=== sram_arbiter ===
==> sram_arbiter/met2.png <==
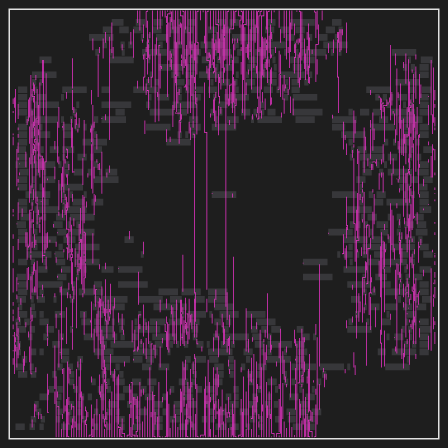
==> sram_arbiter/registers.png <==
Other sequential cells in the stronger grey, the rest of the logic in the fainter grey.
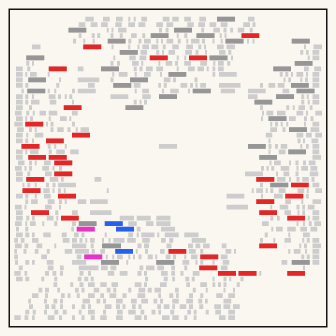
### src/rtl/sram_arbiter.sv
// Two-master round-robin arbiter for the single ext_sram valid/ready port, with a bounded
// port-1 burst lock. Define SRAM_ARB_TIMEOUT_EN to add the BUSY timeout and timeout_err port.
module sram_arbiter #(
  parameter int unsigned ADDR_W    = 32,
  parameter int unsigned DATA_W    = 32,
  parameter int unsigned MAX_BURST = 4,
  parameter int unsigned TIMEOUT   = 64
) (
  input  logic              clk,
  input  logic              reset_n,
  input  logic              m0_valid,
  input  logic              m0_rw,
  input  logic [ADDR_W-1:0] m0_addr,
  input  logic [DATA_W-1:0] m0_dtw,
  output logic              m0_ready,
  output logic [DATA_W-1:0] m0_dtr,
  input  logic              m1_valid,
  input  logic              m1_rw,
  input  logic [ADDR_W-1:0] m1_addr,
  input  logic [DATA_W-1:0] m1_dtw,
  output logic              m1_ready,
  output logic [DATA_W-1:0] m1_dtr,
  input  logic              m1_lock,
  output logic              sval,
  output logic              srw,
  output logic [ADDR_W-1:0] saddr,
  output logic [DATA_W-1:0] sdtw,
  input  logic [DATA_W-1:0] sdtr,
  input  logic              srdy,
  output logic [1:0]        grant
`ifdef SRAM_ARB_TIMEOUT_EN
  ,
  output logic              timeout_err
`endif
);

  localparam int unsigned BW = $clog2(MAX_BURST + 1);

  if (MAX_BURST < 1 || TIMEOUT < 1) begin : g_bad_cfg
    $error("sram_arbiter: MAX_BURST and TIMEOUT must be at least 1");
  end

  typedef enum logic {IDLE, BUSY} state_e;

  state_e            state_q;
  logic              sval_q, srw_q, last_q, lock_q;
  logic [ADDR_W-1:0] saddr_q;
  logic [DATA_W-1:0] sdtw_q;
  logic [1:0]        grant_q;
  logic [BW-1:0]     burst_q;
  logic [BW:0]       burst_inc;
  logic              pick_m1, tmo, done;
  logic [DATA_W-1:0] rdata;

`ifdef SRAM_ARB_TIMEOUT_EN
  localparam int unsigned TW = $clog2(TIMEOUT + 1);
  logic [TW-1:0] age_q;

  always_comb tmo = (state_q == BUSY) && !srdy && (age_q == TW'(TIMEOUT - 1));
  assign timeout_err = tmo;
`else
  always_comb tmo = 1'b0;
`endif

  // Port 1 wins when locked, when alone, or when port 0 was served last.
  always_comb begin
    pick_m1   = m1_valid && (lock_q || !m0_valid || !last_q);
    burst_inc = {1'b0, burst_q} + 1'b1;
    done      = (state_q == BUSY) && (srdy || tmo);
    rdata     = srdy ? sdtr : '1;
    m0_ready  = done && grant_q[0];
    m1_ready  = done && grant_q[1];
    m0_dtr    = m0_ready ? rdata : '0;
    m1_dtr    = m1_ready ? rdata : '0;
  end

  assign sval  = sval_q;
  assign srw   = srw_q;
  assign saddr = saddr_q;
  assign sdtw  = sdtw_q;
  assign grant = grant_q;

  always_ff @(posedge clk or negedge reset_n) begin
    if (!reset_n) begin
      state_q <= IDLE;
      sval_q  <= 1'b0;
      srw_q   <= 1'b0;
      saddr_q <= '0;
      sdtw_q  <= '0;
      grant_q <= '0;
      last_q  <= 1'b1;
      lock_q  <= 1'b0;
      burst_q <= '0;
`ifdef SRAM_ARB_TIMEOUT_EN
      age_q   <= '0;
`endif
    end else begin
      if (state_q == IDLE) begin
        if (m0_valid || m1_valid) begin
          state_q <= BUSY;
          sval_q  <= 1'b1;
          if (pick_m1) begin
            grant_q <= 2'b10;
            srw_q   <= m1_rw;
            saddr_q <= m1_addr;
            sdtw_q  <= m1_dtw;
          end else begin
            grant_q <= 2'b01;
            srw_q   <= m0_rw;
            saddr_q <= m0_addr;
            sdtw_q  <= m0_dtw;
            lock_q  <= 1'b0;
            burst_q <= '0;
          end
        end
      end else if (done) begin
        state_q <= IDLE;
        sval_q  <= 1'b0;
        grant_q <= '0;
        last_q  <= grant_q[1];
        // Lock is sampled only as a port-1 transfer completes.
        if (grant_q[1]) begin
          if (m1_lock && m1_valid && (burst_inc < (BW + 1)'(MAX_BURST))) begin
            lock_q  <= 1'b1;
            burst_q <= burst_inc[BW-1:0];
          end else begin
            lock_q  <= 1'b0;
            burst_q <= '0;
          end
        end
      end
`ifdef SRAM_ARB_TIMEOUT_EN
      age_q <= (state_q == BUSY && !done) ? age_q + 1'b1 : '0;
`endif
    end
  end

endmodule

### config.mk
export PLATFORM = sky130hd
export DESIGN_NAME = sram_arbiter
export DESIGN_NICKNAME = d
export VERILOG_FILES = /design/src/rtl/sram_arbiter.sv
export SDC_FILE = /design/constraint.sdc
export NUM_CORES = 1
export LEC_CHECK = 0
export CELL_PAD_IN_SITES_DETAIL_PLACEMENT = 1
export CELL_PAD_IN_SITES_GLOBAL_PLACEMENT = 2
export CORE_UTILIZATION = 16
export CTS_CLUSTER_DIAMETER = 120
export DETAILED_ROUTE_END_ITERATION = 16
export PLACE_DENSITY = 0.9
export SYNTH_ARGS = -nofsm -noshare
export SYNTH_HDL_FRONTEND = slang
export SYNTH_SLANG_ARGS = --single-unit
export TNS_END_PERCENT = 1
### constraint.sdc
create_clock -name clk -period 1.6 [get_ports clk]
set_input_delay 0.32 -clock clk [delete_from_list [all_inputs] [get_ports clk]]
set_output_delay 0.32 -clock clk [all_outputs]
set_load 0.01 [all_outputs]
==> impl_metrics.json <==
{
  "syn-num-nets": 637,
  "vdd.ir_drop.worst_mv": 0.4488,
  "dieArea_um2": 24160,
  "clockBufferCount": 11,
  "yosys.stat.seqShare_pct": 49.19,
  "drive_above_1_share_pct": 16.60,
  "port_buffers": 301,
  "most-common-layout-cells": "clkdlybuf4s50_1 (190), a21oi_1 (128), nand2_1 (73), dfrtp_1 (73), nor2_1 (68)",
  "setup_violations": 65,
  "violations": "negative setup slack",
  "worstMarginPinSlew_ns": 0.3762,
  "comb_cell_power_mw": 4.57,
  "rsz0062_at_grt": "yes",
  "worst_slack_ns": -0.1079,
  "firstDrtPassIters": 4,
  "grt_antenna_before_repair": 0,
  "sequentialPowerShare_pct": 29.9,
  "final.fill_count": 2720,
  "status": "finished, violations left",
  "layout.nets": 941,
  "grt_max_degree": 44,
  "max_freq_mhz": 585.5,
  "synthDistinctLibCells": 22,
  "cts.sinks": 74,
  "fin_skew_ns": 0.006345,
  "grt_use_met3_pct": 5.070,
  "num_vias": 4456
}
Notes on sram_arbiter/met2.png above:
nets with wire on the layer: 805
share of all routed wire: 49%
main direction: vertical
longest straight run: 78.9 µm
wire length on this layer: 8,480 µm

Notes on sram_arbiter/registers.png above:
[`burst_q`] blue | placed flops: 3
[`sdtw`] red | placed flops: 32 | where: widely spread
[`grant`] magenta | placed flops: 2

-- stage by stage --
stage	total power [mW]	hold WS [ns]	utilization, %
after floorplan	4.884	0.02441	-
after global placement	7.796	0.2640	32.04
after detailed placement	7.916	0.2690	32.04
after CTS	10.42	0.4449	32.66
after global routing	10.83	0.4653	33.18
final	10.14	0.4443	33.18
-- metal layers --
metal | vias to the layer above | part of all wire [%]
li1 | 2147 | -
met1 | 2128 | 42
met2 | 161 | 49
met3 | 20 | 7.5
met4 | 0 | 1.7
met5 | - | 0
-- repair_timing --
item,4_1_cts,5_1_grt
buffers inserted,2,1
endpoints found under the hold margin,24,0
hold buffers,1,0
pin swaps,22,3
gates cloned,2,0
endpoints found under the setup margin,78,101
resized,283,54
-- how the worst max path moves through the flow --
stage	from	slack, ns	endpoint
after global routing	state_q	-0.18	m1_dtr[17]
after global placement	srdy	-0.62	m1_dtr[16]
final	state_q	-0.11	m0_dtr[4]
after detailed placement	srdy	-0.66	m0_dtr[4]
after CTS	state_q	-0.22	m0_dtr[7]
after floorplan	state_q	0.16	m1_dtr[22]
-- cell families after synthesis --
family / synth area share [%]
compound gates: 19.16
fa+ha+maj: 0.3321
buf+inv: 4.849
flops: 49.19
simple gates: 26.47

=== keypad_scanner ===
==> keypad_scanner/final_placement.png <==
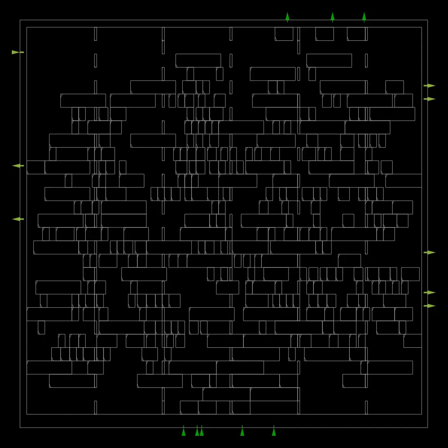
==> keypad_scanner/density.png <==
8 x 8 tiles, from white (low) to dark blue (high), 0 to 100% covered.
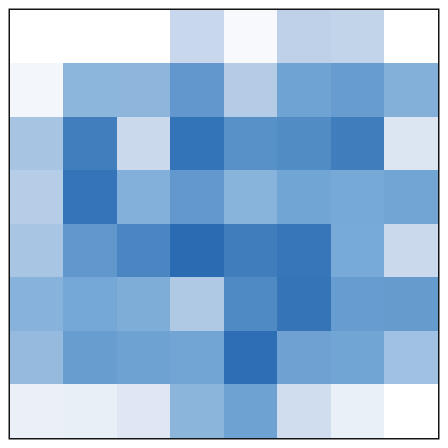
[src/rtl/keypad_scanner.sv]
// keypad_scanner: 4x4 matrix keypad scanner with debounce for the lock.
// Drives col strobe, senses row, emits one key_valid pulse per accepted press.
// Ports: clk, rst (async high), row[3:0] in, col[3:0] out (one-hot low),
//        key_code[3:0] last accepted key, key_valid pulse, key_held level.
`timescale 1ns/1ps
module keypad_scanner #(
  parameter int SCAN_DIV       = 100000,
  parameter int DEBOUNCE_SCANS = 3
) (
  input  logic       clk,
  input  logic       rst,
  input  logic [3:0] row,
  output logic [3:0] col,
  output logic [3:0] key_code,
  output logic       key_valid,
  output logic       key_held
);

  localparam int DW = $clog2(SCAN_DIV);
  localparam logic [DW-1:0] DIV_MAX = DW'(SCAN_DIV - 1);
  localparam int CW = $clog2(DEBOUNCE_SCANS + 1);
  localparam logic [CW-1:0] CNT_LAST = CW'(DEBOUNCE_SCANS - 1);

  typedef enum logic [1:0] {
    S_IDLE,
    S_DEBOUNCE,
    S_HELD,
    S_RELEASE
  } state_t;

  logic [DW-1:0] r_div;
  logic [1:0]    r_c;
  logic [3:0]    r_row_s1;
  logic [3:0]    r_row_s2;
  logic [1:0]    r_hits;
  logic [3:0]    r_hit_code;
  state_t        r_state;
  logic [CW-1:0] r_cnt;
  logic [3:0]    r_cand;

  logic          w_slot_end;
  logic          w_scan_end;
  logic [3:0]    w_low;
  logic [2:0]    w_slot_n;
  logic [2:0]    w_sum;
  logic [1:0]    w_hits_next;
  logic [1:0]    w_slot_row;
  logic [3:0]    w_code_next;
  logic          w_none;
  logic          w_one;

  function automatic logic [3:0] f_map(input logic [1:0] r,
                                       input logic [1:0] c);
    logic [3:0] v;
    case ({r, c})
      4'h0: v = 4'h1;
      4'h1: v = 4'h2;
      4'h2: v = 4'h3;
      4'h3: v = 4'hA;
      4'h4: v = 4'h4;
      4'h5: v = 4'h5;
      4'h6: v = 4'h6;
      4'h7: v = 4'hB;
      4'h8: v = 4'h7;
      4'h9: v = 4'h8;
      4'hA: v = 4'h9;
      4'hB: v = 4'hC;
      4'hC: v = 4'hE;
      4'hD: v = 4'h0;
      4'hE: v = 4'hF;
      default: v = 4'hD;
    endcase
    return v;
  endfunction

  assign col        = ~(4'b0001 << r_c);
  assign w_slot_end = (r_div == DIV_MAX);
  assign w_scan_end = w_slot_end && (r_c == 2'd3);
  assign w_low      = ~r_row_s2;

  assign w_slot_n = 3'(w_low[0]) + 3'(w_low[1])
                  + 3'(w_low[2]) + 3'(w_low[3]);
  assign w_sum    = {1'b0, r_hits} + w_slot_n;
  // Closed-switch tally saturates at 2: anything beyond is just MULTI.
  assign w_hits_next = (w_sum >= 3'd2) ? 2'd2 : w_sum[1:0];

  // Several rows can be low at once; the index only matters when one is.
  always_comb begin
    w_slot_row = 2'd0;
    priority case (1'b1)
      w_low[0]: w_slot_row = 2'd0;
      w_low[1]: w_slot_row = 2'd1;
      w_low[2]: w_slot_row = 2'd2;
      w_low[3]: w_slot_row = 2'd3;
      default:  w_slot_row = 2'd0;
    endcase
  end

  assign w_code_next = (w_slot_n == 3'd1) ? f_map(w_slot_row, r_c)
                                          : r_hit_code;
  assign w_none = (w_hits_next == 2'd0);
  assign w_one  = (w_hits_next == 2'd1);

  always_ff @(posedge clk or posedge rst) begin
    if (rst) begin
      r_div    <= '0;
      r_c      <= 2'd0;
      r_row_s1 <= 4'hF;
      r_row_s2 <= 4'hF;
    end else begin
      r_row_s1 <= row;
      r_row_s2 <= r_row_s1;
      if (w_slot_end) begin
        r_div <= '0;
        r_c   <= r_c + 2'd1;
      end else begin
        r_div <= r_div + DW'(1);
      end
    end
  end

  // Per-scan accumulation; cleared at scan end so each scan stands alone.
  always_ff @(posedge clk or posedge rst) begin
    if (rst) begin
      r_hits     <= 2'd0;
      r_hit_code <= 4'h0;
    end else if (w_slot_end) begin
      if (r_c == 2'd3) begin
        r_hits     <= 2'd0;
        r_hit_code <= 4'h0;
      end else begin
        r_hits     <= w_hits_next;
        r_hit_code <= w_code_next;
      end
    end
  end

  always_ff @(posedge clk or posedge rst) begin
    if (rst) begin
      r_state   <= S_IDLE;
      r_cnt     <= '0;
      r_cand    <= 4'h0;
      key_code  <= 4'h0;
      key_valid <= 1'b0;
      key_held  <= 1'b0;
    end else begin
      key_valid <= 1'b0;
      if (w_scan_end) begin
        unique case (r_state)
          S_IDLE: begin
            if (w_one) begin
              r_cand <= w_code_next;
              if (DEBOUNCE_SCANS == 1) begin
                key_code  <= w_code_next;
                key_valid <= 1'b1;
                key_held  <= 1'b1;
                r_cnt     <= '0;
                r_state   <= S_HELD;
              end else begin
                r_cnt   <= CW'(1);
                r_state <= S_DEBOUNCE;
              end
            end
          end
          S_DEBOUNCE: begin
            if (w_one) begin
              if (w_code_next == r_cand) begin
                if (r_cnt >= CNT_LAST) begin
                  key_code  <= w_code_next;
                  key_valid <= 1'b1;
                  key_held  <= 1'b1;
                  r_cnt     <= '0;
                  r_state   <= S_HELD;
                end else begin
                  r_cnt <= r_cnt + CW'(1);
                end
              end else begin
                r_cand <= w_code_next;
                r_cnt  <= CW'(1);
              end
            end else begin
              r_cnt   <= '0;
              r_state <= S_IDLE;
            end
          end
          S_HELD: begin
            if (w_none) begin
              if (DEBOUNCE_SCANS == 1) begin
                key_held <= 1'b0;
                r_cnt    <= '0;
                r_state  <= S_IDLE;
              end else begin
                r_cnt   <= CW'(1);
                r_state <= S_RELEASE;
              end
            end
          end
          S_RELEASE: begin
            if (w_none) begin
              if (r_cnt >= CNT_LAST) begin
                key_held <= 1'b0;
                r_cnt    <= '0;
                r_state  <= S_IDLE;
              end else begin
                r_cnt <= r_cnt + CW'(1);
              end
            end else begin
              r_cnt   <= '0;
              r_state <= S_HELD;
            end
          end
          default: begin
            r_cnt   <= '0;
            r_state <= S_IDLE;
          end
        endcase
      end
    end
  end

endmodule

[config.mk]
export PLATFORM = sky130hd
export DESIGN_NAME = keypad_scanner
export DESIGN_NICKNAME = d
export VERILOG_FILES = /design/src/rtl/keypad_scanner.sv
export SDC_FILE = /design/constraint.sdc
export NUM_CORES = 1
export LEC_CHECK = 0
export ABC_AREA = 1
export CAP_MARGIN = 30
export CORE_UTILIZATION = 40
export CTS_CLUSTER_SIZE = 20
export DETAILED_ROUTE_END_ITERATION = 16
export GPL_ROUTABILITY_DRIVEN = 0
export SLEW_MARGIN = 10
export SYNTH_ARGS = -nofsm -noshare
export SYNTH_HDL_FRONTEND = slang
export SYNTH_SLANG_ARGS = --single-unit
[constraint.sdc]
create_clock -name clk -period 4.1 [get_ports clk]
set_input_delay 0.41 -clock clk [delete_from_list [all_inputs] [get_ports clk]]
set_output_delay 0.41 -clock clk [all_outputs]
set_load 0.05 [all_outputs]
==> impl_metrics.json <==
{
  "synthTopCellsByCount": "nand2_1 (73), inv_1 (49), dfrtp_1 (39)",
  "critical_path_arrival_ns": 3.59,
  "max_cap_violations": 0,
  "diodes": 0,
  "min_from": "r_row_s1[1]",
  "r2r_start": "r_row_s2[0]",
  "status": "completed",
  "synthCells": 311,
  "grt_usage_pct": 15.42,
  "hold_violations": 0,
  "cts_tree": "yes",
  "ys_chip_area_um2": 2630,
  "worstPathCellList": "inv_1 -> fa_1 -> ha_1 -> ha_1 -> fa_1 -> nor2_1 -> nand2_1 -> nor2_2 -> nor2_1 -> a2111oi_0 -> nand2_1 -> nand2_1 -> nand2_1",
  "startpoint_type": "flip-flop",
  "final_antenna_net_count": 0,
  "grt_pass1_vias": 2011,
  "crit_family": "adder cells",
  "switchingPower_mw": 0.2397,
  "worst_slack_ns": 0.6937,
  "path_buffers": 1,
  "slew_headroom_pct": 63.55,
  "p_int_mw": 0.6998,
  "cp-end-kind": "flip-flop",
  "openroad.warnings": 31,
  "power_mw": 0.9395,
  "regMostFlops": "r_div",
  "dpl_worst_slack_ns": 0.7295,
  "clock_power_mw": 0.327,
  "fin_skew_ns": 0.01010,
  "most-common-layout-cells": "nand2_1 (73), inv_1 (48), dfrtp_1 (39), nand3_1 (20), nor2_1 (20)",
  "cts_buffers": 5,
  "cp.depth": 13,
  "lay_top_count": "nand2_1",
  "largest_area_cell": "dfrtp_1"
}
About keypad_scanner/final_placement.png:
fin util: 47.21%
Core Area: 6350 µm²

About keypad_scanner/density.png:
mean over tiles: 42%
tiles over 75% full: 1.6%
densest ninth of the die: middle
emptiest ninth of the die: top left
nearly empty tiles: 7.8%
fp util: 41.42%

==> layer usage <==
layer / track usage [%] / wire length, µm / up-vias
met5: 0 / 0 / -
met2: 25.93 / 2236 / 14
met1: 20.31 / 2229 / 964
met3: 2.684 / 93 / 5
li1: - / - / 1030
met4: 4.702 / 48 / 0
==> logic make-up (layout without fill, tap and decap cells) <==
logic type | after synthesis | after routing | share of synthesized area (%)
and+or+nand+nor | 161 | 161 | 32.21
xor gates and xnor gates | 4 | 4 | 1.332
adders and majority gates | 12 | 12 | 6.280
AOI/OAI and AO/OA | 34 | 34 | 7.470
DFF | 47 | 47 | 45.10
buffers and inverters | 53 | 76 | 7.612
==> cell type report <==
| cell class | instances | area (µm²) | share of cell area [%] |
|---|---|---|---|
| multi-input combinational | 211 | 1244 | 41.49 |
| sequential | 47 | 1186 | 39.57 |
| inverter | 52 | 195.2 | 6.511 |
| timing repair buffer | 16 | 170.2 | 5.676 |
| tap | 77 | 96.34 | 3.214 |
| clock buffer | 7 | 76.32 | 2.546 |
| clock inverter | 1 | 30.03 | 1.002 |

=== pll_lock_monitor ===
===== src/rtl/pll_lock_monitor.sv =====
// PLL lock monitor: qualifies a signed loop-error stream against lock/unlock thresholds.
// Optional macro LOCK_MON_PEAK_HOLD_EN adds a peak |error| register; without it peak_err_o is tied to 0.
module pll_lock_monitor #(
    parameter int ERR_WIDTH     = 8,
    parameter int LOCK_THRESH   = 4,
    parameter int LOCK_COUNT    = 16,
    parameter int UNLOCK_THRESH = 8,
    parameter int UNLOCK_COUNT  = 4,
    parameter int TIMEOUT       = 1024
) (
    input  logic                        fpga_clk_i,
    input  logic                        reset_i,
    input  logic                        enable_i,
    input  logic                        ref_clk_i,
    input  logic signed [ERR_WIDTH-1:0] error_i,
    output logic                        locked_o,
    output logic [1:0]                  state_o,
    output logic                        lock_lost_o,
    output logic [ERR_WIDTH-1:0]        peak_err_o,
    output logic                        timeout_o
);

    typedef enum logic [1:0] {
        IDLE    = 2'd0,
        ACQUIRE = 2'd1,
        LOCKED  = 2'd2,
        SLIP    = 2'd3
    } state_e;

    localparam int GOOD_W = $clog2(LOCK_COUNT + 1);
    localparam int BAD_W  = $clog2(UNLOCK_COUNT + 1);
    localparam int TMO_W  = $clog2(TIMEOUT + 1);

    localparam logic [GOOD_W-1:0]    GOOD_LAST  = GOOD_W'(LOCK_COUNT - 1);
    localparam logic [BAD_W-1:0]     BAD_LAST   = BAD_W'(UNLOCK_COUNT - 1);
    localparam logic [TMO_W-1:0]     TMO_MAX    = TMO_W'(TIMEOUT);
    localparam logic [TMO_W-1:0]     TMO_LAST   = TMO_W'(TIMEOUT - 1);
    localparam logic [ERR_WIDTH-1:0] LOCK_THR   = ERR_WIDTH'(LOCK_THRESH);
    localparam logic [ERR_WIDTH-1:0] UNLOCK_THR = ERR_WIDTH'(UNLOCK_THRESH);
    localparam logic [ERR_WIDTH-1:0] MOST_NEG   = {1'b1, {(ERR_WIDTH-1){1'b0}}};
    localparam logic [ERR_WIDTH-1:0] MAG_MAX    = {1'b0, {(ERR_WIDTH-1){1'b1}}};

    state_e              state_q, state_d;
    logic [2:0]          ref_sync_q, ref_sync_d;
    logic [GOOD_W-1:0]   good_q, good_d;
    logic [BAD_W-1:0]    bad_q, bad_d;
    logic [TMO_W-1:0]    tmo_q, tmo_d;
    logic                timeout_q, timeout_d;
    logic                lost_q, lost_d;
    logic                strobe;
    logic [ERR_WIDTH-1:0] err_mag;

    // Bits [1:0] are the synchroniser; bit 2 is the previous value for edge detection.
    always_comb begin
        ref_sync_d = {ref_sync_q[1:0], ref_clk_i};
        strobe     = ref_sync_q[1] & ~ref_sync_q[2];
    end

    // The most negative code has no positive twin, so it saturates to the largest magnitude.
    always_comb begin
        if ($unsigned(error_i) == MOST_NEG) begin
            err_mag = MAG_MAX;
        end else if (error_i[ERR_WIDTH-1]) begin
            err_mag = $unsigned(-error_i);
        end else begin
            err_mag = $unsigned(error_i);
        end
    end

    // NOTE: every output of a combinational block gets a default first, so no path can infer a latch.
    always_comb begin
        state_d   = state_q;
        good_d    = good_q;
        bad_d     = bad_q;
        tmo_d     = tmo_q;
        timeout_d = timeout_q;
        lost_d    = 1'b0;

        if (!enable_i) begin
            state_d   = IDLE;
            good_d    = '0;
            bad_d     = '0;
            tmo_d     = '0;
            timeout_d = 1'b0;
        end else if (state_q == IDLE) begin
            state_d = ACQUIRE;
        end else if (strobe) begin
            tmo_d = '0;
            case (state_q)
                ACQUIRE: begin
                    if (err_mag <= LOCK_THR) begin
                        if (good_q == GOOD_LAST) begin
                            state_d = LOCKED;
                            good_d  = '0;
                        end else begin
                            good_d = good_q + GOOD_W'(1);
                        end
                    end else begin
                        good_d = '0;
                    end
                end
                LOCKED: begin
                    if (err_mag > UNLOCK_THR) begin
                        state_d = SLIP;
                        bad_d   = BAD_W'(1);
                    end
                end
                SLIP: begin
                    if (err_mag <= UNLOCK_THR) begin
                        state_d = LOCKED;
                        bad_d   = '0;
                    end else if (bad_q == BAD_LAST) begin
                        state_d = ACQUIRE;
                        bad_d   = '0;
                        lost_d  = 1'b1;
                    end else begin
                        bad_d = bad_q + BAD_W'(1);
                    end
                end
                default: ;
            endcase
        end else if (tmo_q == TMO_LAST) begin
            // Counter parks at TIMEOUT so a dead reference forces ACQUIRE only once.
            tmo_d     = TMO_MAX;
            timeout_d = 1'b1;
            state_d   = ACQUIRE;
            good_d    = '0;
            bad_d     = '0;
            lost_d    = (state_q == LOCKED) || (state_q == SLIP);
        end else if (tmo_q != TMO_MAX) begin
            tmo_d = tmo_q + TMO_W'(1);
        end
    end

    // NOTE: state registers use non-blocking assignments so every flop samples pre-edge values.
    always_ff @(posedge fpga_clk_i or posedge reset_i) begin
        if (reset_i) begin
            state_q    <= IDLE;
            ref_sync_q <= '0;
            good_q     <= '0;
            bad_q      <= '0;
            tmo_q      <= '0;
            timeout_q  <= 1'b0;
            lost_q     <= 1'b0;
        end else begin
            state_q    <= state_d;
            ref_sync_q <= ref_sync_d;
            good_q     <= good_d;
            bad_q      <= bad_d;
            tmo_q      <= tmo_d;
            timeout_q  <= timeout_d;
            lost_q     <= lost_d;
        end
    end

`ifdef LOCK_MON_PEAK_HOLD_EN
    logic [ERR_WIDTH-1:0] peak_q, peak_d;

    always_comb begin
        peak_d = peak_q;
        if (enable_i && strobe && ((state_q == LOCKED) || (state_q == SLIP)) && (err_mag > peak_q)) begin
            peak_d = err_mag;
        end
        if ((state_q == ACQUIRE) && (state_d == LOCKED)) begin
            peak_d = '0;
        end
    end

    always_ff @(posedge fpga_clk_i or posedge reset_i) begin
        if (reset_i) begin
            peak_q <= '0;
        end else begin
            peak_q <= peak_d;
        end
    end

    assign peak_err_o = peak_q;
`else
    assign peak_err_o = '0;
`endif

    assign state_o     = state_q;
    assign locked_o    = (state_q == LOCKED) || (state_q == SLIP);
    assign lock_lost_o = lost_q;
    assign timeout_o   = timeout_q;

endmodule


===== config.mk =====
export PLATFORM = sky130hd
export DESIGN_NAME = pll_lock_monitor
export DESIGN_NICKNAME = d
export VERILOG_FILES = /design/src/rtl/pll_lock_monitor.sv
export SDC_FILE = /design/constraint.sdc
export NUM_CORES = 1
export LEC_CHECK = 0
export CAP_MARGIN = 40
export CORE_ASPECT_RATIO = 1.1
export CORE_MARGIN = 2
export CORE_UTILIZATION = 50
export CTS_BUF_LIST = sky130_fd_sc_hd__clkbuf_8
export DETAILED_ROUTE_END_ITERATION = 8
export PLACE_DENSITY = 0.81
export SYNTH_ARGS = -nofsm -noshare
export SYNTH_HDL_FRONTEND = slang
export SYNTH_SLANG_ARGS = --single-unit

===== constraint.sdc =====
create_clock -name fpga_clk_i -period 1.9 [get_ports fpga_clk_i]
set_clock_uncertainty 0.05 [all_clocks]
set_input_delay 0.19 -clock fpga_clk_i [delete_from_list [all_inputs] [get_ports fpga_clk_i]]
set_output_delay 0.19 -clock fpga_clk_i [all_outputs]
set_load 0.02 [all_outputs]

==> pll_lock_monitor/final_placement.png <==
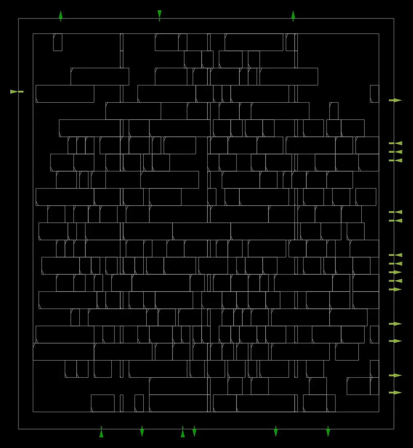
Core Area: 3276 µm²
Non-Filler Instances: 262

==> pll_lock_monitor/met2.png <==
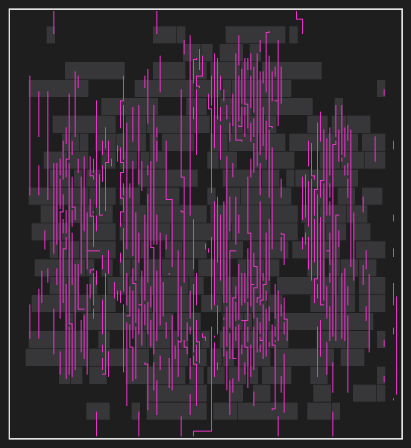
wire length on this layer: 2,120 µm
nets with wire on the layer: 220
share of all routed wire: 54%
longest straight run: 29.1 µm

==> pll_lock_monitor/density.png <==
6 x 6 tiles, from white (low) to dark blue (high), 0 to 100% covered.
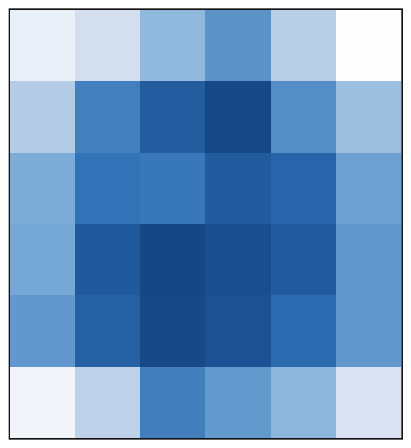
nearly empty tiles: 2.8%
tiles over 75% full: 33%
fullest tile: 91%
mean over tiles: 57%
densest ninth of the die: middle
fin util: 68.98%
fp util: 51.57%

==> impl_metrics.json <==
{
  "layout.nets": 244,
  "cts.sinks": 26,
  "reg2reg_slack_ns": 0.09,
  "clock-root-buffer": "clkbuf_8",
  "synth_flops": 26,
  "cts_buffer_depth": 2,
  "crit_start": "error_i[1]",
  "grt_antenna_before_repair": 0,
  "synth.avg_cell_area_um2": 9.332,
  "finalClockPeriodUsage_pct": 97.53,
  "final.fill_count": 260,
  "ios": 25,
  "setup_violations": 0,
  "h-tree-depth": 1,
  "diodes": 0,
  "status": "completed",
  "cts_resized": 20
}
## worst max-delay path, cell delays in order
cell      delay, ns
buf_6          0.12
inv_12         0.05
ha_4           0.12
or3b_4         0.39
buf_6          0.12
a21oi_2        0.12
o41a_4         0.20
a21oi_4        0.05
or4_1          0.48
a21boi_1       0.15
## report_power, final
part / leakage [nW] / internal, mW / switching, mW
clock network: 0.0288 / 0.185 / 0.166
logic: 0.607 / 0.164 / 0.197
registers: 0.345 / 0.573 / 0.0192
total: 0.981 / 0.922 / 0.382
## per-layer routing
metal  global-route usage, %  wire length, µm  up-vias
met2                   38.46             2120       36
li1                        -                -      746
met4                   5.966               28        0
met3                   1.796              113        2
met5                       0                0        -
met1                   25.38             1632      751
## layout make-up
cell class / count / area share, %
Multi-Input combinational cell: 142 / 46.84
Clock buffer: 4 / 2.436
Tap cell: 36 / 1.993
Inverter: 9 / 2.270
Timing Repair Buffer: 45 / 17.50
Sequential cell: 26 / 28.96
## through the flow
step,area [µm²],total power [mW],cells
after floorplan,1753,0.7959,188
after global placement,2072,0.9103,254
after detailed placement,2072,0.9231,254
after CTS,2151,1.282,259
after global routing,2260,1.375,262
final,2260,1.304,262

=== mem_word_fetch ===
==> mem_word_fetch/met2.png <==
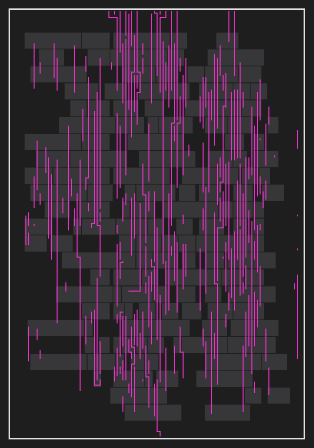
==> mem_word_fetch/density.png <==
5 x 7 tiles, from white (low) to dark blue (high), 0 to 100% covered.
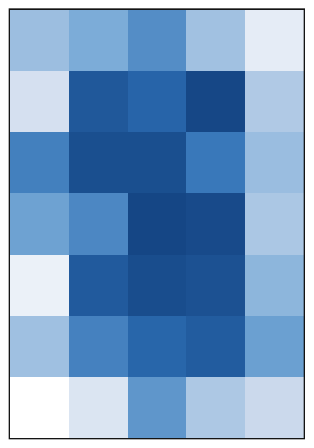
==> mem_word_fetch/final_placement.png <==
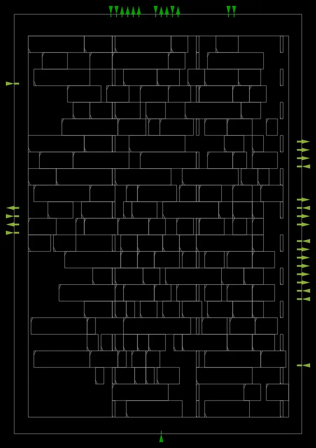
`src/rtl/mem_word_fetch.sv`:
```
// mem_word_fetch: multi-beat memory read sequencer.
//
// Fetches one n-bit word as k = n/m consecutive m-bit beats over a req/ack
// handshake. Beat i is read from (base + i) mod 2^a. Beats are assembled
// little-endian, so beat 0 lands in the LSBs. The finished word is announced
// with a one-cycle active-low load strobe. If a beat goes unacknowledged for
// `to` consecutive cycles, the fetch is abandoned and err pulses for one cycle.
//
// Ports:
//   clk       in   clock, rising edge
//   clr       in   asynchronous active-low reset
//   start     in   fetch request, sampled only while idle
//   addr      in   [a-1:0] base address, captured with start
//   mem_req   out  read request to memory
//   mem_addr  out  [a-1:0] address of the current beat
//   mem_ack   in   beat accepted; mem_data is valid with mem_req & mem_ack
//   mem_data  in   [m-1:0] beat data
//   out       out  [n-1:0] assembled word, held until overwritten
//   ld        out  active-low load strobe, one cycle per completed fetch
//   busy      out  high whenever not idle
//   err       out  one-cycle pulse after a beat timeout
module mem_word_fetch #(
    parameter int unsigned n  = 8,
    parameter int unsigned m  = 4,
    parameter int unsigned a  = 8,
    parameter int unsigned to = 15
) (
    input  logic         clk,
    input  logic         clr,
    input  logic         start,
    input  logic [a-1:0] addr,
    output logic         mem_req,
    output logic [a-1:0] mem_addr,
    input  logic         mem_ack,
    input  logic [m-1:0] mem_data,
    output logic [n-1:0] out,
    output logic         ld,
    output logic         busy,
    output logic         err
);

    localparam int unsigned K  = n / m;
    localparam int unsigned BW = (K > 1) ? $clog2(K) : 1;
    localparam int unsigned WW = $clog2(to + 1);

    typedef enum logic [1:0] {
        StIdle,
        StReq,
        StLoad
    } state_e;

    state_e          state_q, state_d;
    logic [a-1:0]    base_q,  base_d;
    logic [BW-1:0]   beat_q,  beat_d;
    logic [WW-1:0]   wait_q,  wait_d;
    logic [n-1:0]    out_q,   out_d;
    logic            err_q,   err_d;

    always_ff @(posedge clk or negedge clr) begin
        if (!clr) begin
            state_q <= StIdle;
            base_q  <= '0;
            beat_q  <= '0;
            wait_q  <= '0;
            out_q   <= '0;
            err_q   <= 1'b0;
        end else begin
            state_q <= state_d;
            base_q  <= base_d;
            beat_q  <= beat_d;
            wait_q  <= wait_d;
            out_q   <= out_d;
            err_q   <= err_d;
        end
    end

    always_comb begin
        state_d = state_q;
        base_d  = base_q;
        beat_d  = beat_q;
        wait_d  = wait_q;
        out_d   = out_q;
        err_d   = 1'b0;

        unique case (state_q)
            StIdle: begin
                if (start) begin
                    base_d  = addr;
                    beat_d  = '0;
                    wait_d  = '0;
                    state_d = StReq;
                end
            end
            StReq: begin
                if (mem_ack) begin
                    out_d[int'(beat_q) * m +: m] = mem_data;
                    wait_d = '0;
                    if (beat_q == BW'(K - 1)) begin
                        state_d = StLoad;
                    end else begin
                        beat_d = beat_q + 1'b1;
                    end
                end else if (wait_q == WW'(to - 1)) begin
                    // This is the to-th cycle without ack: abandon the fetch.
                    // Beats already written into out are deliberately kept.
                    wait_d  = '0;
                    err_d   = 1'b1;
                    state_d = StIdle;
                end else begin
                    wait_d = wait_q + 1'b1;
                end
            end
            StLoad: begin
                state_d = StIdle;
            end
            default: begin
                state_d = StIdle;
            end
        endcase
    end

    assign mem_req  = (state_q == StReq);
    // Address wraps naturally at 2^a.
    assign mem_addr = base_q + a'(beat_q);
    assign out      = out_q;
    assign ld       = (state_q != StLoad);
    assign busy     = (state_q != StIdle);
    assign err      = err_q;

endmodule

```
`config.mk`:
```
export PLATFORM = sky130hd
export DESIGN_NAME = mem_word_fetch
export DESIGN_NICKNAME = d
export VERILOG_FILES = /design/src/rtl/mem_word_fetch.sv
export SDC_FILE = /design/constraint.sdc
export NUM_CORES = 1
export LEC_CHECK = 0
export CAP_MARGIN = 30
export CORE_ASPECT_RATIO = 1.5
export CORE_MARGIN = 2
export CORE_UTILIZATION = 40
export DETAILED_ROUTE_END_ITERATION = 6
export HOLD_SLACK_MARGIN = 0.15
export PLACE_DENSITY = 0.74
export SLEW_MARGIN = 15
export SYNTH_ARGS = -nofsm -noshare
export SYNTH_HDL_FRONTEND = slang
export SYNTH_SLANG_ARGS = --single-unit
```
`constraint.sdc`:
```
create_clock -name clk -period 1.8 [get_ports clk]
set_clock_uncertainty 0.2 [all_clocks]
set_input_delay 0.45 -clock clk [delete_from_list [all_inputs] [get_ports clk]]
set_output_delay 0.45 -clock clk [all_outputs]
set_load 0.005 [all_outputs]
```
==> impl_metrics.json <==
{
  "ios": 36,
  "seq_power_mw": 0.970,
  "power.leakage_nw": 0.8923,
  "worstHoldEndpoint": "out[4]",
  "synth.cellmix.compoundShare_pct": 3.906,
  "post-route-util_pct": 69.43,
  "setup_violations": 8,
  "worst_slack_ns": -0.3993,
  "worstPathCellList": "ha_4 -> ha_4 -> and3_4 -> nand3_2 -> xnor2_1 -> buf_2",
  "port_buffers": 35,
  "violations": "negative setup slack",
  "openroad.warnings": 30,
  "yosys.stat.seqShare_pct": 53.57,
  "cts_tree": "yes",
  "r2r_start": "state_q[1]",
  "synthDistinctLibCells": 26,
  "edf_count": 0,
  "fp_util_pct": 41.89,
  "cts_buffers": 3,
  "status": "finished, violations left"
}
Notes on mem_word_fetch/met2.png above:
longest straight run: 35.7 µm
main direction: vertical
share of all routed wire: 57%
via count: 900
drt total wl: 2840 µm

Notes on mem_word_fetch/density.png above:
nearly empty tiles: 2.9%
mean over tiles: 56%
fullest tile: 91%
emptiest ninth of the die: bottom left
densest ninth of the die: middle
tiles over 75% full: 34%

Notes on mem_word_fetch/final_placement.png above:
flop count: 24
fill cell count: 200
Core Area: 2676 µm²
Non-Filler Instances: 188
row count: 23

## what timing repair did
| item | 4_1_cts | 5_1_grt |
|---|---|---|
| pin swaps | 6 | 6 |
| setup endpoints to repair | 12 | 28 |
| resized | 50 | 20 |
| hold buffers | 0 | 0 |
| buffers inserted | 5 | 8 |
## stage by stage
| step | setup WS (ns) | cells | hold slack (ns) |
|---|---|---|---|
| 6_report | -0.3993 | 188 | 0.3117 |
| 5_1_grt | -0.4638 | 188 | 0.3290 |
| 4_1_cts | -0.3699 | 180 | 0.3159 |
| 3_5_place_dp | -0.5100 | 171 | 0.2954 |
| 3_3_place_gp | -0.4548 | 171 | 0.2898 |
| 2_1_floorplan | -0.03683 | 88 | -0.04559 |
## layout by cell type (no fill, tap or decap), types with 2 or more instances in the layout
cell type	instances
xor2_1	2
inv_1	6
clkdlybuf4s50_1	17
nand2_1	4
buf_4	19
clkbuf_8	3
o21ai_0	3
xnor2_1	4
and3_4	2
dfrtp_1	24
ha_1	2
mux2_4	7
nand3_2	2
dlymetal6s2s_1	6
buf_2	8
mux2_2	9
nand3_1	3
buf_6	6
ha_4	2
dlygate4sd2_1	2
nand2b_1	2

=== tpu_avmm_csr_slave ===
[config.mk]
export PLATFORM = sky130hd
export DESIGN_NAME = tpu_avmm_csr_slave
export DESIGN_NICKNAME = d
export VERILOG_FILES = /design/src/rtl/tpu_csr_pkg.sv /design/src/rtl/tpu_sync_fifo.sv /design/src/rtl/tpu_avmm_csr_slave.sv
export SDC_FILE = /design/constraint.sdc
export NUM_CORES = 1
export LEC_CHECK = 0
export CAP_MARGIN = 20
export CORE_MARGIN = 4
export CORE_UTILIZATION = 55
export CTS_CLUSTER_SIZE = 8
export DETAILED_ROUTE_END_ITERATION = 12
export PLACE_DENSITY = 0.75
export SLEW_MARGIN = 20
export SYNTH_ARGS = -nofsm -noshare
export SYNTH_HDL_FRONTEND = slang
export SYNTH_SLANG_ARGS = --single-unit
[constraint.sdc]
create_clock -name clk -period 4.3 [get_ports clk]
set_input_delay 0.86 -clock clk [delete_from_list [all_inputs] [get_ports clk]]
set_output_delay 0.86 -clock clk [all_outputs]
set_load 0.02 [all_outputs]
[src/rtl/tpu_csr_pkg.sv]
// Shared constants for the TPU Avalon-MM CSR slave: register map, bit indices,
// FIFO widths and a level-to-byte helper used by the STATUS register.
package tpu_csr_pkg;

  localparam logic [2:0] ADDR_CTRL   = 3'd0;
  localparam logic [2:0] ADDR_STATUS = 3'd1;
  localparam logic [2:0] ADDR_OPA    = 3'd2;
  localparam logic [2:0] ADDR_OPB    = 3'd3;
  localparam logic [2:0] ADDR_RESULT = 3'd4;
  localparam logic [2:0] ADDR_ID     = 3'd5;

  localparam int CTRL_START  = 0;
  localparam int CTRL_FLUSH  = 1;
  localparam int CTRL_IRQ_EN = 2;

  localparam int ST_BUSY      = 0;
  localparam int ST_RES_AVAIL = 1;
  localparam int ST_UNDERFLOW = 4;
  localparam int ST_ERR       = 5;

  localparam logic [31:0] CORE_ID_DEFAULT = 32'h5450_0001;

  localparam int DATA_W = 32;
  localparam int OP_W   = 33;
  localparam int RES_W  = 32;

  // A 256-deep FIFO has a 9-bit level; saturate so a full FIFO never reads as empty.
  function automatic logic [7:0] level_sat8(input logic [8:0] lvl);
    if (lvl > 9'd255) begin
      return 8'hFF;
    end else begin
      return lvl[7:0];
    end
  endfunction

endpackage

[src/rtl/tpu_sync_fifo.sv]
// Single-clock FIFO with guarded push/pop, synchronous flush and an occupancy level.
// A push while full is refused even if a pop happens in the same cycle.
module tpu_sync_fifo #(
  parameter int WIDTH = 32,
  parameter int DEPTH = 16
) (
  input  logic                     clk,
  input  logic                     reset_n,
  input  logic                     flush,
  input  logic                     push,
  input  logic                     pop,
  input  logic [WIDTH-1:0]         din,
  output logic [WIDTH-1:0]         dout,
  output logic                     full,
  output logic                     empty,
  output logic [$clog2(DEPTH):0]   level
);

  localparam int AW = $clog2(DEPTH);
  localparam logic [AW-1:0] PTR_ONE = {{(AW-1){1'b0}}, 1'b1};
  localparam logic [AW:0]   CNT_ONE = {{AW{1'b0}}, 1'b1};
  localparam logic [AW:0]   CNT_MAX = DEPTH[AW:0];

  logic [WIDTH-1:0] r_mem [DEPTH];
  logic [AW-1:0]    r_wr_ptr;
  logic [AW-1:0]    r_rd_ptr;
  logic [AW:0]      r_count;
  logic             w_push;
  logic             w_pop;

  assign full   = (r_count == CNT_MAX);
  assign empty  = (r_count == {(AW+1){1'b0}});
  assign level  = r_count;
  assign dout   = r_mem[r_rd_ptr];
  assign w_push = push & ~full;
  assign w_pop  = pop & ~empty;

  always_ff @(posedge clk) begin
    if (!reset_n) begin
      r_wr_ptr <= {AW{1'b0}};
      r_rd_ptr <= {AW{1'b0}};
      r_count  <= {(AW+1){1'b0}};
    end else if (flush) begin
      r_wr_ptr <= {AW{1'b0}};
      r_rd_ptr <= {AW{1'b0}};
      r_count  <= {(AW+1){1'b0}};
    end else begin
      if (w_push) r_wr_ptr <= r_wr_ptr + PTR_ONE;
      if (w_pop)  r_rd_ptr <= r_rd_ptr + PTR_ONE;
      case ({w_push, w_pop})
        2'b10:   r_count <= r_count + CNT_ONE;
        2'b01:   r_count <= r_count - CNT_ONE;
        default: r_count <= r_count;
      endcase
    end
  end

  // Storage carries no reset; only pointers and count define validity.
  always_ff @(posedge clk) begin
    if (w_push && !flush) r_mem[r_wr_ptr] <= din;
  end

endmodule

[src/rtl/tpu_avmm_csr_slave.sv]
// Avalon-MM CSR slave bridging HPS register accesses to the TPU operand/result streams.
// Optional interrupt output enabled by defining TPU_CSR_IRQ_EN.
module tpu_avmm_csr_slave
  import tpu_csr_pkg::*;
#(
  parameter int          FIFO_DEPTH = 16,
  parameter logic [31:0] CORE_ID    = CORE_ID_DEFAULT
) (
  input  logic        clk,
  input  logic        reset_n,
  input  logic [2:0]  avs_address,
  input  logic        avs_read,
  input  logic        avs_write,
  input  logic [31:0] avs_writedata,
  input  logic [3:0]  avs_byteenable,
  output logic [31:0] avs_readdata,
  output logic        avs_readdatavalid,
  output logic        avs_waitrequest,
  output logic        op_valid,
  input  logic        op_ready,
  output logic        op_sel,
  output logic [31:0] op_data,
  output logic        op_start,
  input  logic        res_valid,
  output logic        res_ready,
  input  logic [31:0] res_data
`ifdef TPU_CSR_IRQ_EN
  ,
  output logic        irq
`endif
);

  localparam int LW = $clog2(FIFO_DEPTH) + 1;

  logic            w_op_full, w_op_empty, w_res_full, w_res_empty;
  logic [LW-1:0]   w_op_level, w_res_level;
  logic [OP_W-1:0] w_op_din, w_op_dout;
  logic [RES_W-1:0] w_res_dout;
  logic            w_is_op_addr, w_be_full;
  logic            w_wr_acc, w_rd_acc;
  logic            w_op_push, w_op_pop, w_op_wr_bad;
  logic            w_res_push, w_res_rd, w_res_pop;
  logic            w_ctrl_wr, w_status_wr, w_flush;
  logic            w_underflow_set, w_err_set;
  logic [31:0]     w_status, w_rd_mux;

  logic            r_irq_en, r_underflow, r_err, r_op_start, r_readdatavalid;
  logic [31:0]     r_readdata;

  assign w_is_op_addr    = (avs_address == ADDR_OPA) || (avs_address == ADDR_OPB);
  assign w_be_full       = (avs_byteenable == 4'hF);
  assign avs_waitrequest = avs_write & w_is_op_addr & w_op_full;
  assign w_wr_acc        = avs_write & ~avs_waitrequest;
  // A concurrent read and write is illegal; the write is served and the read dropped.
  assign w_rd_acc        = avs_read & ~avs_write;

  assign w_op_push   = w_wr_acc & w_is_op_addr & w_be_full;
  assign w_op_wr_bad = w_wr_acc & w_is_op_addr & ~w_be_full;
  assign w_op_din    = {(avs_address == ADDR_OPB), avs_writedata};
  assign w_op_pop    = ~w_op_empty & op_ready;

  assign w_ctrl_wr   = w_wr_acc & (avs_address == ADDR_CTRL) & avs_byteenable[0];
  assign w_status_wr = w_wr_acc & (avs_address == ADDR_STATUS) & avs_byteenable[0];
  assign w_flush     = w_ctrl_wr & avs_writedata[CTRL_FLUSH];

  assign w_res_push      = res_valid & ~w_res_full;
  assign w_res_rd        = w_rd_acc & (avs_address == ADDR_RESULT);
  assign w_res_pop       = w_res_rd & ~w_res_empty;
  assign w_underflow_set = w_res_rd & w_res_empty;
  assign w_err_set       = w_op_wr_bad | (avs_read & avs_write);

  tpu_sync_fifo #(.WIDTH(OP_W), .DEPTH(FIFO_DEPTH)) u_op_fifo (
    .clk(clk), .reset_n(reset_n), .flush(w_flush),
    .push(w_op_push), .pop(w_op_pop), .din(w_op_din), .dout(w_op_dout),
    .full(w_op_full), .empty(w_op_empty), .level(w_op_level)
  );

  tpu_sync_fifo #(.WIDTH(RES_W), .DEPTH(FIFO_DEPTH)) u_res_fifo (
    .clk(clk), .reset_n(reset_n), .flush(w_flush),
    .push(w_res_push), .pop(w_res_pop), .din(res_data), .dout(w_res_dout),
    .full(w_res_full), .empty(w_res_empty), .level(w_res_level)
  );

  always_comb begin
    w_status               = 32'd0;
    w_status[ST_BUSY]      = ~w_op_empty;
    w_status[ST_RES_AVAIL] = ~w_res_empty;
    w_status[ST_UNDERFLOW] = r_underflow;
    w_status[ST_ERR]       = r_err;
    w_status[15:8]         = level_sat8(9'(w_op_level));
    w_status[23:16]        = level_sat8(9'(w_res_level));
  end

  always_comb begin
    w_rd_mux = 32'd0;
    case (avs_address)
      ADDR_CTRL:   w_rd_mux[CTRL_IRQ_EN] = r_irq_en;
      ADDR_STATUS: w_rd_mux = w_status;
      ADDR_RESULT: w_rd_mux = w_res_empty ? 32'd0 : w_res_dout;
      ADDR_ID:     w_rd_mux = CORE_ID;
      default:     w_rd_mux = 32'd0;
    endcase
  end

  // Sticky bits: a set in the same cycle as a W1C clear takes priority.
  always_ff @(posedge clk) begin
    if (!reset_n) begin
      r_readdata      <= 32'd0;
      r_readdatavalid <= 1'b0;
      r_op_start      <= 1'b0;
      r_irq_en        <= 1'b0;
      r_underflow     <= 1'b0;
      r_err           <= 1'b0;
    end else begin
      r_readdatavalid <= w_rd_acc;
      if (w_rd_acc) r_readdata <= w_rd_mux;
      r_op_start <= w_ctrl_wr & avs_writedata[CTRL_START];
      if (w_ctrl_wr) r_irq_en <= avs_writedata[CTRL_IRQ_EN];
      if (w_underflow_set) r_underflow <= 1'b1;
      else if (w_status_wr && avs_writedata[ST_UNDERFLOW]) r_underflow <= 1'b0;
      if (w_err_set) r_err <= 1'b1;
      else if (w_status_wr && avs_writedata[ST_ERR]) r_err <= 1'b0;
    end
  end

`ifdef TPU_CSR_IRQ_EN
  logic r_irq;

  always_ff @(posedge clk) begin
    if (!reset_n) r_irq <= 1'b0;
    else          r_irq <= r_irq_en & (~w_res_empty | r_underflow | r_err);
  end

  assign irq = r_irq;
`endif

  assign avs_readdata      = r_readdata;
  assign avs_readdatavalid = r_readdatavalid;
  assign op_valid          = ~w_op_empty;
  assign op_sel            = w_op_dout[OP_W-1];
  assign op_data           = w_op_dout[DATA_W-1:0];
  assign op_start          = r_op_start;
  assign res_ready         = ~w_res_full;

endmodule

==> tpu_avmm_csr_slave/density.png <==
29 x 29 tiles, from white (low) to dark blue (high), 0 to 100% covered.
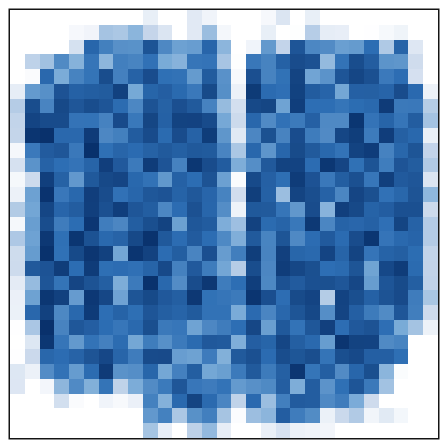
fullest tile: 100%
tiles over 75% full: 45%
nearly empty tiles: 12%
mean over tiles: 60%

==> tpu_avmm_csr_slave/met2.png <==
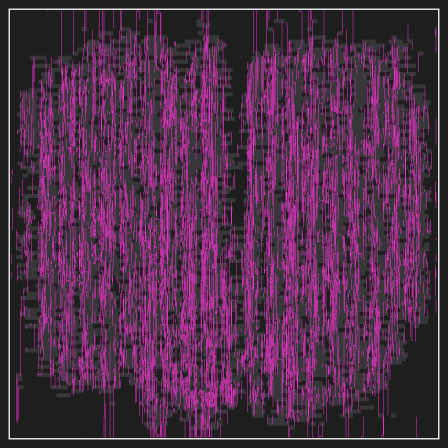
share of all routed wire: 53%
main direction: vertical
wire length on this layer: 50.1 mm

==> impl_metrics.json <==
{
  "worstMarginPinSlew_ns": 0.9587,
  "openroad.warnings": 33,
  "grt_antenna_before_repair": 5,
  "status": "completed",
  "finalClockPeriodUsage_pct": 95.58,
  "drt-wirelength-per-cell_um": 28.64,
  "top_cell_area_share_pct": 73.35,
  "fp_util_pct": 55.78,
  "firstDrtPassIters": 7,
  "worstSkewPairLatency_ns": 0.72,
  "critPathRequiredTime_ns": 3.44,
  "dpl_cell_area_um2": 45850,
  "grt_pass1_wl_um": 141100,
  "globalRouteMet1Util_pct": 30.76,
  "syn-num-nets": 2011
}
## cells by family after synthesis
group | Yosys count
flops | 1111
mux | 359
simple gates | 187
buf+inv | 114
compound gates | 107
fa+ha+maj | 20
xor+xnor | 16
## worst max-delay path: stages, from the launching register on
cell and delay, ns:
dfxtp_4 0.39, buf_12 0.34, mux4_2 0.60, mux4_2 0.56
clkdlybuf4s50_1 0.58
## where the power goes
part | internal [mW] | switching [mW] | total [mW]
logic | 0.208 | 0.336 | 0.544
registers | 11.9 | 0.0345 | 12.0
clock network | 6.66 | 4.25 | 10.9
## path summary, 6_finish.rpt
kind | end | depth (start not counted) | start
max | op_data[2] | 4 | flip-flop
min | avs_readdata[21] | 2 | avs_readdata[21]
max reg2reg | u_res_fifo.level[4] | 11 | u_res_fifo.level[0]
min reg2reg | avs_readdata[21] | 2 | avs_readdata[21]
## layout make-up
| type | instances | area, µm² |
|---|---|---|
| flip-flops and latches | 1111 | 32670 |
| repair buffers | 218 | 2252 |
| diodes | 3 | 7.507 |
| well taps | 1030 | 1289 |
| clock inverters | 13 | 177.7 |
| clock buffers | 217 | 4175 |
| inverters | 17 | 63.81 |
| multi-input cells | 689 | 9578 |
| fillers | 4818 | 26110 |

=== gcd_share_arbiter ===
[src/rtl/gcd_share_arbiter.sv]
// Round-robin arbiter sharing one gcd engine among NREQ requesters.
// Optional watchdog: define GCD_ARB_TIMEOUT_EN.
module gcd_share_arbiter #(
  parameter int NREQ           = 4,
  parameter int W              = 8,
  parameter int TIMEOUT_CYCLES = 1024
) (
  input  logic            clk,
  input  logic            rst_n,
  input  logic [NREQ-1:0] req,
  input  logic [NREQ*W-1:0] a_flat,
  input  logic [NREQ*W-1:0] b_flat,
  output logic [NREQ-1:0] ack,
  output logic [NREQ-1:0] rsp_valid,
  output logic [W-1:0]    rsp_data,
  output logic            rsp_err,
  output logic            busy,
  output logic            gcd_go,
  output logic [W-1:0]    gcd_in1,
  output logic [W-1:0]    gcd_in2,
  input  logic [W-1:0]    gcd_out,
  input  logic            gcd_done
);

  localparam int IW = (NREQ > 1) ? $clog2(NREQ) : 1;

  typedef enum logic [1:0] {
    IDLE,
    LAUNCH,
    BUSY,
    RESP
  } state_t;

  state_t          state;
  logic [IW-1:0]   rr;
  logic [IW-1:0]   idx;
  logic            found;
  logic [IW-1:0]   gidx;
  logic [IW-1:0]   nxt_rr;
  logic [W-1:0]    a_sel;
  logic [W-1:0]    b_sel;
  logic [NREQ-1:0] gnt_oh;
  logic [NREQ-1:0] idx_oh;
  logic            tmo;

  // Scan req from the rr pointer upward with wrap; first hit wins.
  always_comb begin
    int j;
    found  = 1'b0;
    gidx   = '0;
    for (int k = 0; k < NREQ; k++) begin
      j = int'(rr) + k;
      if (j >= NREQ) j = j - NREQ;
      if (!found && req[j]) begin
        found = 1'b1;
        gidx  = IW'(j);
      end
    end
    nxt_rr = (int'(gidx) == NREQ - 1) ? '0 : gidx + 1'b1;
    a_sel  = a_flat[gidx*W +: W];
    b_sel  = b_flat[gidx*W +: W];
    gnt_oh = '0;
    gnt_oh[gidx] = 1'b1;
    idx_oh = '0;
    idx_oh[idx] = 1'b1;
  end

`ifdef GCD_ARB_TIMEOUT_EN
  localparam int CW = $clog2(TIMEOUT_CYCLES + 1);
  logic [CW-1:0] cnt;

  assign tmo = ((state == LAUNCH) || (state == BUSY)) &&
               (cnt == CW'(TIMEOUT_CYCLES - 1));

  // Watchdog counts cycles spent waiting on the engine.
  always_ff @(posedge clk or negedge rst_n) begin
    if (!rst_n) begin
      cnt <= '0;
    end else if (((state == LAUNCH) || (state == BUSY)) && !tmo) begin
      cnt <= cnt + 1'b1;
    end else begin
      cnt <= '0;
    end
  end
`else
  // Watchdog compiled out: engine waits are unbounded.
  assign tmo = (TIMEOUT_CYCLES < 0);
`endif

  // Main sequencer; every output is a register.
  always_ff @(posedge clk or negedge rst_n) begin
    if (!rst_n) begin
      state     <= IDLE;
      rr        <= '0;
      idx       <= '0;
      ack       <= '0;
      rsp_valid <= '0;
      rsp_data  <= '0;
      rsp_err   <= 1'b0;
      busy      <= 1'b0;
      gcd_go    <= 1'b0;
      gcd_in1   <= '0;
      gcd_in2   <= '0;
    end else begin
      ack       <= '0;
      rsp_valid <= '0;
      unique case (state)
        IDLE: begin
          if (found && gcd_done) begin
            idx     <= gidx;
            rr      <= nxt_rr;
            gcd_in1 <= a_sel;
            gcd_in2 <= b_sel;
            ack     <= gnt_oh;
            busy    <= 1'b1;
            if ((a_sel == '0) || (b_sel == '0)) begin
              rsp_data <= a_sel | b_sel;
              rsp_err  <= 1'b0;
              state    <= RESP;
            end else begin
              gcd_go <= 1'b1;
              state  <= LAUNCH;
            end
          end
        end
        LAUNCH: begin
          if (tmo) begin
            gcd_go   <= 1'b0;
            rsp_data <= '0;
            rsp_err  <= 1'b1;
            state    <= RESP;
          end else if (!gcd_done) begin
            gcd_go <= 1'b0;
            state  <= BUSY;
          end
        end
        BUSY: begin
          if (gcd_done) begin
            rsp_data <= gcd_out;
            rsp_err  <= 1'b0;
            state    <= RESP;
          end else if (tmo) begin
            rsp_data <= '0;
            rsp_err  <= 1'b1;
            state    <= RESP;
          end
        end
        RESP: begin
          rsp_valid <= idx_oh;
          busy      <= 1'b0;
          state     <= IDLE;
        end
        default: state <= IDLE;
      endcase
    end
  end

endmodule

[config.mk]
export PLATFORM = sky130hd
export DESIGN_NAME = gcd_share_arbiter
export DESIGN_NICKNAME = d
export VERILOG_FILES = /design/src/rtl/gcd_share_arbiter.sv
export SDC_FILE = /design/constraint.sdc
export NUM_CORES = 1
export LEC_CHECK = 0
export CORE_MARGIN = 2
export CORE_UTILIZATION = 32
export CTS_CLUSTER_DIAMETER = 60
export DETAILED_ROUTE_END_ITERATION = 16
export PLACE_DENSITY_LB_ADDON = 0.25
export RECOVER_POWER = 100
export SLEW_MARGIN = 20
export SYNTH_ARGS = -nofsm -noshare
export SYNTH_HDL_FRONTEND = slang
export SYNTH_SLANG_ARGS = --single-unit
export TNS_END_PERCENT = 10
[constraint.sdc]
create_clock -name clk -period 5.45 [get_ports clk]
set_clock_uncertainty 0.05 [all_clocks]
set_input_delay 0.545 -clock clk [delete_from_list [all_inputs] [get_ports clk]]
set_output_delay 0.545 -clock clk [all_outputs]
set_load 0.05 [all_outputs]
==> gcd_share_arbiter/met1.png <==
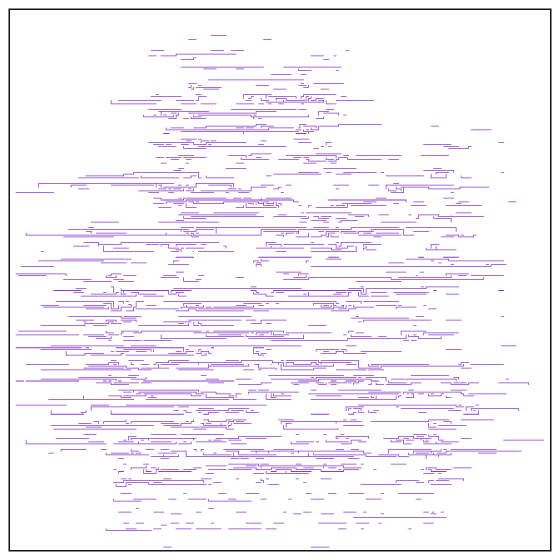
share of all routed wire: 43%
main direction: horizontal
longest straight run: 33.1 µm

==> impl_metrics.json <==
{
  "slowest_stage": "nor2_1",
  "diodes": 0,
  "synth-main-ff-cell": "dfrtp_1",
  "final_antenna_net_count": 0,
  "violations": "max-capacitance violations, max-slew violations",
  "cts_resized": 0,
  "rows": 34,
  "place_hpwl_um": 7337,
  "cts_tree": "yes",
  "worstPathCellList": "dlygate4sd3_1 -> mux2i_1 -> o2bb2ai_1 -> nor2_1 -> nand3_1 -> a22oi_1 -> and4_4 -> or3_1 -> nand3_1",
  "cts.sinks": 40,
  "status": "finished, violations left",
  "max_cap_violations": 1,
  "met1_length_um": 4332,
  "worstHoldEndpoint": "gcd_in1[6]",
  "slew_violations": 41,
  "fin_crit_ns": 3.897,
  "globalRouteMet1Util_pct": 25.87
}
[tightest hold or removal path, stage by stage, from the launching register on]
cell	delay, ns
dfrtp_1	0.34
nand2_1	0.05
nand2_1	0.05
[power by group]
part	switching [mW]	internal [mW]
Combinational	0.982	0.471
Sequential	0.0928	0.425
Clock	0.115	0.0894
Total	1.19	0.986
[logic make-up (layout without fill, tap and decap cells)]
| kind of cell | count (synthesis) | in the layout | synth area share (%) |
|---|---|---|---|
| and+or+nand+nor | 197 | 197 | 33.72 |
| AOI/OAI and AO/OA | 91 | 91 | 20.58 |
| DFF | 40 | 40 | 34.36 |
| buffers and inverters | 35 | 130 | 7.001 |
| adders and majority gates | 9 | 9 | 3.866 |
| other | 1 | 1 | 0.1287 |
| muxes | 1 | 1 | 0.3437 |
[cells in the final DEF, fill, tap and decap left out, types with 9 or more instances in the layout]
| cell | n |
|---|---|
| nand3_1 | 88 |
| clkdlybuf4s50_1 | 75 |
| nand2_1 | 56 |
| dfrtp_1 | 40 |
| o21ai_0 | 37 |
| dlygate4sd3_1 | 36 |
| o21ai_1 | 16 |
| nor2_1 | 9 |
| nor2b_1 | 9 |
| nor3_1 | 9 |
| ha_1 | 9 |

=== snf_link_rxreq_wrap ===
==> snf_link_rxreq_wrap/registers.png <==
Other sequential cells in the stronger grey, the rest of the logic in the fainter grey.
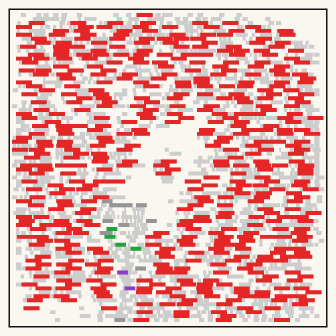
==> snf_link_rxreq_wrap/met2.png <==
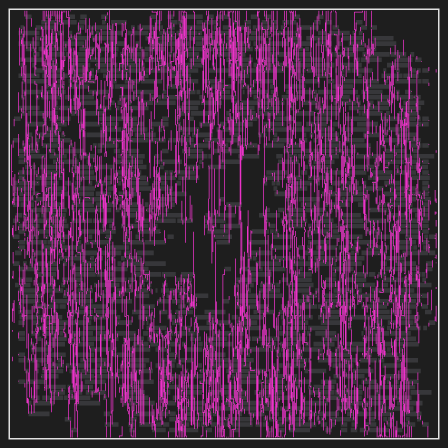
## config.mk

```make
export PLATFORM = sky130hd
export DESIGN_NAME = snf_link_rxreq_wrap
export DESIGN_NICKNAME = d
export VERILOG_FILES = /design/src/rtl/snf_link_rxreq_wrap.sv
export SDC_FILE = /design/constraint.sdc
export NUM_CORES = 1
export LEC_CHECK = 0
export CORE_MARGIN = 1
export CORE_UTILIZATION = 49
export DETAILED_ROUTE_END_ITERATION = 10
export PLACE_DENSITY_LB_ADDON = 0.2
export SLEW_MARGIN = 20
export SYNTH_ARGS = -nofsm -noshare
export SYNTH_HDL_FRONTEND = slang
export SYNTH_SLANG_ARGS = --single-unit
```

## constraint.sdc

```tcl
create_clock -name clk -period 11 [get_ports clk]
set_input_delay 1.1 -clock clk [delete_from_list [all_inputs] [get_ports clk]]
set_output_delay 1.1 -clock clk [all_outputs]
set_load 0.1 [all_outputs]
```

## src/rtl/snf_link_rxreq_wrap.sv

```systemverilog
// CHI-E REQ link receiver at the SN-F: grants L-credits sized to a flit FIFO, queues REQ flits and
// presents decoded head fields to the request tracker. Optional TgtID check: SNF_RXREQ_TGTID_CHK_EN.
`ifndef CHIE_REQ_FLIT_WIDTH
`define CHIE_REQ_FLIT_WIDTH              133
`define CHIE_REQ_FLIT_QOS_WIDTH          4
`define CHIE_REQ_FLIT_QOS_LSB            0
`define CHIE_REQ_FLIT_TGTID_WIDTH        11
`define CHIE_REQ_FLIT_TGTID_LSB          4
`define CHIE_REQ_FLIT_SRCID_WIDTH        11
`define CHIE_REQ_FLIT_SRCID_LSB          15
`define CHIE_REQ_FLIT_TXNID_WIDTH        12
`define CHIE_REQ_FLIT_TXNID_LSB          26
`define CHIE_REQ_FLIT_RETURNNID_WIDTH    11
`define CHIE_REQ_FLIT_RETURNNID_LSB      38
`define CHIE_REQ_FLIT_RETURNTXNID_WIDTH  12
`define CHIE_REQ_FLIT_RETURNTXNID_LSB    49
`define CHIE_REQ_FLIT_OPCODE_WIDTH       7
`define CHIE_REQ_FLIT_OPCODE_LSB         61
`define CHIE_REQ_FLIT_SIZE_WIDTH         3
`define CHIE_REQ_FLIT_SIZE_LSB           68
`define CHIE_REQ_FLIT_ADDR_WIDTH         52
`define CHIE_REQ_FLIT_ADDR_LSB           71
`define CHIE_REQ_FLIT_NS_WIDTH           1
`define CHIE_REQ_FLIT_NS_LSB             123
`define CHIE_REQ_FLIT_ALLOWRETRY_WIDTH   1
`define CHIE_REQ_FLIT_ALLOWRETRY_LSB     124
`define CHIE_REQ_FLIT_ORDER_WIDTH        2
`define CHIE_REQ_FLIT_ORDER_LSB          125
`define CHIE_REQ_FLIT_MEMATTR_WIDTH      4
`define CHIE_REQ_FLIT_MEMATTR_LSB        127
`define CHIE_REQ_FLIT_DODWT_WIDTH        1
`define CHIE_REQ_FLIT_DODWT_LSB          131
`define CHIE_REQ_FLIT_TRACETAG_WIDTH     1
`define CHIE_REQ_FLIT_TRACETAG_LSB       132
`endif

module snf_link_rxreq_wrap #(
  parameter int SNF_NID_PARAM    = 0,
  parameter int RXREQ_FIFO_DEPTH = 4,
  parameter int RXREQ_CNT_WIDTH  = 4
) (
  input  logic                                      clk,
  input  logic                                      rst,
  input  logic                                      rxreqflitv,
  input  logic [`CHIE_REQ_FLIT_WIDTH-1:0]           rxreqflit,
  input  logic                                      rxreqflitpend,
  output logic                                      rxreq_lcrdv,
  output logic                                      rxreq_valid,
  input  logic                                      rxreq_ready,
  output logic [`CHIE_REQ_FLIT_OPCODE_WIDTH-1:0]      rxreq_opcode,
  output logic [`CHIE_REQ_FLIT_TXNID_WIDTH-1:0]       rxreq_txnid,
  output logic [`CHIE_REQ_FLIT_SRCID_WIDTH-1:0]       rxreq_srcid,
  output logic [`CHIE_REQ_FLIT_RETURNNID_WIDTH-1:0]   rxreq_returnnid,
  output logic [`CHIE_REQ_FLIT_RETURNTXNID_WIDTH-1:0] rxreq_returntxnid,
  output logic [`CHIE_REQ_FLIT_SIZE_WIDTH-1:0]        rxreq_size,
  output logic [`CHIE_REQ_FLIT_ADDR_WIDTH-1:0]        rxreq_addr,
  output logic [`CHIE_REQ_FLIT_NS_WIDTH-1:0]          rxreq_ns,
  output logic [`CHIE_REQ_FLIT_QOS_WIDTH-1:0]         rxreq_qos,
  output logic [`CHIE_REQ_FLIT_ORDER_WIDTH-1:0]       rxreq_order,
  output logic [`CHIE_REQ_FLIT_MEMATTR_WIDTH-1:0]     rxreq_memattr,
  output logic [`CHIE_REQ_FLIT_ALLOWRETRY_WIDTH-1:0]  rxreq_allowretry,
  output logic [`CHIE_REQ_FLIT_DODWT_WIDTH-1:0]       rxreq_dodwt,
  output logic [`CHIE_REQ_FLIT_TRACETAG_WIDTH-1:0]    rxreq_tracetag,
  output logic                                      rxreq_err
);
  typedef struct packed {
    logic [`CHIE_REQ_FLIT_OPCODE_WIDTH-1:0]      opcode;
    logic [`CHIE_REQ_FLIT_TXNID_WIDTH-1:0]       txnid;
    logic [`CHIE_REQ_FLIT_SRCID_WIDTH-1:0]       srcid;
    logic [`CHIE_REQ_FLIT_RETURNNID_WIDTH-1:0]   returnnid;
    logic [`CHIE_REQ_FLIT_RETURNTXNID_WIDTH-1:0] returntxnid;
    logic [`CHIE_REQ_FLIT_SIZE_WIDTH-1:0]        size;
    logic [`CHIE_REQ_FLIT_ADDR_WIDTH-1:0]        addr;
    logic [`CHIE_REQ_FLIT_NS_WIDTH-1:0]          ns;
    logic [`CHIE_REQ_FLIT_QOS_WIDTH-1:0]         qos;
    logic [`CHIE_REQ_FLIT_ORDER_WIDTH-1:0]       order;
    logic [`CHIE_REQ_FLIT_MEMATTR_WIDTH-1:0]     memattr;
    logic [`CHIE_REQ_FLIT_ALLOWRETRY_WIDTH-1:0]  allowretry;
    logic [`CHIE_REQ_FLIT_DODWT_WIDTH-1:0]       dodwt;
    logic [`CHIE_REQ_FLIT_TRACETAG_WIDTH-1:0]    tracetag;
  } req_fields_t;

  localparam int CW  = RXREQ_CNT_WIDTH;
  localparam int CW1 = CW + 1;
  localparam int PW  = (RXREQ_FIFO_DEPTH > 1) ? $clog2(RXREQ_FIFO_DEPTH) : 1;
  localparam logic [PW-1:0]  LAST    = PW'(RXREQ_FIFO_DEPTH - 1);
  localparam logic [CW1-1:0] DEPTH_C = CW1'(RXREQ_FIFO_DEPTH);

  logic [CW-1:0] crd_out_q, fifo_cnt_q;
  logic [PW-1:0] wr_ptr, rd_ptr;
  req_fields_t   mem [RXREQ_FIFO_DEPTH];
  req_fields_t   in_f, out_f;
  logic          grant_s0, flit_acc, is_crd_ret, tgt_bad, push, pop, err_d;
  logic          unused_ok;

  always_comb begin
    in_f             = '0;
    in_f.opcode      = rxreqflit[`CHIE_REQ_FLIT_OPCODE_LSB +: `CHIE_REQ_FLIT_OPCODE_WIDTH];
    in_f.txnid       = rxreqflit[`CHIE_REQ_FLIT_TXNID_LSB +: `CHIE_REQ_FLIT_TXNID_WIDTH];
    in_f.srcid       = rxreqflit[`CHIE_REQ_FLIT_SRCID_LSB +: `CHIE_REQ_FLIT_SRCID_WIDTH];
    in_f.returnnid   = rxreqflit[`CHIE_REQ_FLIT_RETURNNID_LSB +: `CHIE_REQ_FLIT_RETURNNID_WIDTH];
    in_f.returntxnid = rxreqflit[`CHIE_REQ_FLIT_RETURNTXNID_LSB +: `CHIE_REQ_FLIT_RETURNTXNID_WIDTH];
    in_f.size        = rxreqflit[`CHIE_REQ_FLIT_SIZE_LSB +: `CHIE_REQ_FLIT_SIZE_WIDTH];
    in_f.addr        = rxreqflit[`CHIE_REQ_FLIT_ADDR_LSB +: `CHIE_REQ_FLIT_ADDR_WIDTH];
    in_f.ns          = rxreqflit[`CHIE_REQ_FLIT_NS_LSB +: `CHIE_REQ_FLIT_NS_WIDTH];
    in_f.qos         = rxreqflit[`CHIE_REQ_FLIT_QOS_LSB +: `CHIE_REQ_FLIT_QOS_WIDTH];
    in_f.order       = rxreqflit[`CHIE_REQ_FLIT_ORDER_LSB +: `CHIE_REQ_FLIT_ORDER_WIDTH];
    in_f.memattr     = rxreqflit[`CHIE_REQ_FLIT_MEMATTR_LSB +: `CHIE_REQ_FLIT_MEMATTR_WIDTH];
    in_f.allowretry  = rxreqflit[`CHIE_REQ_FLIT_ALLOWRETRY_LSB +: `CHIE_REQ_FLIT_ALLOWRETRY_WIDTH];
    in_f.dodwt       = rxreqflit[`CHIE_REQ_FLIT_DODWT_LSB +: `CHIE_REQ_FLIT_DODWT_WIDTH];
    in_f.tracetag    = rxreqflit[`CHIE_REQ_FLIT_TRACETAG_LSB +: `CHIE_REQ_FLIT_TRACETAG_WIDTH];
  end

`ifdef SNF_RXREQ_TGTID_CHK_EN
  localparam logic [`CHIE_REQ_FLIT_TGTID_WIDTH-1:0] MY_NID = `CHIE_REQ_FLIT_TGTID_WIDTH'(SNF_NID_PARAM);
  assign tgt_bad = rxreqflit[`CHIE_REQ_FLIT_TGTID_LSB +: `CHIE_REQ_FLIT_TGTID_WIDTH] != MY_NID;
`else
  assign tgt_bad = 1'b0;
`endif
  assign unused_ok = ^{rxreqflitpend, rxreqflit, SNF_NID_PARAM};

  // Registered counts only: a same-cycle pop frees its slot for grant one cycle later.
  assign grant_s0   = ~rst & (({1'b0, crd_out_q} + {1'b0, fifo_cnt_q}) < DEPTH_C);
  assign flit_acc   = rxreqflitv & (crd_out_q != '0);
  assign is_crd_ret = (in_f.opcode == '0);
  assign push       = flit_acc & ~is_crd_ret & ~tgt_bad;
  assign rxreq_valid = (fifo_cnt_q != '0);
  assign pop        = rxreq_valid & rxreq_ready;
  assign err_d      = (rxreqflitv & (crd_out_q == '0)) | (flit_acc & tgt_bad);

  always_ff @(posedge clk) begin
    if (rst) begin
      rxreq_lcrdv <= 1'b0;
      rxreq_err   <= 1'b0;
      crd_out_q   <= '0;
      fifo_cnt_q  <= '0;
      wr_ptr      <= '0;
      rd_ptr      <= '0;
      for (int i = 0; i < RXREQ_FIFO_DEPTH; i++) mem[i] <= '0;
    end else begin
      rxreq_lcrdv <= grant_s0;
      rxreq_err   <= err_d;
      crd_out_q   <= crd_out_q + CW'(grant_s0) - CW'(flit_acc);
      if (push) begin
        mem[wr_ptr] <= in_f;
        wr_ptr      <= (wr_ptr == LAST) ? '0 : wr_ptr + 1'b1;
      end
      if (pop) rd_ptr <= (rd_ptr == LAST) ? '0 : rd_ptr + 1'b1;
      case ({push, pop})
        2'b10:   fifo_cnt_q <= fifo_cnt_q + 1'b1;
        2'b01:   fifo_cnt_q <= fifo_cnt_q - 1'b1;
        default: fifo_cnt_q <= fifo_cnt_q;
      endcase
    end
  end

  assign out_f = rxreq_valid ? mem[rd_ptr] : '0;

  assign rxreq_opcode      = out_f.opcode;
  assign rxreq_txnid       = out_f.txnid;
  assign rxreq_srcid       = out_f.srcid;
  assign rxreq_returnnid   = out_f.returnnid;
  assign rxreq_returntxnid = out_f.returntxnid;
  assign rxreq_size        = out_f.size;
  assign rxreq_addr        = out_f.addr;
  assign rxreq_ns          = out_f.ns;
  assign rxreq_qos         = out_f.qos;
  assign rxreq_order       = out_f.order;
  assign rxreq_memattr     = out_f.memattr;
  assign rxreq_allowretry  = out_f.allowretry;
  assign rxreq_dodwt       = out_f.dodwt;
  assign rxreq_tracetag    = out_f.tracetag;

endmodule

```

==> impl_metrics.json <==
{
  "min_from": "rd_ptr[1]",
  "fin_skew_ns": 0.02386,
  "fin_setup_tns_ns": 0,
  "yosys.stat.seqShare_pct": 66.13,
  "worstSkewPairLatency_ns": 0.60,
  "slew_violations": 0,
  "p_int_mw": 4.433,
  "cp.depth": 5,
  "fin_area_um2": 27330,
  "cts_buffers": 53,
  "openroad.warnings": 38,
  "grt_use_met3_pct": 5.493,
  "power.share.combinational_pct": 45.9,
  "hold_violations": 0,
  "max_cap_violations": 0,
  "grt_max_degree": 90,
  "cp-end-kind": "primary output",
  "synthArstFlopShare_pct": 0,
  "status": "completed",
  "rr_worst_depth": 8,
  "num_vias": 12250,
  "switchingPower_mw": 3.455,
  "cp_max_fo": 49,
  "power_mw": 7.888,
  "logic_family": "simple AND/OR/NAND/NOR gates",
  "synth_area_um2": 22650
}
## Picture notes: snf_link_rxreq_wrap/registers.png
[`crd_out_q`] green | placed flops: 4
[`wr_ptr`] purple | placed flops: 2
[`mem`] red | placed flops: 488 | where: widely spread
not coloured: 10
flop share of the area: 54.82%
FF/Latch Area: 14,980 µm²
Seq group: 2.47 mW

## Picture notes: snf_link_rxreq_wrap/met2.png
share of all routed wire: 50%
wire length on this layer: 25.5 mm

## metal layers
metal / up-vias / part of all wire [%]
li1: 5588 / -
met1: 6287 / 41
met2: 312 / 50
met3: 55 / 7.1
met4: 4 / 1.4
met5: - / 0.055
## synth_stat cells, types with 2 or more instances
library cell	instances	area [µm²]
nand3_1	3	15.01
edfxtp_1	488	14650
ha_1	13	162.7
inv_1	12	45.04
buf_1	9	33.78
buf_2	14	70.07
dfxtp_1	16	320.3
buf_6	16	180.2
fa_1	2	40.04
mux4_2	122	2748
clkbuf_1	60	225.2
and2_1	611	3822
or3_1	3	18.77
nand2_1	5	18.77
or2_1	2	12.51
xor2_1	3	26.28
or4_1	2	15.01
a21oi_1	9	45.04
nor2_1	12	45.04
and3b_1	2	17.52
## state kept, by name, summed over array words and instances (netlist names), named ones only
name / cells
rxreq_err: 1
rxreq_lcrdv: 1
fifo_cnt_q: 4
wr_ptr: 2
crd_out_q: 4
mem: 488
rd_ptr: 2
## cell type report
class / instances / area, µm²
sequential: 504 / 14980
clock buffer: 65 / 1414
tap: 600 / 750.7
multi-input combinational: 804 / 7164
fill: 3542 / 18150
timing repair buffer: 267 / 2643
clock inverter: 32 / 321.6
inverter: 12 / 45.04
antenna: 3 / 7.507

=== uart_tx_arbiter ===
==> uart_tx_arbiter/registers.png <==
Other sequential cells in the stronger grey, the rest of the logic in the fainter grey.
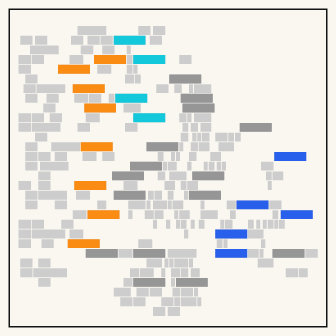
==> uart_tx_arbiter/final_placement.png <==
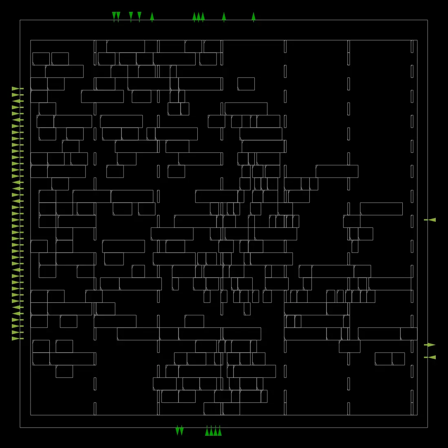
`src/rtl/uart_arb_pkg.sv`:
```
// Shared types and defaults for the UART transmit arbiter.
//   arb_state_e : arbiter FSM states
//   DEF_*       : default parameter values
//   id_w(n)     : width of a requester index for n requesters
package uart_arb_pkg;

   localparam int unsigned DEF_N_REQ     = 4;
   localparam int unsigned DEF_DATA_W    = 8;
   localparam int unsigned DEF_MAX_BURST = 16;
   localparam int unsigned DEF_BUSY_TO   = 8;

   typedef enum logic [2:0] {
      IDLE,
      LOAD,
      START,
      WAIT_BUSY,
      WAIT_DONE,
      HOLD
   } arb_state_e;

   function automatic int unsigned id_w(input int unsigned n);
      return $clog2(n);
   endfunction

endpackage

```
`src/rtl/rr_arbiter.sv`:
```
// Combinational rotate-priority encoder.
//   req     : request vector
//   rr_ptr  : index with highest priority this round
//   gnt_id  : first set request at or above rr_ptr, wrapping
//   gnt_any : at least one request set
module rr_arbiter
   import uart_arb_pkg::*;
#(
   parameter int unsigned  N_REQ = DEF_N_REQ,
   localparam int unsigned ID_W  = id_w(N_REQ)
) (
   input  logic [N_REQ-1:0] req,
   input  logic [ID_W-1:0]  rr_ptr,
   output logic [ID_W-1:0]  gnt_id,
   output logic             gnt_any
);

   // Scan from the lowest priority upward so the highest-priority hit is written last.
   always_comb begin
      int idx;
      gnt_id  = '0;
      gnt_any = 1'b0;
      idx     = 0;
      for (int k = int'(N_REQ) - 1; k >= 0; k--) begin
         idx = int'(rr_ptr) + k;
         if (idx >= int'(N_REQ)) idx = idx - int'(N_REQ);
         if (req[ID_W'(idx)]) begin
            gnt_any = 1'b1;
            gnt_id  = ID_W'(idx);
         end
      end
   end

endmodule

```
`src/rtl/uart_tx_arbiter.sv`:
```
// Shares one UART transmitter among N_REQ byte-stream requesters.
// Round-robin grant held for a whole packet (at most MAX_BURST bytes),
// with the UART start/busy handshake sequenced per byte.
//   clk, rst_n      : clock, asynchronous active-low reset
//   req_valid/data/last, req_ready : per-lane byte streams, ready is a one-cycle consume pulse
//   uart_tx_start/data, uart_tx_busy : UART TX handshake
//   grant_valid, grant_id           : current owner
//   err_timeout     : sticky, busy never rose after a start pulse
module uart_tx_arbiter
   import uart_arb_pkg::*;
#(
   parameter int unsigned N_REQ     = DEF_N_REQ,
   parameter int unsigned DATA_W    = DEF_DATA_W,
   parameter int unsigned MAX_BURST = DEF_MAX_BURST,
   parameter int unsigned BUSY_TO   = DEF_BUSY_TO
) (
   input  logic                      clk,
   input  logic                      rst_n,
   input  logic [N_REQ-1:0]          req_valid,
   input  logic [N_REQ*DATA_W-1:0]   req_data,
   input  logic [N_REQ-1:0]          req_last,
   output logic [N_REQ-1:0]          req_ready,
   output logic                      uart_tx_start,
   output logic [DATA_W-1:0]         uart_tx_data,
   input  logic                      uart_tx_busy,
   output logic                      grant_valid,
   output logic [id_w(N_REQ)-1:0]    grant_id,
   output logic                      err_timeout
);

   localparam int unsigned ID_W    = id_w(N_REQ);
   localparam int unsigned BURST_W = $clog2(MAX_BURST + 1);
   localparam int unsigned TO_W    = $clog2(BUSY_TO + 1);

   arb_state_e          state_q, state_d;
   logic [ID_W-1:0]     rr_ptr_q, rr_ptr_d;
   logic [ID_W-1:0]     gid_q, gid_d;
   logic                gv_q, gv_d;
   logic [BURST_W-1:0]  burst_q, burst_d;
   logic [TO_W-1:0]     to_q, to_d;
   logic [DATA_W-1:0]   data_q, data_d;
   logic                last_q, last_d;
   logic [N_REQ-1:0]    ready_q, ready_d;
   logic                start_q, start_d;
   logic                err_q, err_d;

   logic [ID_W-1:0]     arb_id_c;
   logic                arb_any_c;
   logic [ID_W-1:0]     sel_id_c;
   logic [DATA_W-1:0]   sel_data_c;
   logic                sel_last_c;

   rr_arbiter #(.N_REQ(N_REQ)) u_rr (
      .req     (req_valid),
      .rr_ptr  (rr_ptr_q),
      .gnt_id  (arb_id_c),
      .gnt_any (arb_any_c)
   );

   // Lane feeding the next LOAD: the round-robin winner from IDLE, else the owner.
   always_comb begin
      sel_id_c   = (state_q == IDLE) ? arb_id_c : gid_q;
      sel_data_c = '0;
      sel_last_c = 1'b0;
      for (int i = 0; i < int'(N_REQ); i++) begin
         if (sel_id_c == ID_W'(i)) begin
            sel_data_c = req_data[i*DATA_W +: DATA_W];
            sel_last_c = req_last[i];
         end
      end
   end

   // Next-state and registered-output logic.
   always_comb begin
      state_d  = state_q;
      rr_ptr_d = rr_ptr_q;
      gid_d    = gid_q;
      gv_d     = gv_q;
      burst_d  = burst_q;
      to_d     = to_q;
      data_d   = data_q;
      last_d   = last_q;
      err_d    = err_q;
      ready_d  = '0;
      start_d  = 1'b0;

      case (state_q)
         IDLE: begin
            if (arb_any_c) begin
               state_d = LOAD;
               gid_d   = arb_id_c;
               gv_d    = 1'b1;
               burst_d = '0;
            end
         end
         LOAD: begin
            state_d = START;
            burst_d = burst_q + BURST_W'(1);
            start_d = 1'b1;
         end
         START: begin
            state_d = WAIT_BUSY;
            to_d    = '0;
         end
         WAIT_BUSY: begin
            if (uart_tx_busy) begin
               state_d = WAIT_DONE;
            end else if (to_q == TO_W'(BUSY_TO - 1)) begin
               state_d = IDLE;
               gv_d    = 1'b0;
               err_d   = 1'b1;
            end else begin
               to_d = to_q + TO_W'(1);
            end
         end
         WAIT_DONE: begin
            if (!uart_tx_busy) begin
               if (last_q || (burst_q == BURST_W'(MAX_BURST))) begin
                  state_d  = IDLE;
                  gv_d     = 1'b0;
                  rr_ptr_d = (gid_q == ID_W'(N_REQ - 1)) ? '0 : gid_q + ID_W'(1);
               end else if (req_valid[gid_q]) begin
                  state_d = LOAD;
               end else begin
                  state_d = HOLD;
               end
            end
         end
         HOLD: begin
            if (req_valid[gid_q]) state_d = LOAD;
         end
         default: state_d = IDLE;
      endcase

      // Entering LOAD: consume the selected lane and latch its byte for the whole transfer.
      if (state_d == LOAD) begin
         ready_d = N_REQ'(1) << sel_id_c;
         data_d  = sel_data_c;
         last_d  = sel_last_c;
      end
   end

   // State and output registers.
   always_ff @(posedge clk or negedge rst_n) begin
      if (!rst_n) begin
         state_q  <= IDLE;
         rr_ptr_q <= '0;
         gid_q    <= '0;
         gv_q     <= 1'b0;
         burst_q  <= '0;
         to_q     <= '0;
         data_q   <= '0;
         last_q   <= 1'b0;
         ready_q  <= '0;
         start_q  <= 1'b0;
         err_q    <= 1'b0;
      end else begin
         state_q  <= state_d;
         rr_ptr_q <= rr_ptr_d;
         gid_q    <= gid_d;
         gv_q     <= gv_d;
         burst_q  <= burst_d;
         to_q     <= to_d;
         data_q   <= data_d;
         last_q   <= last_d;
         ready_q  <= ready_d;
         start_q  <= start_d;
         err_q    <= err_d;
      end
   end

   assign req_ready     = ready_q;
   assign uart_tx_start = start_q;
   assign uart_tx_data  = data_q;
   assign grant_valid   = gv_q;
   assign grant_id      = gid_q;
   assign err_timeout   = err_q;

endmodule

```
`config.mk`:
```
export PLATFORM = sky130hd
export DESIGN_NAME = uart_tx_arbiter
export DESIGN_NICKNAME = d
export VERILOG_FILES = /design/src/rtl/uart_arb_pkg.sv /design/src/rtl/rr_arbiter.sv /design/src/rtl/uart_tx_arbiter.sv
export SDC_FILE = /design/constraint.sdc
export NUM_CORES = 1
export LEC_CHECK = 0
export CORE_MARGIN = 2
export CORE_UTILIZATION = 25
export DETAILED_ROUTE_END_ITERATION = 10
export PLACE_DENSITY_LB_ADDON = 0.15
export SLEW_MARGIN = 25
export SYNTH_ARGS = -nofsm -noshare
export SYNTH_HDL_FRONTEND = slang
export SYNTH_HIERARCHICAL = 1
export SYNTH_SLANG_ARGS = --single-unit
```
`constraint.sdc`:
```
create_clock -name clk -period 3.99 [get_ports clk]
set_input_delay 0.9975 -clock clk [delete_from_list [all_inputs] [get_ports clk]]
set_output_delay 0.9975 -clock clk [all_outputs]
set_load 0.05 [all_outputs]
```
==> impl_metrics.json <==
{
  "status": "completed",
  "grt_antenna_before_repair": 0,
  "cts.sinks": 32,
  "fin_area_um2": 2597,
  "ys_cells": 159,
  "synthCells": 159,
  "drt-wirelength-per-cell_um": 12.86,
  "worstSkewPairLatency_ns": 0.28,
  "cts_buffer_depth": 2,
  "max_cap_violations": 0,
  "synthArstFlopShare_pct": 100.0,
  "cp_max_fo": 12,
  "whs_ns": 0.4747,
  "power.leakage_nw": 1.083,
  "slowest_delay_ns": 0.59,
  "hold_depth": 1,
  "synthDistinctLibCells": 36,
  "fin_setup_tns_ns": 0,
  "final_antenna_net_count": 0,
  "die_h_um": 88.72,
  "r2r_start": "burst_q[0]",
  "layout.nets": 271,
  "finalClockPeriodUsage_pct": 73.35,
  "ys_warn_count": 6,
  "crit_family": "multiplexers",
  "grt_pass1_vias": 1460,
  "vdd.ir_drop.worst_mv": 0.2443,
  "r2r-end": "uart_tx_data[7]",
  "hold_violations": 0
}
About uart_tx_arbiter/registers.png:
[`burst_q`] blue | placed flops: 5
[`req_ready`] cyan | placed flops: 4 | where: top middle
[`uart_tx_data`] orange | placed flops: 8
Seq group: 0.578 mW
fin util: 37.81%
FF/Latch Area: 800.8 µm²

About uart_tx_arbiter/final_placement.png:
flop count: 32
row count: 30
flop share of the area: 30.83%
Core Area: 6869 µm²
Non-Filler Instances: 321

-- area by class of cell --
cell class,count,area (µm²)
tap,96,120.1
fill,669,4272
multi-input combinational,111,920.9
clock buffer,8,90.09
timing repair buffer,64,628.1
inverter,10,37.54
sequential,32,800.8
-- metal layers --
layer  track usage (%)  up-vias  routed length (µm)
met4             4.270        0                  73
met3             5.317        8                 389
met5                 0        -                   0
met1             14.38      688                1801
met2             17.37       55                1863
li1                  -      709                   -
-- Yosys cell counts (2+ instances only) --
library cell / instances
nor3b_1: 2
nand2b_1: 6
a21oi_1: 2
ha_1: 4
mux2_2: 13
nand3_1: 3
nand4_1: 2
mux2i_1: 4
nor3_1: 8
nand2_1: 13
clkbuf_1: 3
dfrtp_1: 32
a31oi_1: 3
o21ai_0: 9
mux4_2: 8
inv_1: 10
buf_6: 2
nor2_1: 15
xor2_1: 2
mux4_1: 2
-- power breakdown --
part,total (mW),switching (mW),leakage (nW),internal [mW]
registers,0.578,0.131,0.408,0.447
clock network,0.262,0.122,0.0455,0.141
logic,1.10,0.590,0.630,0.509
total,1.94,0.843,1.08,1.10

=== countdown2 ===
<file path="config.mk">
export PLATFORM = sky130hd
export DESIGN_NAME = countdown2
export DESIGN_NICKNAME = d
export VERILOG_FILES = /design/src/rtl/countdown2.sv
export SDC_FILE = /design/constraint.sdc
export NUM_CORES = 1
export LEC_CHECK = 0
export ABC_AREA = 1
export ABC_CLOCK_PERIOD_IN_PS = 1600
export CELL_PAD_IN_SITES_DETAIL_PLACEMENT = 0
export CELL_PAD_IN_SITES_GLOBAL_PLACEMENT = 2
export CORE_MARGIN = 2
export CORE_UTILIZATION = 25
export DETAILED_ROUTE_END_ITERATION = 6
export PLACE_DENSITY = 0.81
export REMOVE_ABC_BUFFERS = 1
export SYNTH_ARGS = -nofsm -noshare
export SYNTH_HDL_FRONTEND = slang
export SYNTH_SLANG_ARGS = --single-unit
</file>
<file path="constraint.sdc">
create_clock -name clk -period 1.6 [get_ports clk]
set_input_delay 0.4 -clock clk [delete_from_list [all_inputs] [get_ports clk]]
set_output_delay 0.4 -clock clk [all_outputs]
set_load 0.03 [all_outputs]
</file>
<file path="src/rtl/countdown2.sv">
// countdown2: two-digit loadable down-counter with borrow cascade and run control
//
// Ports:
//   clk        - rising-edge clock
//   rst_n      - asynchronous active-low reset
//   enabled    - count tick, one decrement per sampled high cycle while running
//   load       - synchronous load strobe, highest priority after reset
//   load_low   - low digit to load (clamped to DIGIT_MAX)
//   load_high  - high digit to load (clamped to DIGIT_MAX)
//   start      - start or resume request (IDLE/PAUSE only)
//   stop       - pause request (RUN only), beats start
//   value_low  - registered low digit
//   value_high - registered high digit
//   running    - high while in RUN
//   done       - high while in DONE
//   expired    - one-cycle pulse on the RUN->DONE transition
module countdown2 #(
    parameter int DIGIT_MAX = 9
) (
    input  logic       clk,
    input  logic       rst_n,
    input  logic       enabled,
    input  logic       load,
    input  logic [3:0] load_low,
    input  logic [3:0] load_high,
    input  logic       start,
    input  logic       stop,
    output logic [3:0] value_low,
    output logic [3:0] value_high,
    output logic       running,
    output logic       done,
    output logic       expired
);
    typedef enum logic [1:0] {IDLE, RUN, PAUSE, DONE} state_t;

    localparam logic [3:0] DMAX = 4'(DIGIT_MAX);

    state_t     state, state_nxt;
    logic [3:0] low_nxt, high_nxt;
    logic       expired_nxt;
    logic       is_zero;

    assign is_zero = value_low == 4'd0 && value_high == 4'd0;

    // running/done are registered alongside the state so they are glitch-free flops
    always_ff @(posedge clk or negedge rst_n) begin
        if (!rst_n) begin
            state      <= IDLE;
            value_low  <= 4'd0;
            value_high <= 4'd0;
            running    <= 1'b0;
            done       <= 1'b0;
            expired    <= 1'b0;
        end else begin
            state      <= state_nxt;
            value_low  <= low_nxt;
            value_high <= high_nxt;
            running    <= state_nxt == RUN;
            done       <= state_nxt == DONE;
            expired    <= expired_nxt;
        end
    end

    always_comb begin
        state_nxt   = state;
        low_nxt     = value_low;
        high_nxt    = value_high;
        expired_nxt = 1'b0;
        if (load) begin
            low_nxt   = load_low > DMAX ? DMAX : load_low;
            high_nxt  = load_high > DMAX ? DMAX : load_high;
            state_nxt = IDLE;
        end else if (stop) begin
            // stop swallows a simultaneous start or tick in every state
            state_nxt = state == RUN ? PAUSE : state;
        end else if (start && (state == IDLE || state == PAUSE)) begin
            state_nxt = is_zero ? DONE : RUN;
        end else if (enabled && state == RUN && !is_zero) begin
            low_nxt  = value_low != 4'd0 ? value_low - 4'd1 : DMAX;
            high_nxt = value_low != 4'd0 ? value_high : value_high - 4'd1;
            if (value_high == 4'd0 && value_low == 4'd1) begin
                state_nxt   = DONE;
                expired_nxt = 1'b1;
            end
        end
    end
endmodule

</file>
==> impl_metrics.json <==
{
  "status": "completed",
  "cts_buffer_depth": 2,
  "ys_cells": 107,
  "clk_pin_slew_worst_paths_ns": 0.09,
  "rr_worst_depth": 7,
  "ys_sh_mux_pct": 0,
  "ys_warn_count": 0,
  "comb_cell_power_mw": 0.386,
  "num_vias": 812,
  "top_power_group": "sequential cells",
  "final_cells": 189,
  "path_class": "reg2out",
  "vias_per_cell": 4.296,
  "logic_family": "simple AND/OR/NAND/NOR gates",
  "slew_violations": 0,
  "fin_crit_ns": 1.511,
  "areaGrowthSynthToFinish_pct": 46.76,
  "fp_util_pct": 26.34,
  "cp_max_fo": 3,
  "grt_antenna_before_repair": 0,
  "finalClockPeriodUsage_pct": 94.47,
  "inv_count": 17,
  "synth-simple-area-share_pct": 32.10,
  "dp.cells": 185,
  "slowest_delay_ns": 0.42,
  "rows": 20,
  "critPathRequiredTime_ns": 1.20,
  "drive_above_1_share_pct": 22.07,
  "flop-count": 13,
  "ios": 25,
  "slew_headroom_pct": 78.59,
  "worst_slack_ns": 0.08853,
  "combGateArea_um2": 410.4,
  "power.leakage_nw": 0.5899,
  "firstDrtPassIters": 4,
  "lay_top_count": "nand2_1",
  "grt_pass1_wl_um": 3125,
  "h-tree-depth": 1
}
what timing repair did:
item	in CTS	in global routing
pin swaps	0	1
gates resized	11	0
endpoints found under the setup margin	11	1
Yosys cell counts:
master     n  area, µm²
nor3_1     1      5.000
nand3_1    5      25.02
a31oi_1    2      12.51
o21ai_1    4      20.02
ha_1       2      25.02
a21oi_1    1      5.000
inv_1     15      56.30
a22oi_1    1      7.510
o211ai_2   1      12.51
dfrtp_1   13      325.3
nand2_1   20      75.07
nor3_2     1      10.01
xor2_1     1      8.760
nor2_4     1      11.26
o21ai_0   10      50.05
nand4_1    3      18.77
nor2_2     8      50.05
nand2_2    5      31.28
nor2_1     9      33.78
buf_6      1      11.26
inv_2      2      7.510
xnor2_1    1      8.760
metal layers:
layer,up-vias,global-route usage (%),wire length (µm)
li1,421,-,-
met1,366,14.88,922
met2,23,18.74,846
met3,2,3.198,100
met4,0,3.727,19
met5,-,0,0
worst register-to-register path: stages (launching register included):
cell	delay (ns)
dfrtp_1	0.40
buf_4	0.15
nor2_2	0.14
nand2_2	0.10
o211ai_2	0.25
nand2_2	0.13
o21ai_1	0.09
o21ai_1	0.07
==> countdown2/met2.png <==
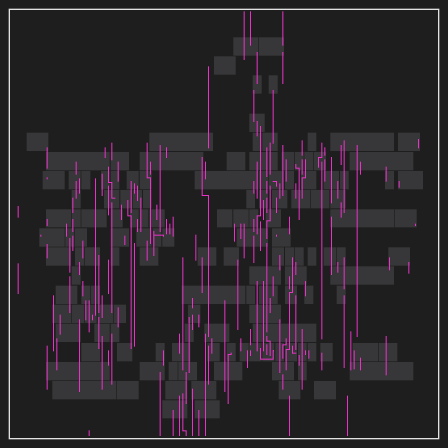
nets with wire on the layer: 137
main direction: vertical
wire length on this layer: 847 µm
longest straight run: 27.2 µm
share of all routed wire: 45%


=== bus_mem_responder ===
==> bus_mem_responder/density.png <==
21 x 21 tiles, from white (low) to dark blue (high), 0 to 100% covered.
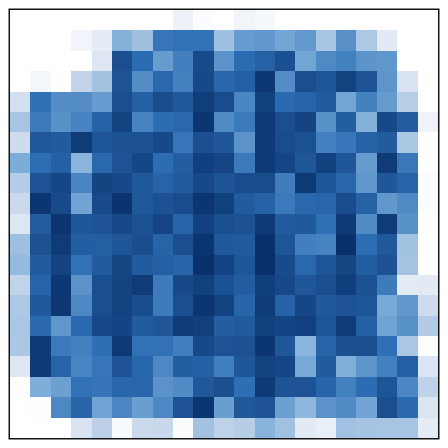
==> bus_mem_responder/final_placement.png <==
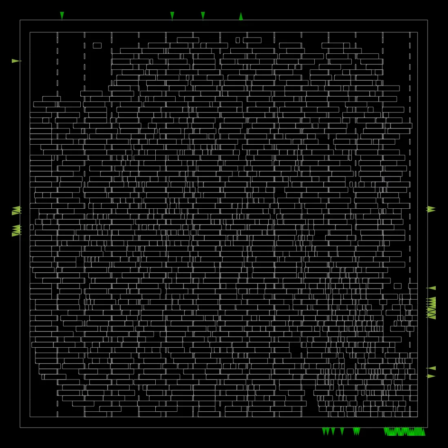
==> bus_mem_responder/registers.png <==
Other sequential cells in the stronger grey, the rest of the logic in the fainter grey.
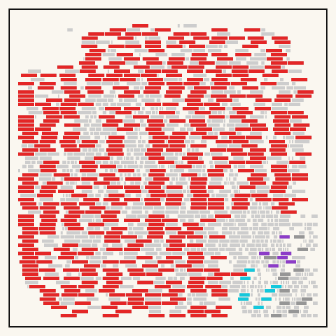
### src/rtl/bus_mem_responder.sv
// Memory-side responder for the 8-bit processor bus: asynchronous-read RAM,
// a byte-stream program loader that holds the CPU in reset, and a watch-address capture.
module bus_mem_responder #(
   parameter int ADDR_W     = 6,
   parameter int DATA_W     = 8,
   parameter int DEPTH      = 64,
   parameter int WATCH_ADDR = 14
) (
   input  logic              clk,
   input  logic              rst,
   input  logic [ADDR_W-1:0] addr,
   input  logic [DATA_W-1:0] data_in,
   input  logic              we,
   output logic [DATA_W-1:0] data_out,
   input  logic              load_valid,
   input  logic [DATA_W-1:0] load_data,
   input  logic              load_last,
   output logic              load_ready,
   output logic              cpu_run,
   output logic [DATA_W-1:0] result,
   output logic              result_valid,
   output logic [7:0]        wr_count
);

   typedef enum logic {
      S_LOAD = 1'b0,
      S_RUN  = 1'b1
   } state_t;

   state_t            state_q;
   logic [ADDR_W-1:0] load_ptr_q;
   logic [ADDR_W-1:0] load_ptr_d;
   logic              load_ready_q;
   logic              cpu_run_q;
   logic [DATA_W-1:0] result_q;
   logic              result_valid_q;
   logic [7:0]        wr_count_q;
   logic [7:0]        wr_count_d;
   logic [DATA_W-1:0] mem_q [DEPTH];

   logic load_xfer;
   logic cpu_wr;
   logic watch_hit;
   logic ptr_last;

   // Writes presented in a reset cycle are dropped, both from the loader and the CPU.
   assign load_xfer = (state_q == S_LOAD) && load_valid && !rst;
   assign cpu_wr    = (state_q == S_RUN) && we && !rst;
   assign watch_hit = (addr == ADDR_W'(WATCH_ADDR));
   assign ptr_last  = (load_ptr_q == ADDR_W'(DEPTH - 1));

   always_comb begin
      load_ptr_d = load_ptr_q + 1'b1;
      wr_count_d = (wr_count_q == 8'hFF) ? wr_count_q : wr_count_q + 8'd1;
   end

   // Memory has no reset so a program survives a CPU restart.
   always_ff @(posedge clk) begin
      if (load_xfer) begin
         mem_q[load_ptr_q] <= load_data;
      end else if (cpu_wr) begin
         mem_q[addr] <= data_in;
      end
   end

   always_ff @(posedge clk) begin
      if (rst) begin
         state_q        <= S_LOAD;
         load_ptr_q     <= '0;
         load_ready_q   <= 1'b1;
         cpu_run_q      <= 1'b0;
         result_q       <= '0;
         result_valid_q <= 1'b0;
         wr_count_q     <= 8'd0;
      end else begin
         result_valid_q <= 1'b0;
         case (state_q)
            S_LOAD: begin
               if (load_xfer) begin
                  load_ptr_q <= load_ptr_d;
                  if (load_last || ptr_last) begin
                     state_q      <= S_RUN;
                     load_ready_q <= 1'b0;
                     cpu_run_q    <= 1'b1;
                  end
               end
            end
            S_RUN: begin
               if (we) begin
                  wr_count_q <= wr_count_d;
                  if (watch_hit) begin
                     result_q       <= data_in;
                     result_valid_q <= 1'b1;
                  end
               end
            end
            default: state_q <= S_LOAD;
         endcase
      end
   end

   // Zero-latency read matches the CPU's asynchronous-read timing.
   assign data_out     = (state_q == S_RUN) ? mem_q[addr] : '0;
   assign load_ready   = load_ready_q;
   assign cpu_run      = cpu_run_q;
   assign result       = result_q;
   assign result_valid = result_valid_q;
   assign wr_count     = wr_count_q;

endmodule

### config.mk
export PLATFORM = sky130hd
export DESIGN_NAME = bus_mem_responder
export DESIGN_NICKNAME = d
export VERILOG_FILES = /design/src/rtl/bus_mem_responder.sv
export SDC_FILE = /design/constraint.sdc
export NUM_CORES = 1
export LEC_CHECK = 0
export CORE_MARGIN = 5
export CORE_UTILIZATION = 55
export CTS_CLUSTER_DIAMETER = 40
export DETAILED_ROUTE_END_ITERATION = 8
export PLACE_DENSITY = 0.73
export SETUP_SLACK_MARGIN = 0.5
export SLEW_MARGIN = 20
export SYNTH_ARGS = -nofsm -noshare
export SYNTH_HDL_FRONTEND = slang
export SYNTH_SLANG_ARGS = --single-unit
### constraint.sdc
create_clock -name clk -period 2.4 [get_ports clk]
set_input_delay 0.48 -clock clk [delete_from_list [all_inputs] [get_ports clk]]
set_output_delay 0.48 -clock clk [all_outputs]
set_load 0.01 [all_outputs]
==> impl_metrics.json <==
{
  "critical_path_arrival_ns": 2.45,
  "setup_violations": 8,
  "flop_area_um2": 15900,
  "violations": "negative setup slack",
  "h-tree-depth": 2,
  "ys_warn_count": 0,
  "switchingPower_mw": 4.602,
  "post-route-drc-count": 0,
  "port_buffers": 53,
  "busiest_layer": "met2",
  "cts_tree": "yes",
  "clkCellAreaFrac_pct": 7.275,
  "die_width_um": 207.5,
  "ys_chip_area_um2": 21460,
  "dominant_cells": "registers",
  "status": "finished, violations left",
  "power_mw": 21.05,
  "critPathRequiredTime_ns": 1.92,
  "syn-num-nets": 1152,
  "max_cap_violations": 0,
  "clk_pin_slew_worst_paths_ns": 0.06,
  "worst_slack_ns": -0.5345,
  "power.leakage_nw": 9.174,
  "slowest_stage": "mux4_2",
  "final_cells": 1959,
  "worstSkewPairLatency_ns": 0.63,
  "slew_headroom_pct": 54.20,
  "worstMarginPinSlew_ns": 0.6840,
  "ys_sh_adder_pct": 0.1166,
  "wl_met2_um": 27080,
  "cp-end-kind": "primary output",
  "ys_cells": 1123,
  "fin_area_um2": 27970,
  "layout.nets": 1421,
  "startpoint_type": "flip-flop",
  "firstDrtPassIters": 5,
  "drt-wirelength-per-cell_um": 27.84,
  "synthDistinctLibCells": 54,
  "fin_skew_ns": 0.02522,
  "grt_use_met3_pct": 5.289,
  "final_antenna_net_count": 0,
  "r2r_start": "state_q",
  "dpl_worst_slack_ns": -1.150,
  "slowest_delay_ns": 0.48
}
## Picture notes: bus_mem_responder/density.png
tiles over 75% full: 52%
emptiest ninth of the die: top left
mean over tiles: 63%
fullest tile: 100%
Core Area: 38,650 µm²
fp util: 55.52%
fin util: 72.36%

## Picture notes: bus_mem_responder/final_placement.png
flop share of the area: 56.85%
row count: 72
Tapcell Cnt: 518
fill cell count: 2,203
flop count: 538

## Picture notes: bus_mem_responder/registers.png
[`load_ptr_q`] purple | placed flops: 6 | where: bottom right
[`mem_q`] red | placed flops: 512 | where: widely spread
[`wr_count`] cyan | placed flops: 8 | where: bottom right

==> registers in the layout (all words and copies together), names as in the netlist <==
signal / cells
mem_q: 512
result: 8
wr_count: 8
load_ptr_q: 6
cpu_run: 1
load_ready: 1
result_valid: 1
state_q: 1
==> power by group through the flow <==
stage | Sequential [mW] | Clock, mW | Combinational [mW]
6_report | 10.3 | 9.32 | 1.39
5_1_grt | 10.3 | 9.87 | 1.46
3_3_place_gp | 10.5 | 0 | 1.21
3_5_place_dp | 10.5 | 0 | 1.23
2_1_floorplan | 10.5 | 0 | 0.674
4_1_cts | 10.3 | 9.41 | 1.33
==> what timing repair did <==
action,CTS,global route
gates cloned,1,0
gates resized,185,67
setup buffers,20,13
endpoints found under the setup margin,726,543
pin swaps,52,36
==> critical path: cells and delay by family, from the launching register on <==
family / cells / cell delay, ns
buf+inv: 3 / 0.43
flops: 1 / 0.39
mux: 2 / 0.64
simple gates: 1 / 0.05
compound gates: 2 / 0.33
==> final timing paths <==
kind | end | slack, ns | depth (start not counted)
worst min register to register | cpu_run | 0.47 | 2
worst max-delay path | data_out[0] | -0.53 | 8
worst min-delay path | cpu_run | 0.47 | 2
worst max register to register | mem_q[38][5] | 0.18 | 9

=== rdyacpt_fifo ===
<file path="src/rtl/rdyacpt_fifo.sv">
// rdyacpt_fifo
// Elastic DEPTH-entry circular buffer for the rdy/acpt streaming handshake.
//
// Handshake semantics (both sides):
//   A word moves across an interface on a rising clk edge when the sender's
//   rdy and the receiver's acpt are both high. The sender holds rdy and data
//   stable until that edge. The receiver may raise or lower acpt freely.
//   upstream_acpt and downstream_rdy come from registered state only, so
//   there is no combinational path from either input handshake to the
//   opposite output. This lets long chains of these buffers close timing.
//
// A flush at an edge empties the buffer and cancels any push or pop in that
// same cycle. Storage is not reset. downstream_data is meaningless while
// downstream_rdy is low.

module rdyacpt_fifo #(
  parameter int WIDTH     = 8,
  parameter int DEPTH     = 4,
  parameter int AF_THRESH = 3,
  localparam int LW       = $clog2(DEPTH + 1)
) (
  input  logic             clk,
  input  logic             reset_n,
  input  logic             flush,
  input  logic             upstream_rdy,
  input  logic [WIDTH-1:0] upstream_data,
  output logic             upstream_acpt,
  output logic             downstream_rdy,
  output logic [WIDTH-1:0] downstream_data,
  input  logic             downstream_acpt,
  output logic [LW-1:0]    level,
  output logic             almost_full
);

  // Pointer width. DEPTH is at least 2, so $clog2 is at least 1.
  localparam int PW = $clog2(DEPTH);

  localparam logic [PW-1:0] LAST_IDX  = PW'(DEPTH - 1);
  localparam logic [LW-1:0] FULL_LVL  = LW'(DEPTH);
  localparam logic [LW-1:0] AF_LVL    = LW'(AF_THRESH);

  logic [WIDTH-1:0] mem [DEPTH];
  logic [PW-1:0]    wr_ptr;
  logic [PW-1:0]    rd_ptr;
  logic [LW-1:0]    level_q;

  logic             push;
  logic             pop;
  logic [PW-1:0]    wr_ptr_inc;
  logic [PW-1:0]    rd_ptr_inc;
  logic [LW-1:0]    level_nxt;

  // The handshake outputs come from the registered level only. When the
  // buffer is full, a same-cycle pop does not reopen upstream_acpt. The
  // freed slot is offered from the next cycle.
  assign upstream_acpt   = (level_q != FULL_LVL);
  assign downstream_rdy  = (level_q != '0);
  assign downstream_data = mem[rd_ptr];
  assign level           = level_q;
  assign almost_full     = (level_q >= AF_LVL);

  // Qualified transfers. An input rdy or acpt is ignored when the
  // matching output is low.
  assign push = upstream_rdy & upstream_acpt;
  assign pop  = downstream_rdy & downstream_acpt;

  // Wrapping pointer increments. DEPTH need not be a power of two, so the
  // wrap point is compared explicitly.
  always_comb begin
    wr_ptr_inc = (wr_ptr == LAST_IDX) ? '0 : wr_ptr + PW'(1);
    rd_ptr_inc = (rd_ptr == LAST_IDX) ? '0 : rd_ptr + PW'(1);
  end

  // Next occupancy. A simultaneous push and pop leaves the level unchanged.
  always_comb begin
    level_nxt = level_q;
    unique case ({push, pop})
      2'b10:   level_nxt = level_q + LW'(1);
      2'b01:   level_nxt = level_q - LW'(1);
      default: level_nxt = level_q;
    endcase
  end

  // Pointers and level. Reset and flush both return the buffer to empty.
  // A flush takes priority over any transfer in the same cycle.
  always_ff @(posedge clk or negedge reset_n) begin
    if (!reset_n) begin
      wr_ptr  <= '0;
      rd_ptr  <= '0;
      level_q <= '0;
    end else if (flush) begin
      wr_ptr  <= '0;
      rd_ptr  <= '0;
      level_q <= '0;
    end else begin
      if (push) wr_ptr <= wr_ptr_inc;
      if (pop)  rd_ptr <= rd_ptr_inc;
      level_q <= level_nxt;
    end
  end

  // Payload storage. It has no reset. A write cancelled by flush or reset
  // is harmless because the pointers no longer reach it as valid data.
  always_ff @(posedge clk) begin
    if (push && !flush && reset_n) begin
      mem[wr_ptr] <= upstream_data;
    end
  end

endmodule

</file>
<file path="config.mk">
export PLATFORM = sky130hd
export DESIGN_NAME = rdyacpt_fifo
export DESIGN_NICKNAME = d
export VERILOG_FILES = /design/src/rtl/rdyacpt_fifo.sv
export SDC_FILE = /design/constraint.sdc
export NUM_CORES = 1
export LEC_CHECK = 0
export CAP_MARGIN = 5
export CELL_PAD_IN_SITES_DETAIL_PLACEMENT = 0
export CELL_PAD_IN_SITES_GLOBAL_PLACEMENT = 1
export CORE_UTILIZATION = 40
export DETAILED_ROUTE_END_ITERATION = 12
export GPL_TIMING_DRIVEN = 0
export PLACE_DENSITY = 0.83
export SLEW_MARGIN = 0
export SYNTH_ARGS = -nofsm -noshare
export SYNTH_HDL_FRONTEND = slang
export SYNTH_SLANG_ARGS = --single-unit
</file>
<file path="constraint.sdc">
create_clock -name clk -period 2.95 [get_ports clk]
set_input_delay 0.295 -clock clk [delete_from_list [all_inputs] [get_ports clk]]
set_output_delay 0.295 -clock clk [all_outputs]
set_load 0.005 [all_outputs]
</file>
==> rdyacpt_fifo/registers.png <==
Other sequential cells in the stronger grey, the rest of the logic in the fainter grey.
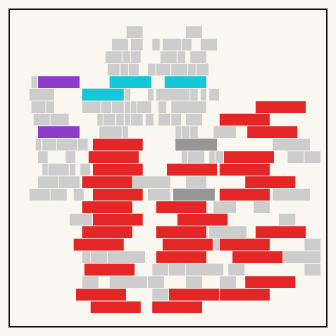
[`wr_ptr`] purple | placed flops: 2
[`level`] cyan | placed flops: 3
[`mem`] red | placed flops: 32

==> impl_metrics.json <==
{
  "post_cts_buffers": 0,
  "multiInputCombCellCount": 62,
  "synthCells": 111,
  "ios": 27,
  "area_leaders": "edfxtp_1 (54%), mux4_2 (10%), dfrtp_1 (9.8%)",
  "synthDistinctLibCells": 36,
  "status": "completed",
  "grt_pass1_wl_um": 4657,
  "edf_count": 32,
  "switchingPower_mw": 0.2762,
  "grt_usage_pct": 14.54,
  "drt-wirelength-per-cell_um": 15.12,
  "num_vias": 1005,
  "comb_cell_power_mw": 0.227,
  "most-common-layout-cells": "edfxtp_1 (32), clkdlybuf4s50_1 (25), mux4_2 (8), nor2_1 (7), dfrtp_1 (7)",
  "power.share.combinational_pct": 19.2,
  "synth_flops": 39,
  "power_mw": 1.182,
  "globalplace.congestion": 0.8229,
  "rsz0062_at_grt": "no",
  "cellPowerDensity_nw_per_um2": 543.5,
  "clock_power_mw": 0.328,
  "finalClockPeriodUsage_pct": 76.70,
  "firstDrtPassIters": 4,
  "whs_ns": 0.1835,
  "final_antenna_net_count": 0,
  "clkCellAreaFrac_pct": 3.740,
  "cp_max_fo": 10,
  "core_area_um2": 4144,
  "bufAreaShareNonClock_pct": 14.27
}
==> per-layer routing <==
metal / up-vias / global-route usage (%) / part of all wire, %
li1: 485 / - / -
met4: 0 / 7.908 / 1.9
met3: 7 / 3.947 / 4.5
met5: - / 0 / 0
met2: 26 / 23.90 / 52
met1: 487 / 17.33 / 42
==> worst paths after layout <==
check | start | to | slack (ns) | depth (start not counted)
worst min-delay path | flush | wr_ptr[0] | 0.18 | 2
worst min register to register | wr_ptr[0] | wr_ptr[0] | 0.60 | 2
worst max-delay path | rd_ptr[0] | downstream_data[4] | 0.69 | 3
worst max register to register | level[0] | level[1] | 0.93 | 7
min in group asynchronous | reset_n | rd_ptr[1] | 0.28 | 1
max in group asynchronous | reset_n | wr_ptr[0] | 2.42 | 1
==> worst max-delay path, cell delays in order, from the launching register on <==
cell and delay (ns):
dfrtp_1 0.35, buf_2 0.32, mux4_2 0.56, clkdlybuf4s50_1 0.46
==> metrics by stage <==
stage | std cells | util, %
5_1_grt | 194 | 52.48
3_3_place_gp | 186 | 50.51
3_5_place_dp | 186 | 50.51
4_1_cts | 194 | 52.48
6_report | 194 | 52.48
2_1_floorplan | 111 | -

=== alu_iterative ===
$ cat config.mk
export PLATFORM = sky130hd
export DESIGN_NAME = alu_iterative
export DESIGN_NICKNAME = d
export VERILOG_FILES = /design/src/rtl/alu_iterative.sv
export SDC_FILE = /design/constraint.sdc
export NUM_CORES = 1
export LEC_CHECK = 0
export ABC_AREA = 0
export CELL_PAD_IN_SITES_DETAIL_PLACEMENT = 2
export CELL_PAD_IN_SITES_GLOBAL_PLACEMENT = 2
export CORE_MARGIN = 5
export CORE_UTILIZATION = 40
export CTS_CLUSTER_SIZE = 10
export DETAILED_ROUTE_END_ITERATION = 10
export DONT_BUFFER_PORTS = 1
export PLACE_DENSITY_LB_ADDON = 0.1
export SLEW_MARGIN = 40
export SYNTH_ARGS = -nofsm -noshare
export SYNTH_HDL_FRONTEND = slang
export SYNTH_SLANG_ARGS = --single-unit
$ cat constraint.sdc
create_clock -name clk_i -period 12.7 [get_ports clk_i]
set_input_delay 3.175 -clock clk_i [delete_from_list [all_inputs] [get_ports clk_i]]
set_output_delay 3.175 -clock clk_i [all_outputs]
set_load 0.01 [all_outputs]
$ cat src/rtl/alu_iterative.sv
// Execution-stage ALU with a valid/ready request/response handshake.
// Logic, arithmetic and compare operations finish in a single cycle.
// Shifts move one bit per cycle through an accumulator rather than a barrel shifter.
module alu_iterative #(
    parameter int unsigned DATA_WIDTH  = 32,
    parameter int unsigned SHAMT_WIDTH = 5
) (
    input  logic                  clk_i,
    input  logic                  rst_n_i,
    input  logic                  in_valid_i,
    output logic                  in_ready_o,
    input  logic [3:0]            alu_control_i,
    input  logic [DATA_WIDTH-1:0] operand_a_i,
    input  logic [DATA_WIDTH-1:0] operand_b_i,
    input  logic                  flush_i,
    output logic                  out_valid_o,
    input  logic                  out_ready_i,
    output logic [DATA_WIDTH-1:0] result_o,
    output logic                  zero_o
);

    typedef enum logic [1:0] {
        IDLE  = 2'd0,
        SHIFT = 2'd1,
        DONE  = 2'd2
    } state_t;

    localparam logic [3:0] OP_ADD  = 4'b0000;
    localparam logic [3:0] OP_SUB  = 4'b0001;
    localparam logic [3:0] OP_AND  = 4'b0010;
    localparam logic [3:0] OP_OR   = 4'b0011;
    localparam logic [3:0] OP_XOR  = 4'b0100;
    localparam logic [3:0] OP_SLL  = 4'b0101;
    localparam logic [3:0] OP_SRL  = 4'b0110;
    localparam logic [3:0] OP_SRA  = 4'b0111;
    localparam logic [3:0] OP_SLT  = 4'b1000;
    localparam logic [3:0] OP_SLTU = 4'b1001;

    state_t                 state;
    logic [DATA_WIDTH-1:0]  acc;
    logic [SHAMT_WIDTH-1:0] cnt;
    logic [3:0]             op_q;

    logic [SHAMT_WIDTH-1:0] shamt;
    logic                   is_shift;
    logic [DATA_WIDTH-1:0]  alu_res;
    logic [DATA_WIDTH-1:0]  acc_next;

    assign shamt       = operand_b_i[SHAMT_WIDTH-1:0];
    assign is_shift    = (alu_control_i == OP_SLL) || (alu_control_i == OP_SRL) ||
                         (alu_control_i == OP_SRA);
    assign in_ready_o  = (state == IDLE);
    assign out_valid_o = (state == DONE);

    // Single-cycle result; a shift only takes this path when its amount is zero.
    always_comb begin
        alu_res = operand_a_i + operand_b_i;
        case (alu_control_i)
            OP_SUB:  alu_res = operand_a_i - operand_b_i;
            OP_AND:  alu_res = operand_a_i & operand_b_i;
            OP_OR:   alu_res = operand_a_i | operand_b_i;
            OP_XOR:  alu_res = operand_a_i ^ operand_b_i;
            OP_SLL,
            OP_SRL,
            OP_SRA:  alu_res = operand_a_i;
            OP_SLT:  alu_res = {{(DATA_WIDTH-1){1'b0}},
                                ($signed(operand_a_i) < $signed(operand_b_i))};
            OP_SLTU: alu_res = {{(DATA_WIDTH-1){1'b0}}, (operand_a_i < operand_b_i)};
            default: alu_res = operand_a_i + operand_b_i;
        endcase
    end

    // One-bit step of the captured shift operation.
    always_comb begin
        acc_next = acc;
        case (op_q)
            OP_SLL:  acc_next = {acc[DATA_WIDTH-2:0], 1'b0};
            OP_SRL:  acc_next = {1'b0, acc[DATA_WIDTH-1:1]};
            OP_SRA:  acc_next = {acc[DATA_WIDTH-1], acc[DATA_WIDTH-1:1]};
            default: acc_next = acc;
        endcase
    end

    // Control FSM and result registers; reset beats flush, flush beats both handshakes.
    always_ff @(posedge clk_i) begin
        if (!rst_n_i) begin
            state    <= IDLE;
            result_o <= '0;
            zero_o   <= 1'b0;
            cnt      <= '0;
            acc      <= '0;
            op_q     <= OP_ADD;
        end else if (flush_i) begin
            state <= IDLE;
            cnt   <= '0;
        end else begin
            case (state)
                IDLE: begin
                    if (in_valid_i) begin
                        if (is_shift && (shamt != '0)) begin
                            acc   <= operand_a_i;
                            cnt   <= shamt;
                            op_q  <= alu_control_i;
                            state <= SHIFT;
                        end else begin
                            result_o <= alu_res;
                            zero_o   <= (alu_res == '0);
                            state    <= DONE;
                        end
                    end
                end
                SHIFT: begin
                    acc <= acc_next;
                    cnt <= cnt - 1'b1;
                    if (cnt == SHAMT_WIDTH'(1)) begin
                        result_o <= acc_next;
                        zero_o   <= (acc_next == '0);
                        state    <= DONE;
                    end
                end
                DONE: begin
                    if (out_ready_i) begin
                        state <= IDLE;
                    end
                end
                default: state <= IDLE;
            endcase
        end
    end

endmodule
==> impl_metrics.json <==
{
  "globalRouteMet1Util_pct": 43.30,
  "grt_pass1_wl_um": 72150,
  "layout.nets": 1550,
  "cts_resized": 0,
  "slew_headroom_pct": 51.65,
  "post-route-drc-count": 0,
  "slew_violations": 0,
  "top_cell": "nand2_1",
  "grt_usage_pct": 32.21,
  "areaGrowthSynthToFinish_pct": 5.505,
  "final_antenna_net_count": 0,
  "startpoint_type": "primary input",
  "h-tree-depth": 3,
  "worstSkewPairLatency_ns": 0.34,
  "cp_max_fo": 5,
  "cts.sinks": 76,
  "slowest_stage": "or4bb_1",
  "cellPowerDensity_nw_per_um2": 91.69,
  "fin_skew_ns": 0.007087,
  "top_layer": "met4",
  "clock_power_mw": 0.324,
  "ios": 108,
  "clock-root-buffer": "clkbuf_16",
  "sequentialPowerShare_pct": 27.2,
  "met3_length_um": 2924,
  "port_buffers": 0,
  "comb_cell_power_mw": 0.372,
  "globalplace.congestion": 0.9107,
  "diodes": 0,
  "hold_violations": 0,
  "cp-end-kind": "flip-flop",
  "synthDistinctLibCells": 81,
  "vdd.ir_drop.worst_mv": 0.08471,
  "path_buffers": 2,
  "status": "completed",
  "power.share.combinational_pct": 38.9,
  "slowest_delay_ns": 0.56,
  "yosys.stat.seqShare_pct": 15.39
}
metrics by stage:
step / hold slack (ns) / total power [mW] / instance area [µm²]
final: 0.4582 / 0.9565 / 10430
after global placement: 0.4222 / 0.6109 / 10020
after detailed placement: 0.4306 / 0.6249 / 10050
after floorplan: 0.4100 / 0.5168 / 9887
after CTS: 0.4680 / 0.9484 / 10420
after global routing: 0.4860 / 0.9984 / 10430
path summary, 6_finish.rpt:
path                  end            from  cells after the start
setup reg to reg   zero_o        state[1]                     11
hold / removal    op_q[3]         op_q[3]                      2
setup / recovery   zero_o  operand_a_i[0]                     15
hold reg to reg   op_q[3]         op_q[3]                      2
logic make-up after synthesis:
logic type	Yosys count	synth area share, %
compound gates	558	37.94
simple gates	485	23.07
buf+inv	212	8.251
fa+ha+maj	100	12.81
flops	76	15.39
mux	17	1.746
xor+xnor	9	0.7973
cell type report:
| type | instances | area (µm²) |
|---|---|---|
| Clock buffer | 10 | 239.0 |
| Clock inverter | 6 | 135.1 |
| Fill cell | 3004 | 13890 |
| Inverter | 103 | 386.6 |
| Multi-Input combinational cell | 1169 | 7597 |
| Sequential cell | 76 | 1521 |
| Tap cell | 324 | 405.4 |
| Timing Repair Buffer | 18 | 146.4 |
==> alu_iterative/density.png <==
17 x 17 tiles, from white (low) to dark blue (high), 0 to 100% covered.
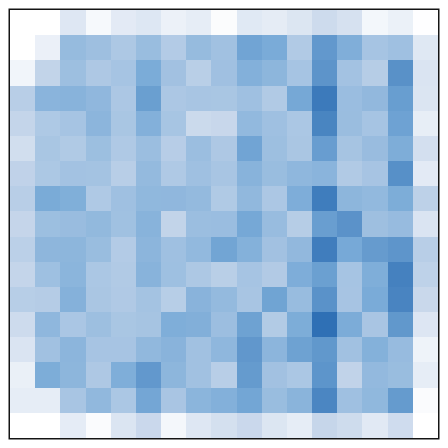
nearly empty tiles: 2.8%
mean over tiles: 36%
fullest tile: 74%
densest ninth of the die: right middle
fp util: 40.65%
Core Area: 24,320 µm²
fin util: 42.89%

==> alu_iterative/final_placement.png <==
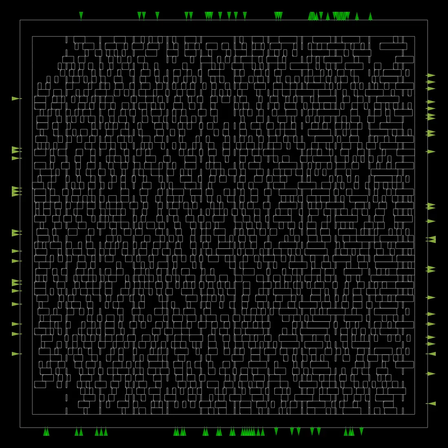
Non-Filler Instances: 1,706
flop count: 76
flop share of the area: 14.59%
row count: 57
fill cell count: 3,004

==> alu_iterative/met1.png <==
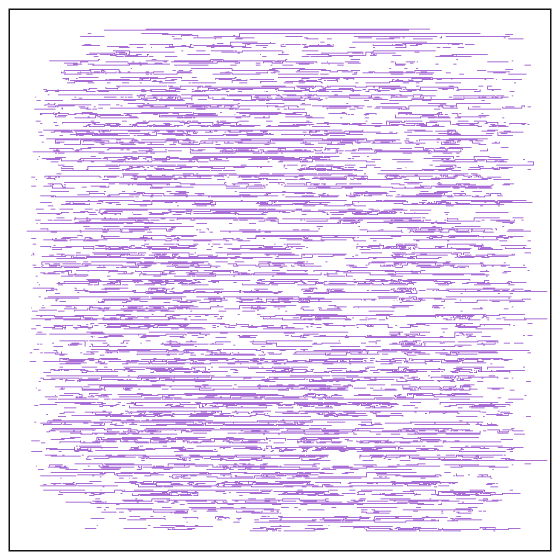
main direction: horizontal
nets with wire on the layer: 1,436
via count: 11,640
drt total wl: 46,890 µm



==> layout pictures side by side <==
Register map, names as in the netlist.
Other sequential cells in the stronger grey, the rest of the logic in the fainter grey.
shot_01.png
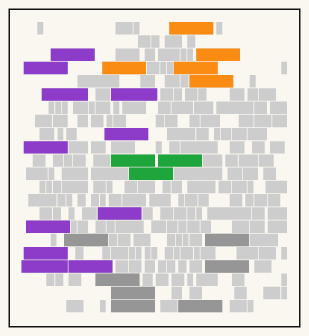
shot_02.png
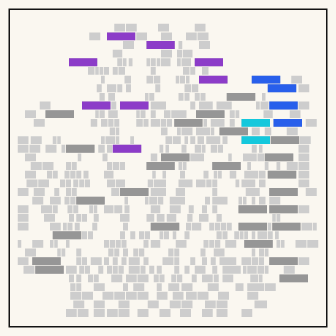
shot_03.png
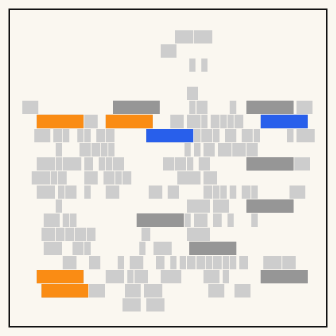
shot_04.png
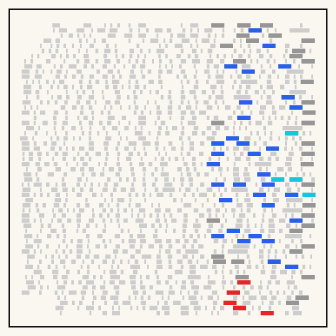
shot_05.png
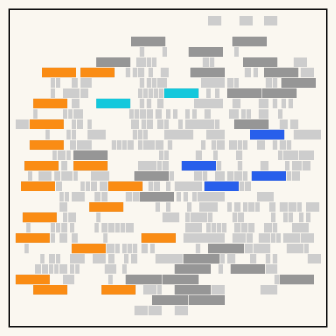
shot_06.png
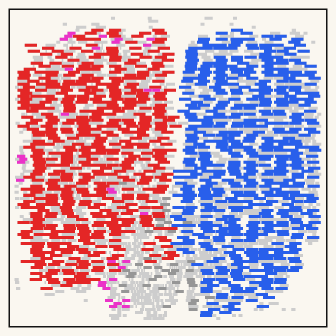
tpu_avmm_csr_slave is shot_06.png.
pll_lock_monitor is shot_01.png.
gcd_share_arbiter is shot_02.png.
countdown2 is shot_03.png.
alu_iterative is shot_04.png.
keypad_scanner is shot_05.png.
- most cells: shot_06.png
- fewest cells: shot_03.png

Key to shot_06.png:
[`u_res_fifo.r_mem`] red | placed flops: 512
[`avs_readdata`] magenta | placed flops: 32
[`u_op_fifo.r_mem`] blue | placed flops: 528
not coloured: 39


==> notes/layouts.md <==
Pictures saved along the way, in no particular order.

Placed standard cells.
image #1
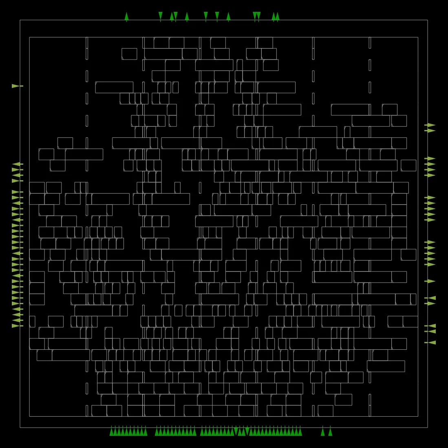
image #2
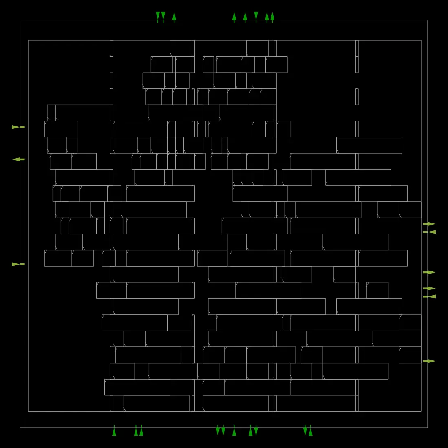
image #3
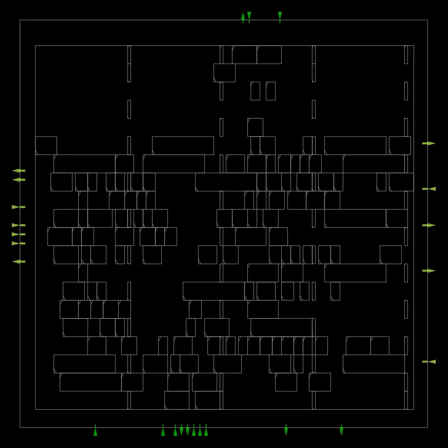
image #4
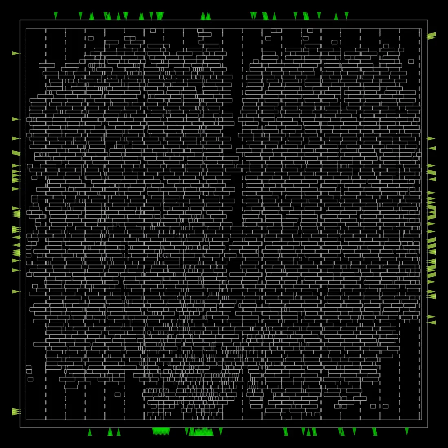
image #5
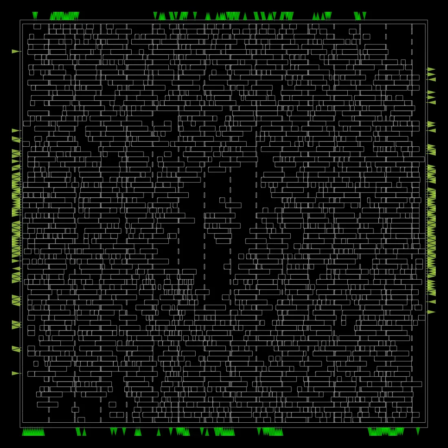
image #6
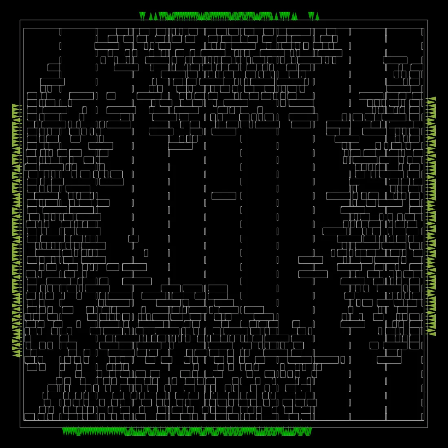
The one with the lowest utilization is image #6.
| picture | from |
|---|---|
| image #1 | gcd_share_arbiter |
| image #3 | countdown2 |
| image #2 | rdyacpt_fifo |
| image #5 | snf_link_rxreq_wrap |
| image #4 | tpu_avmm_csr_slave |
| image #6 | sram_arbiter |

Power is estimated from default activity; no workload was simulated.
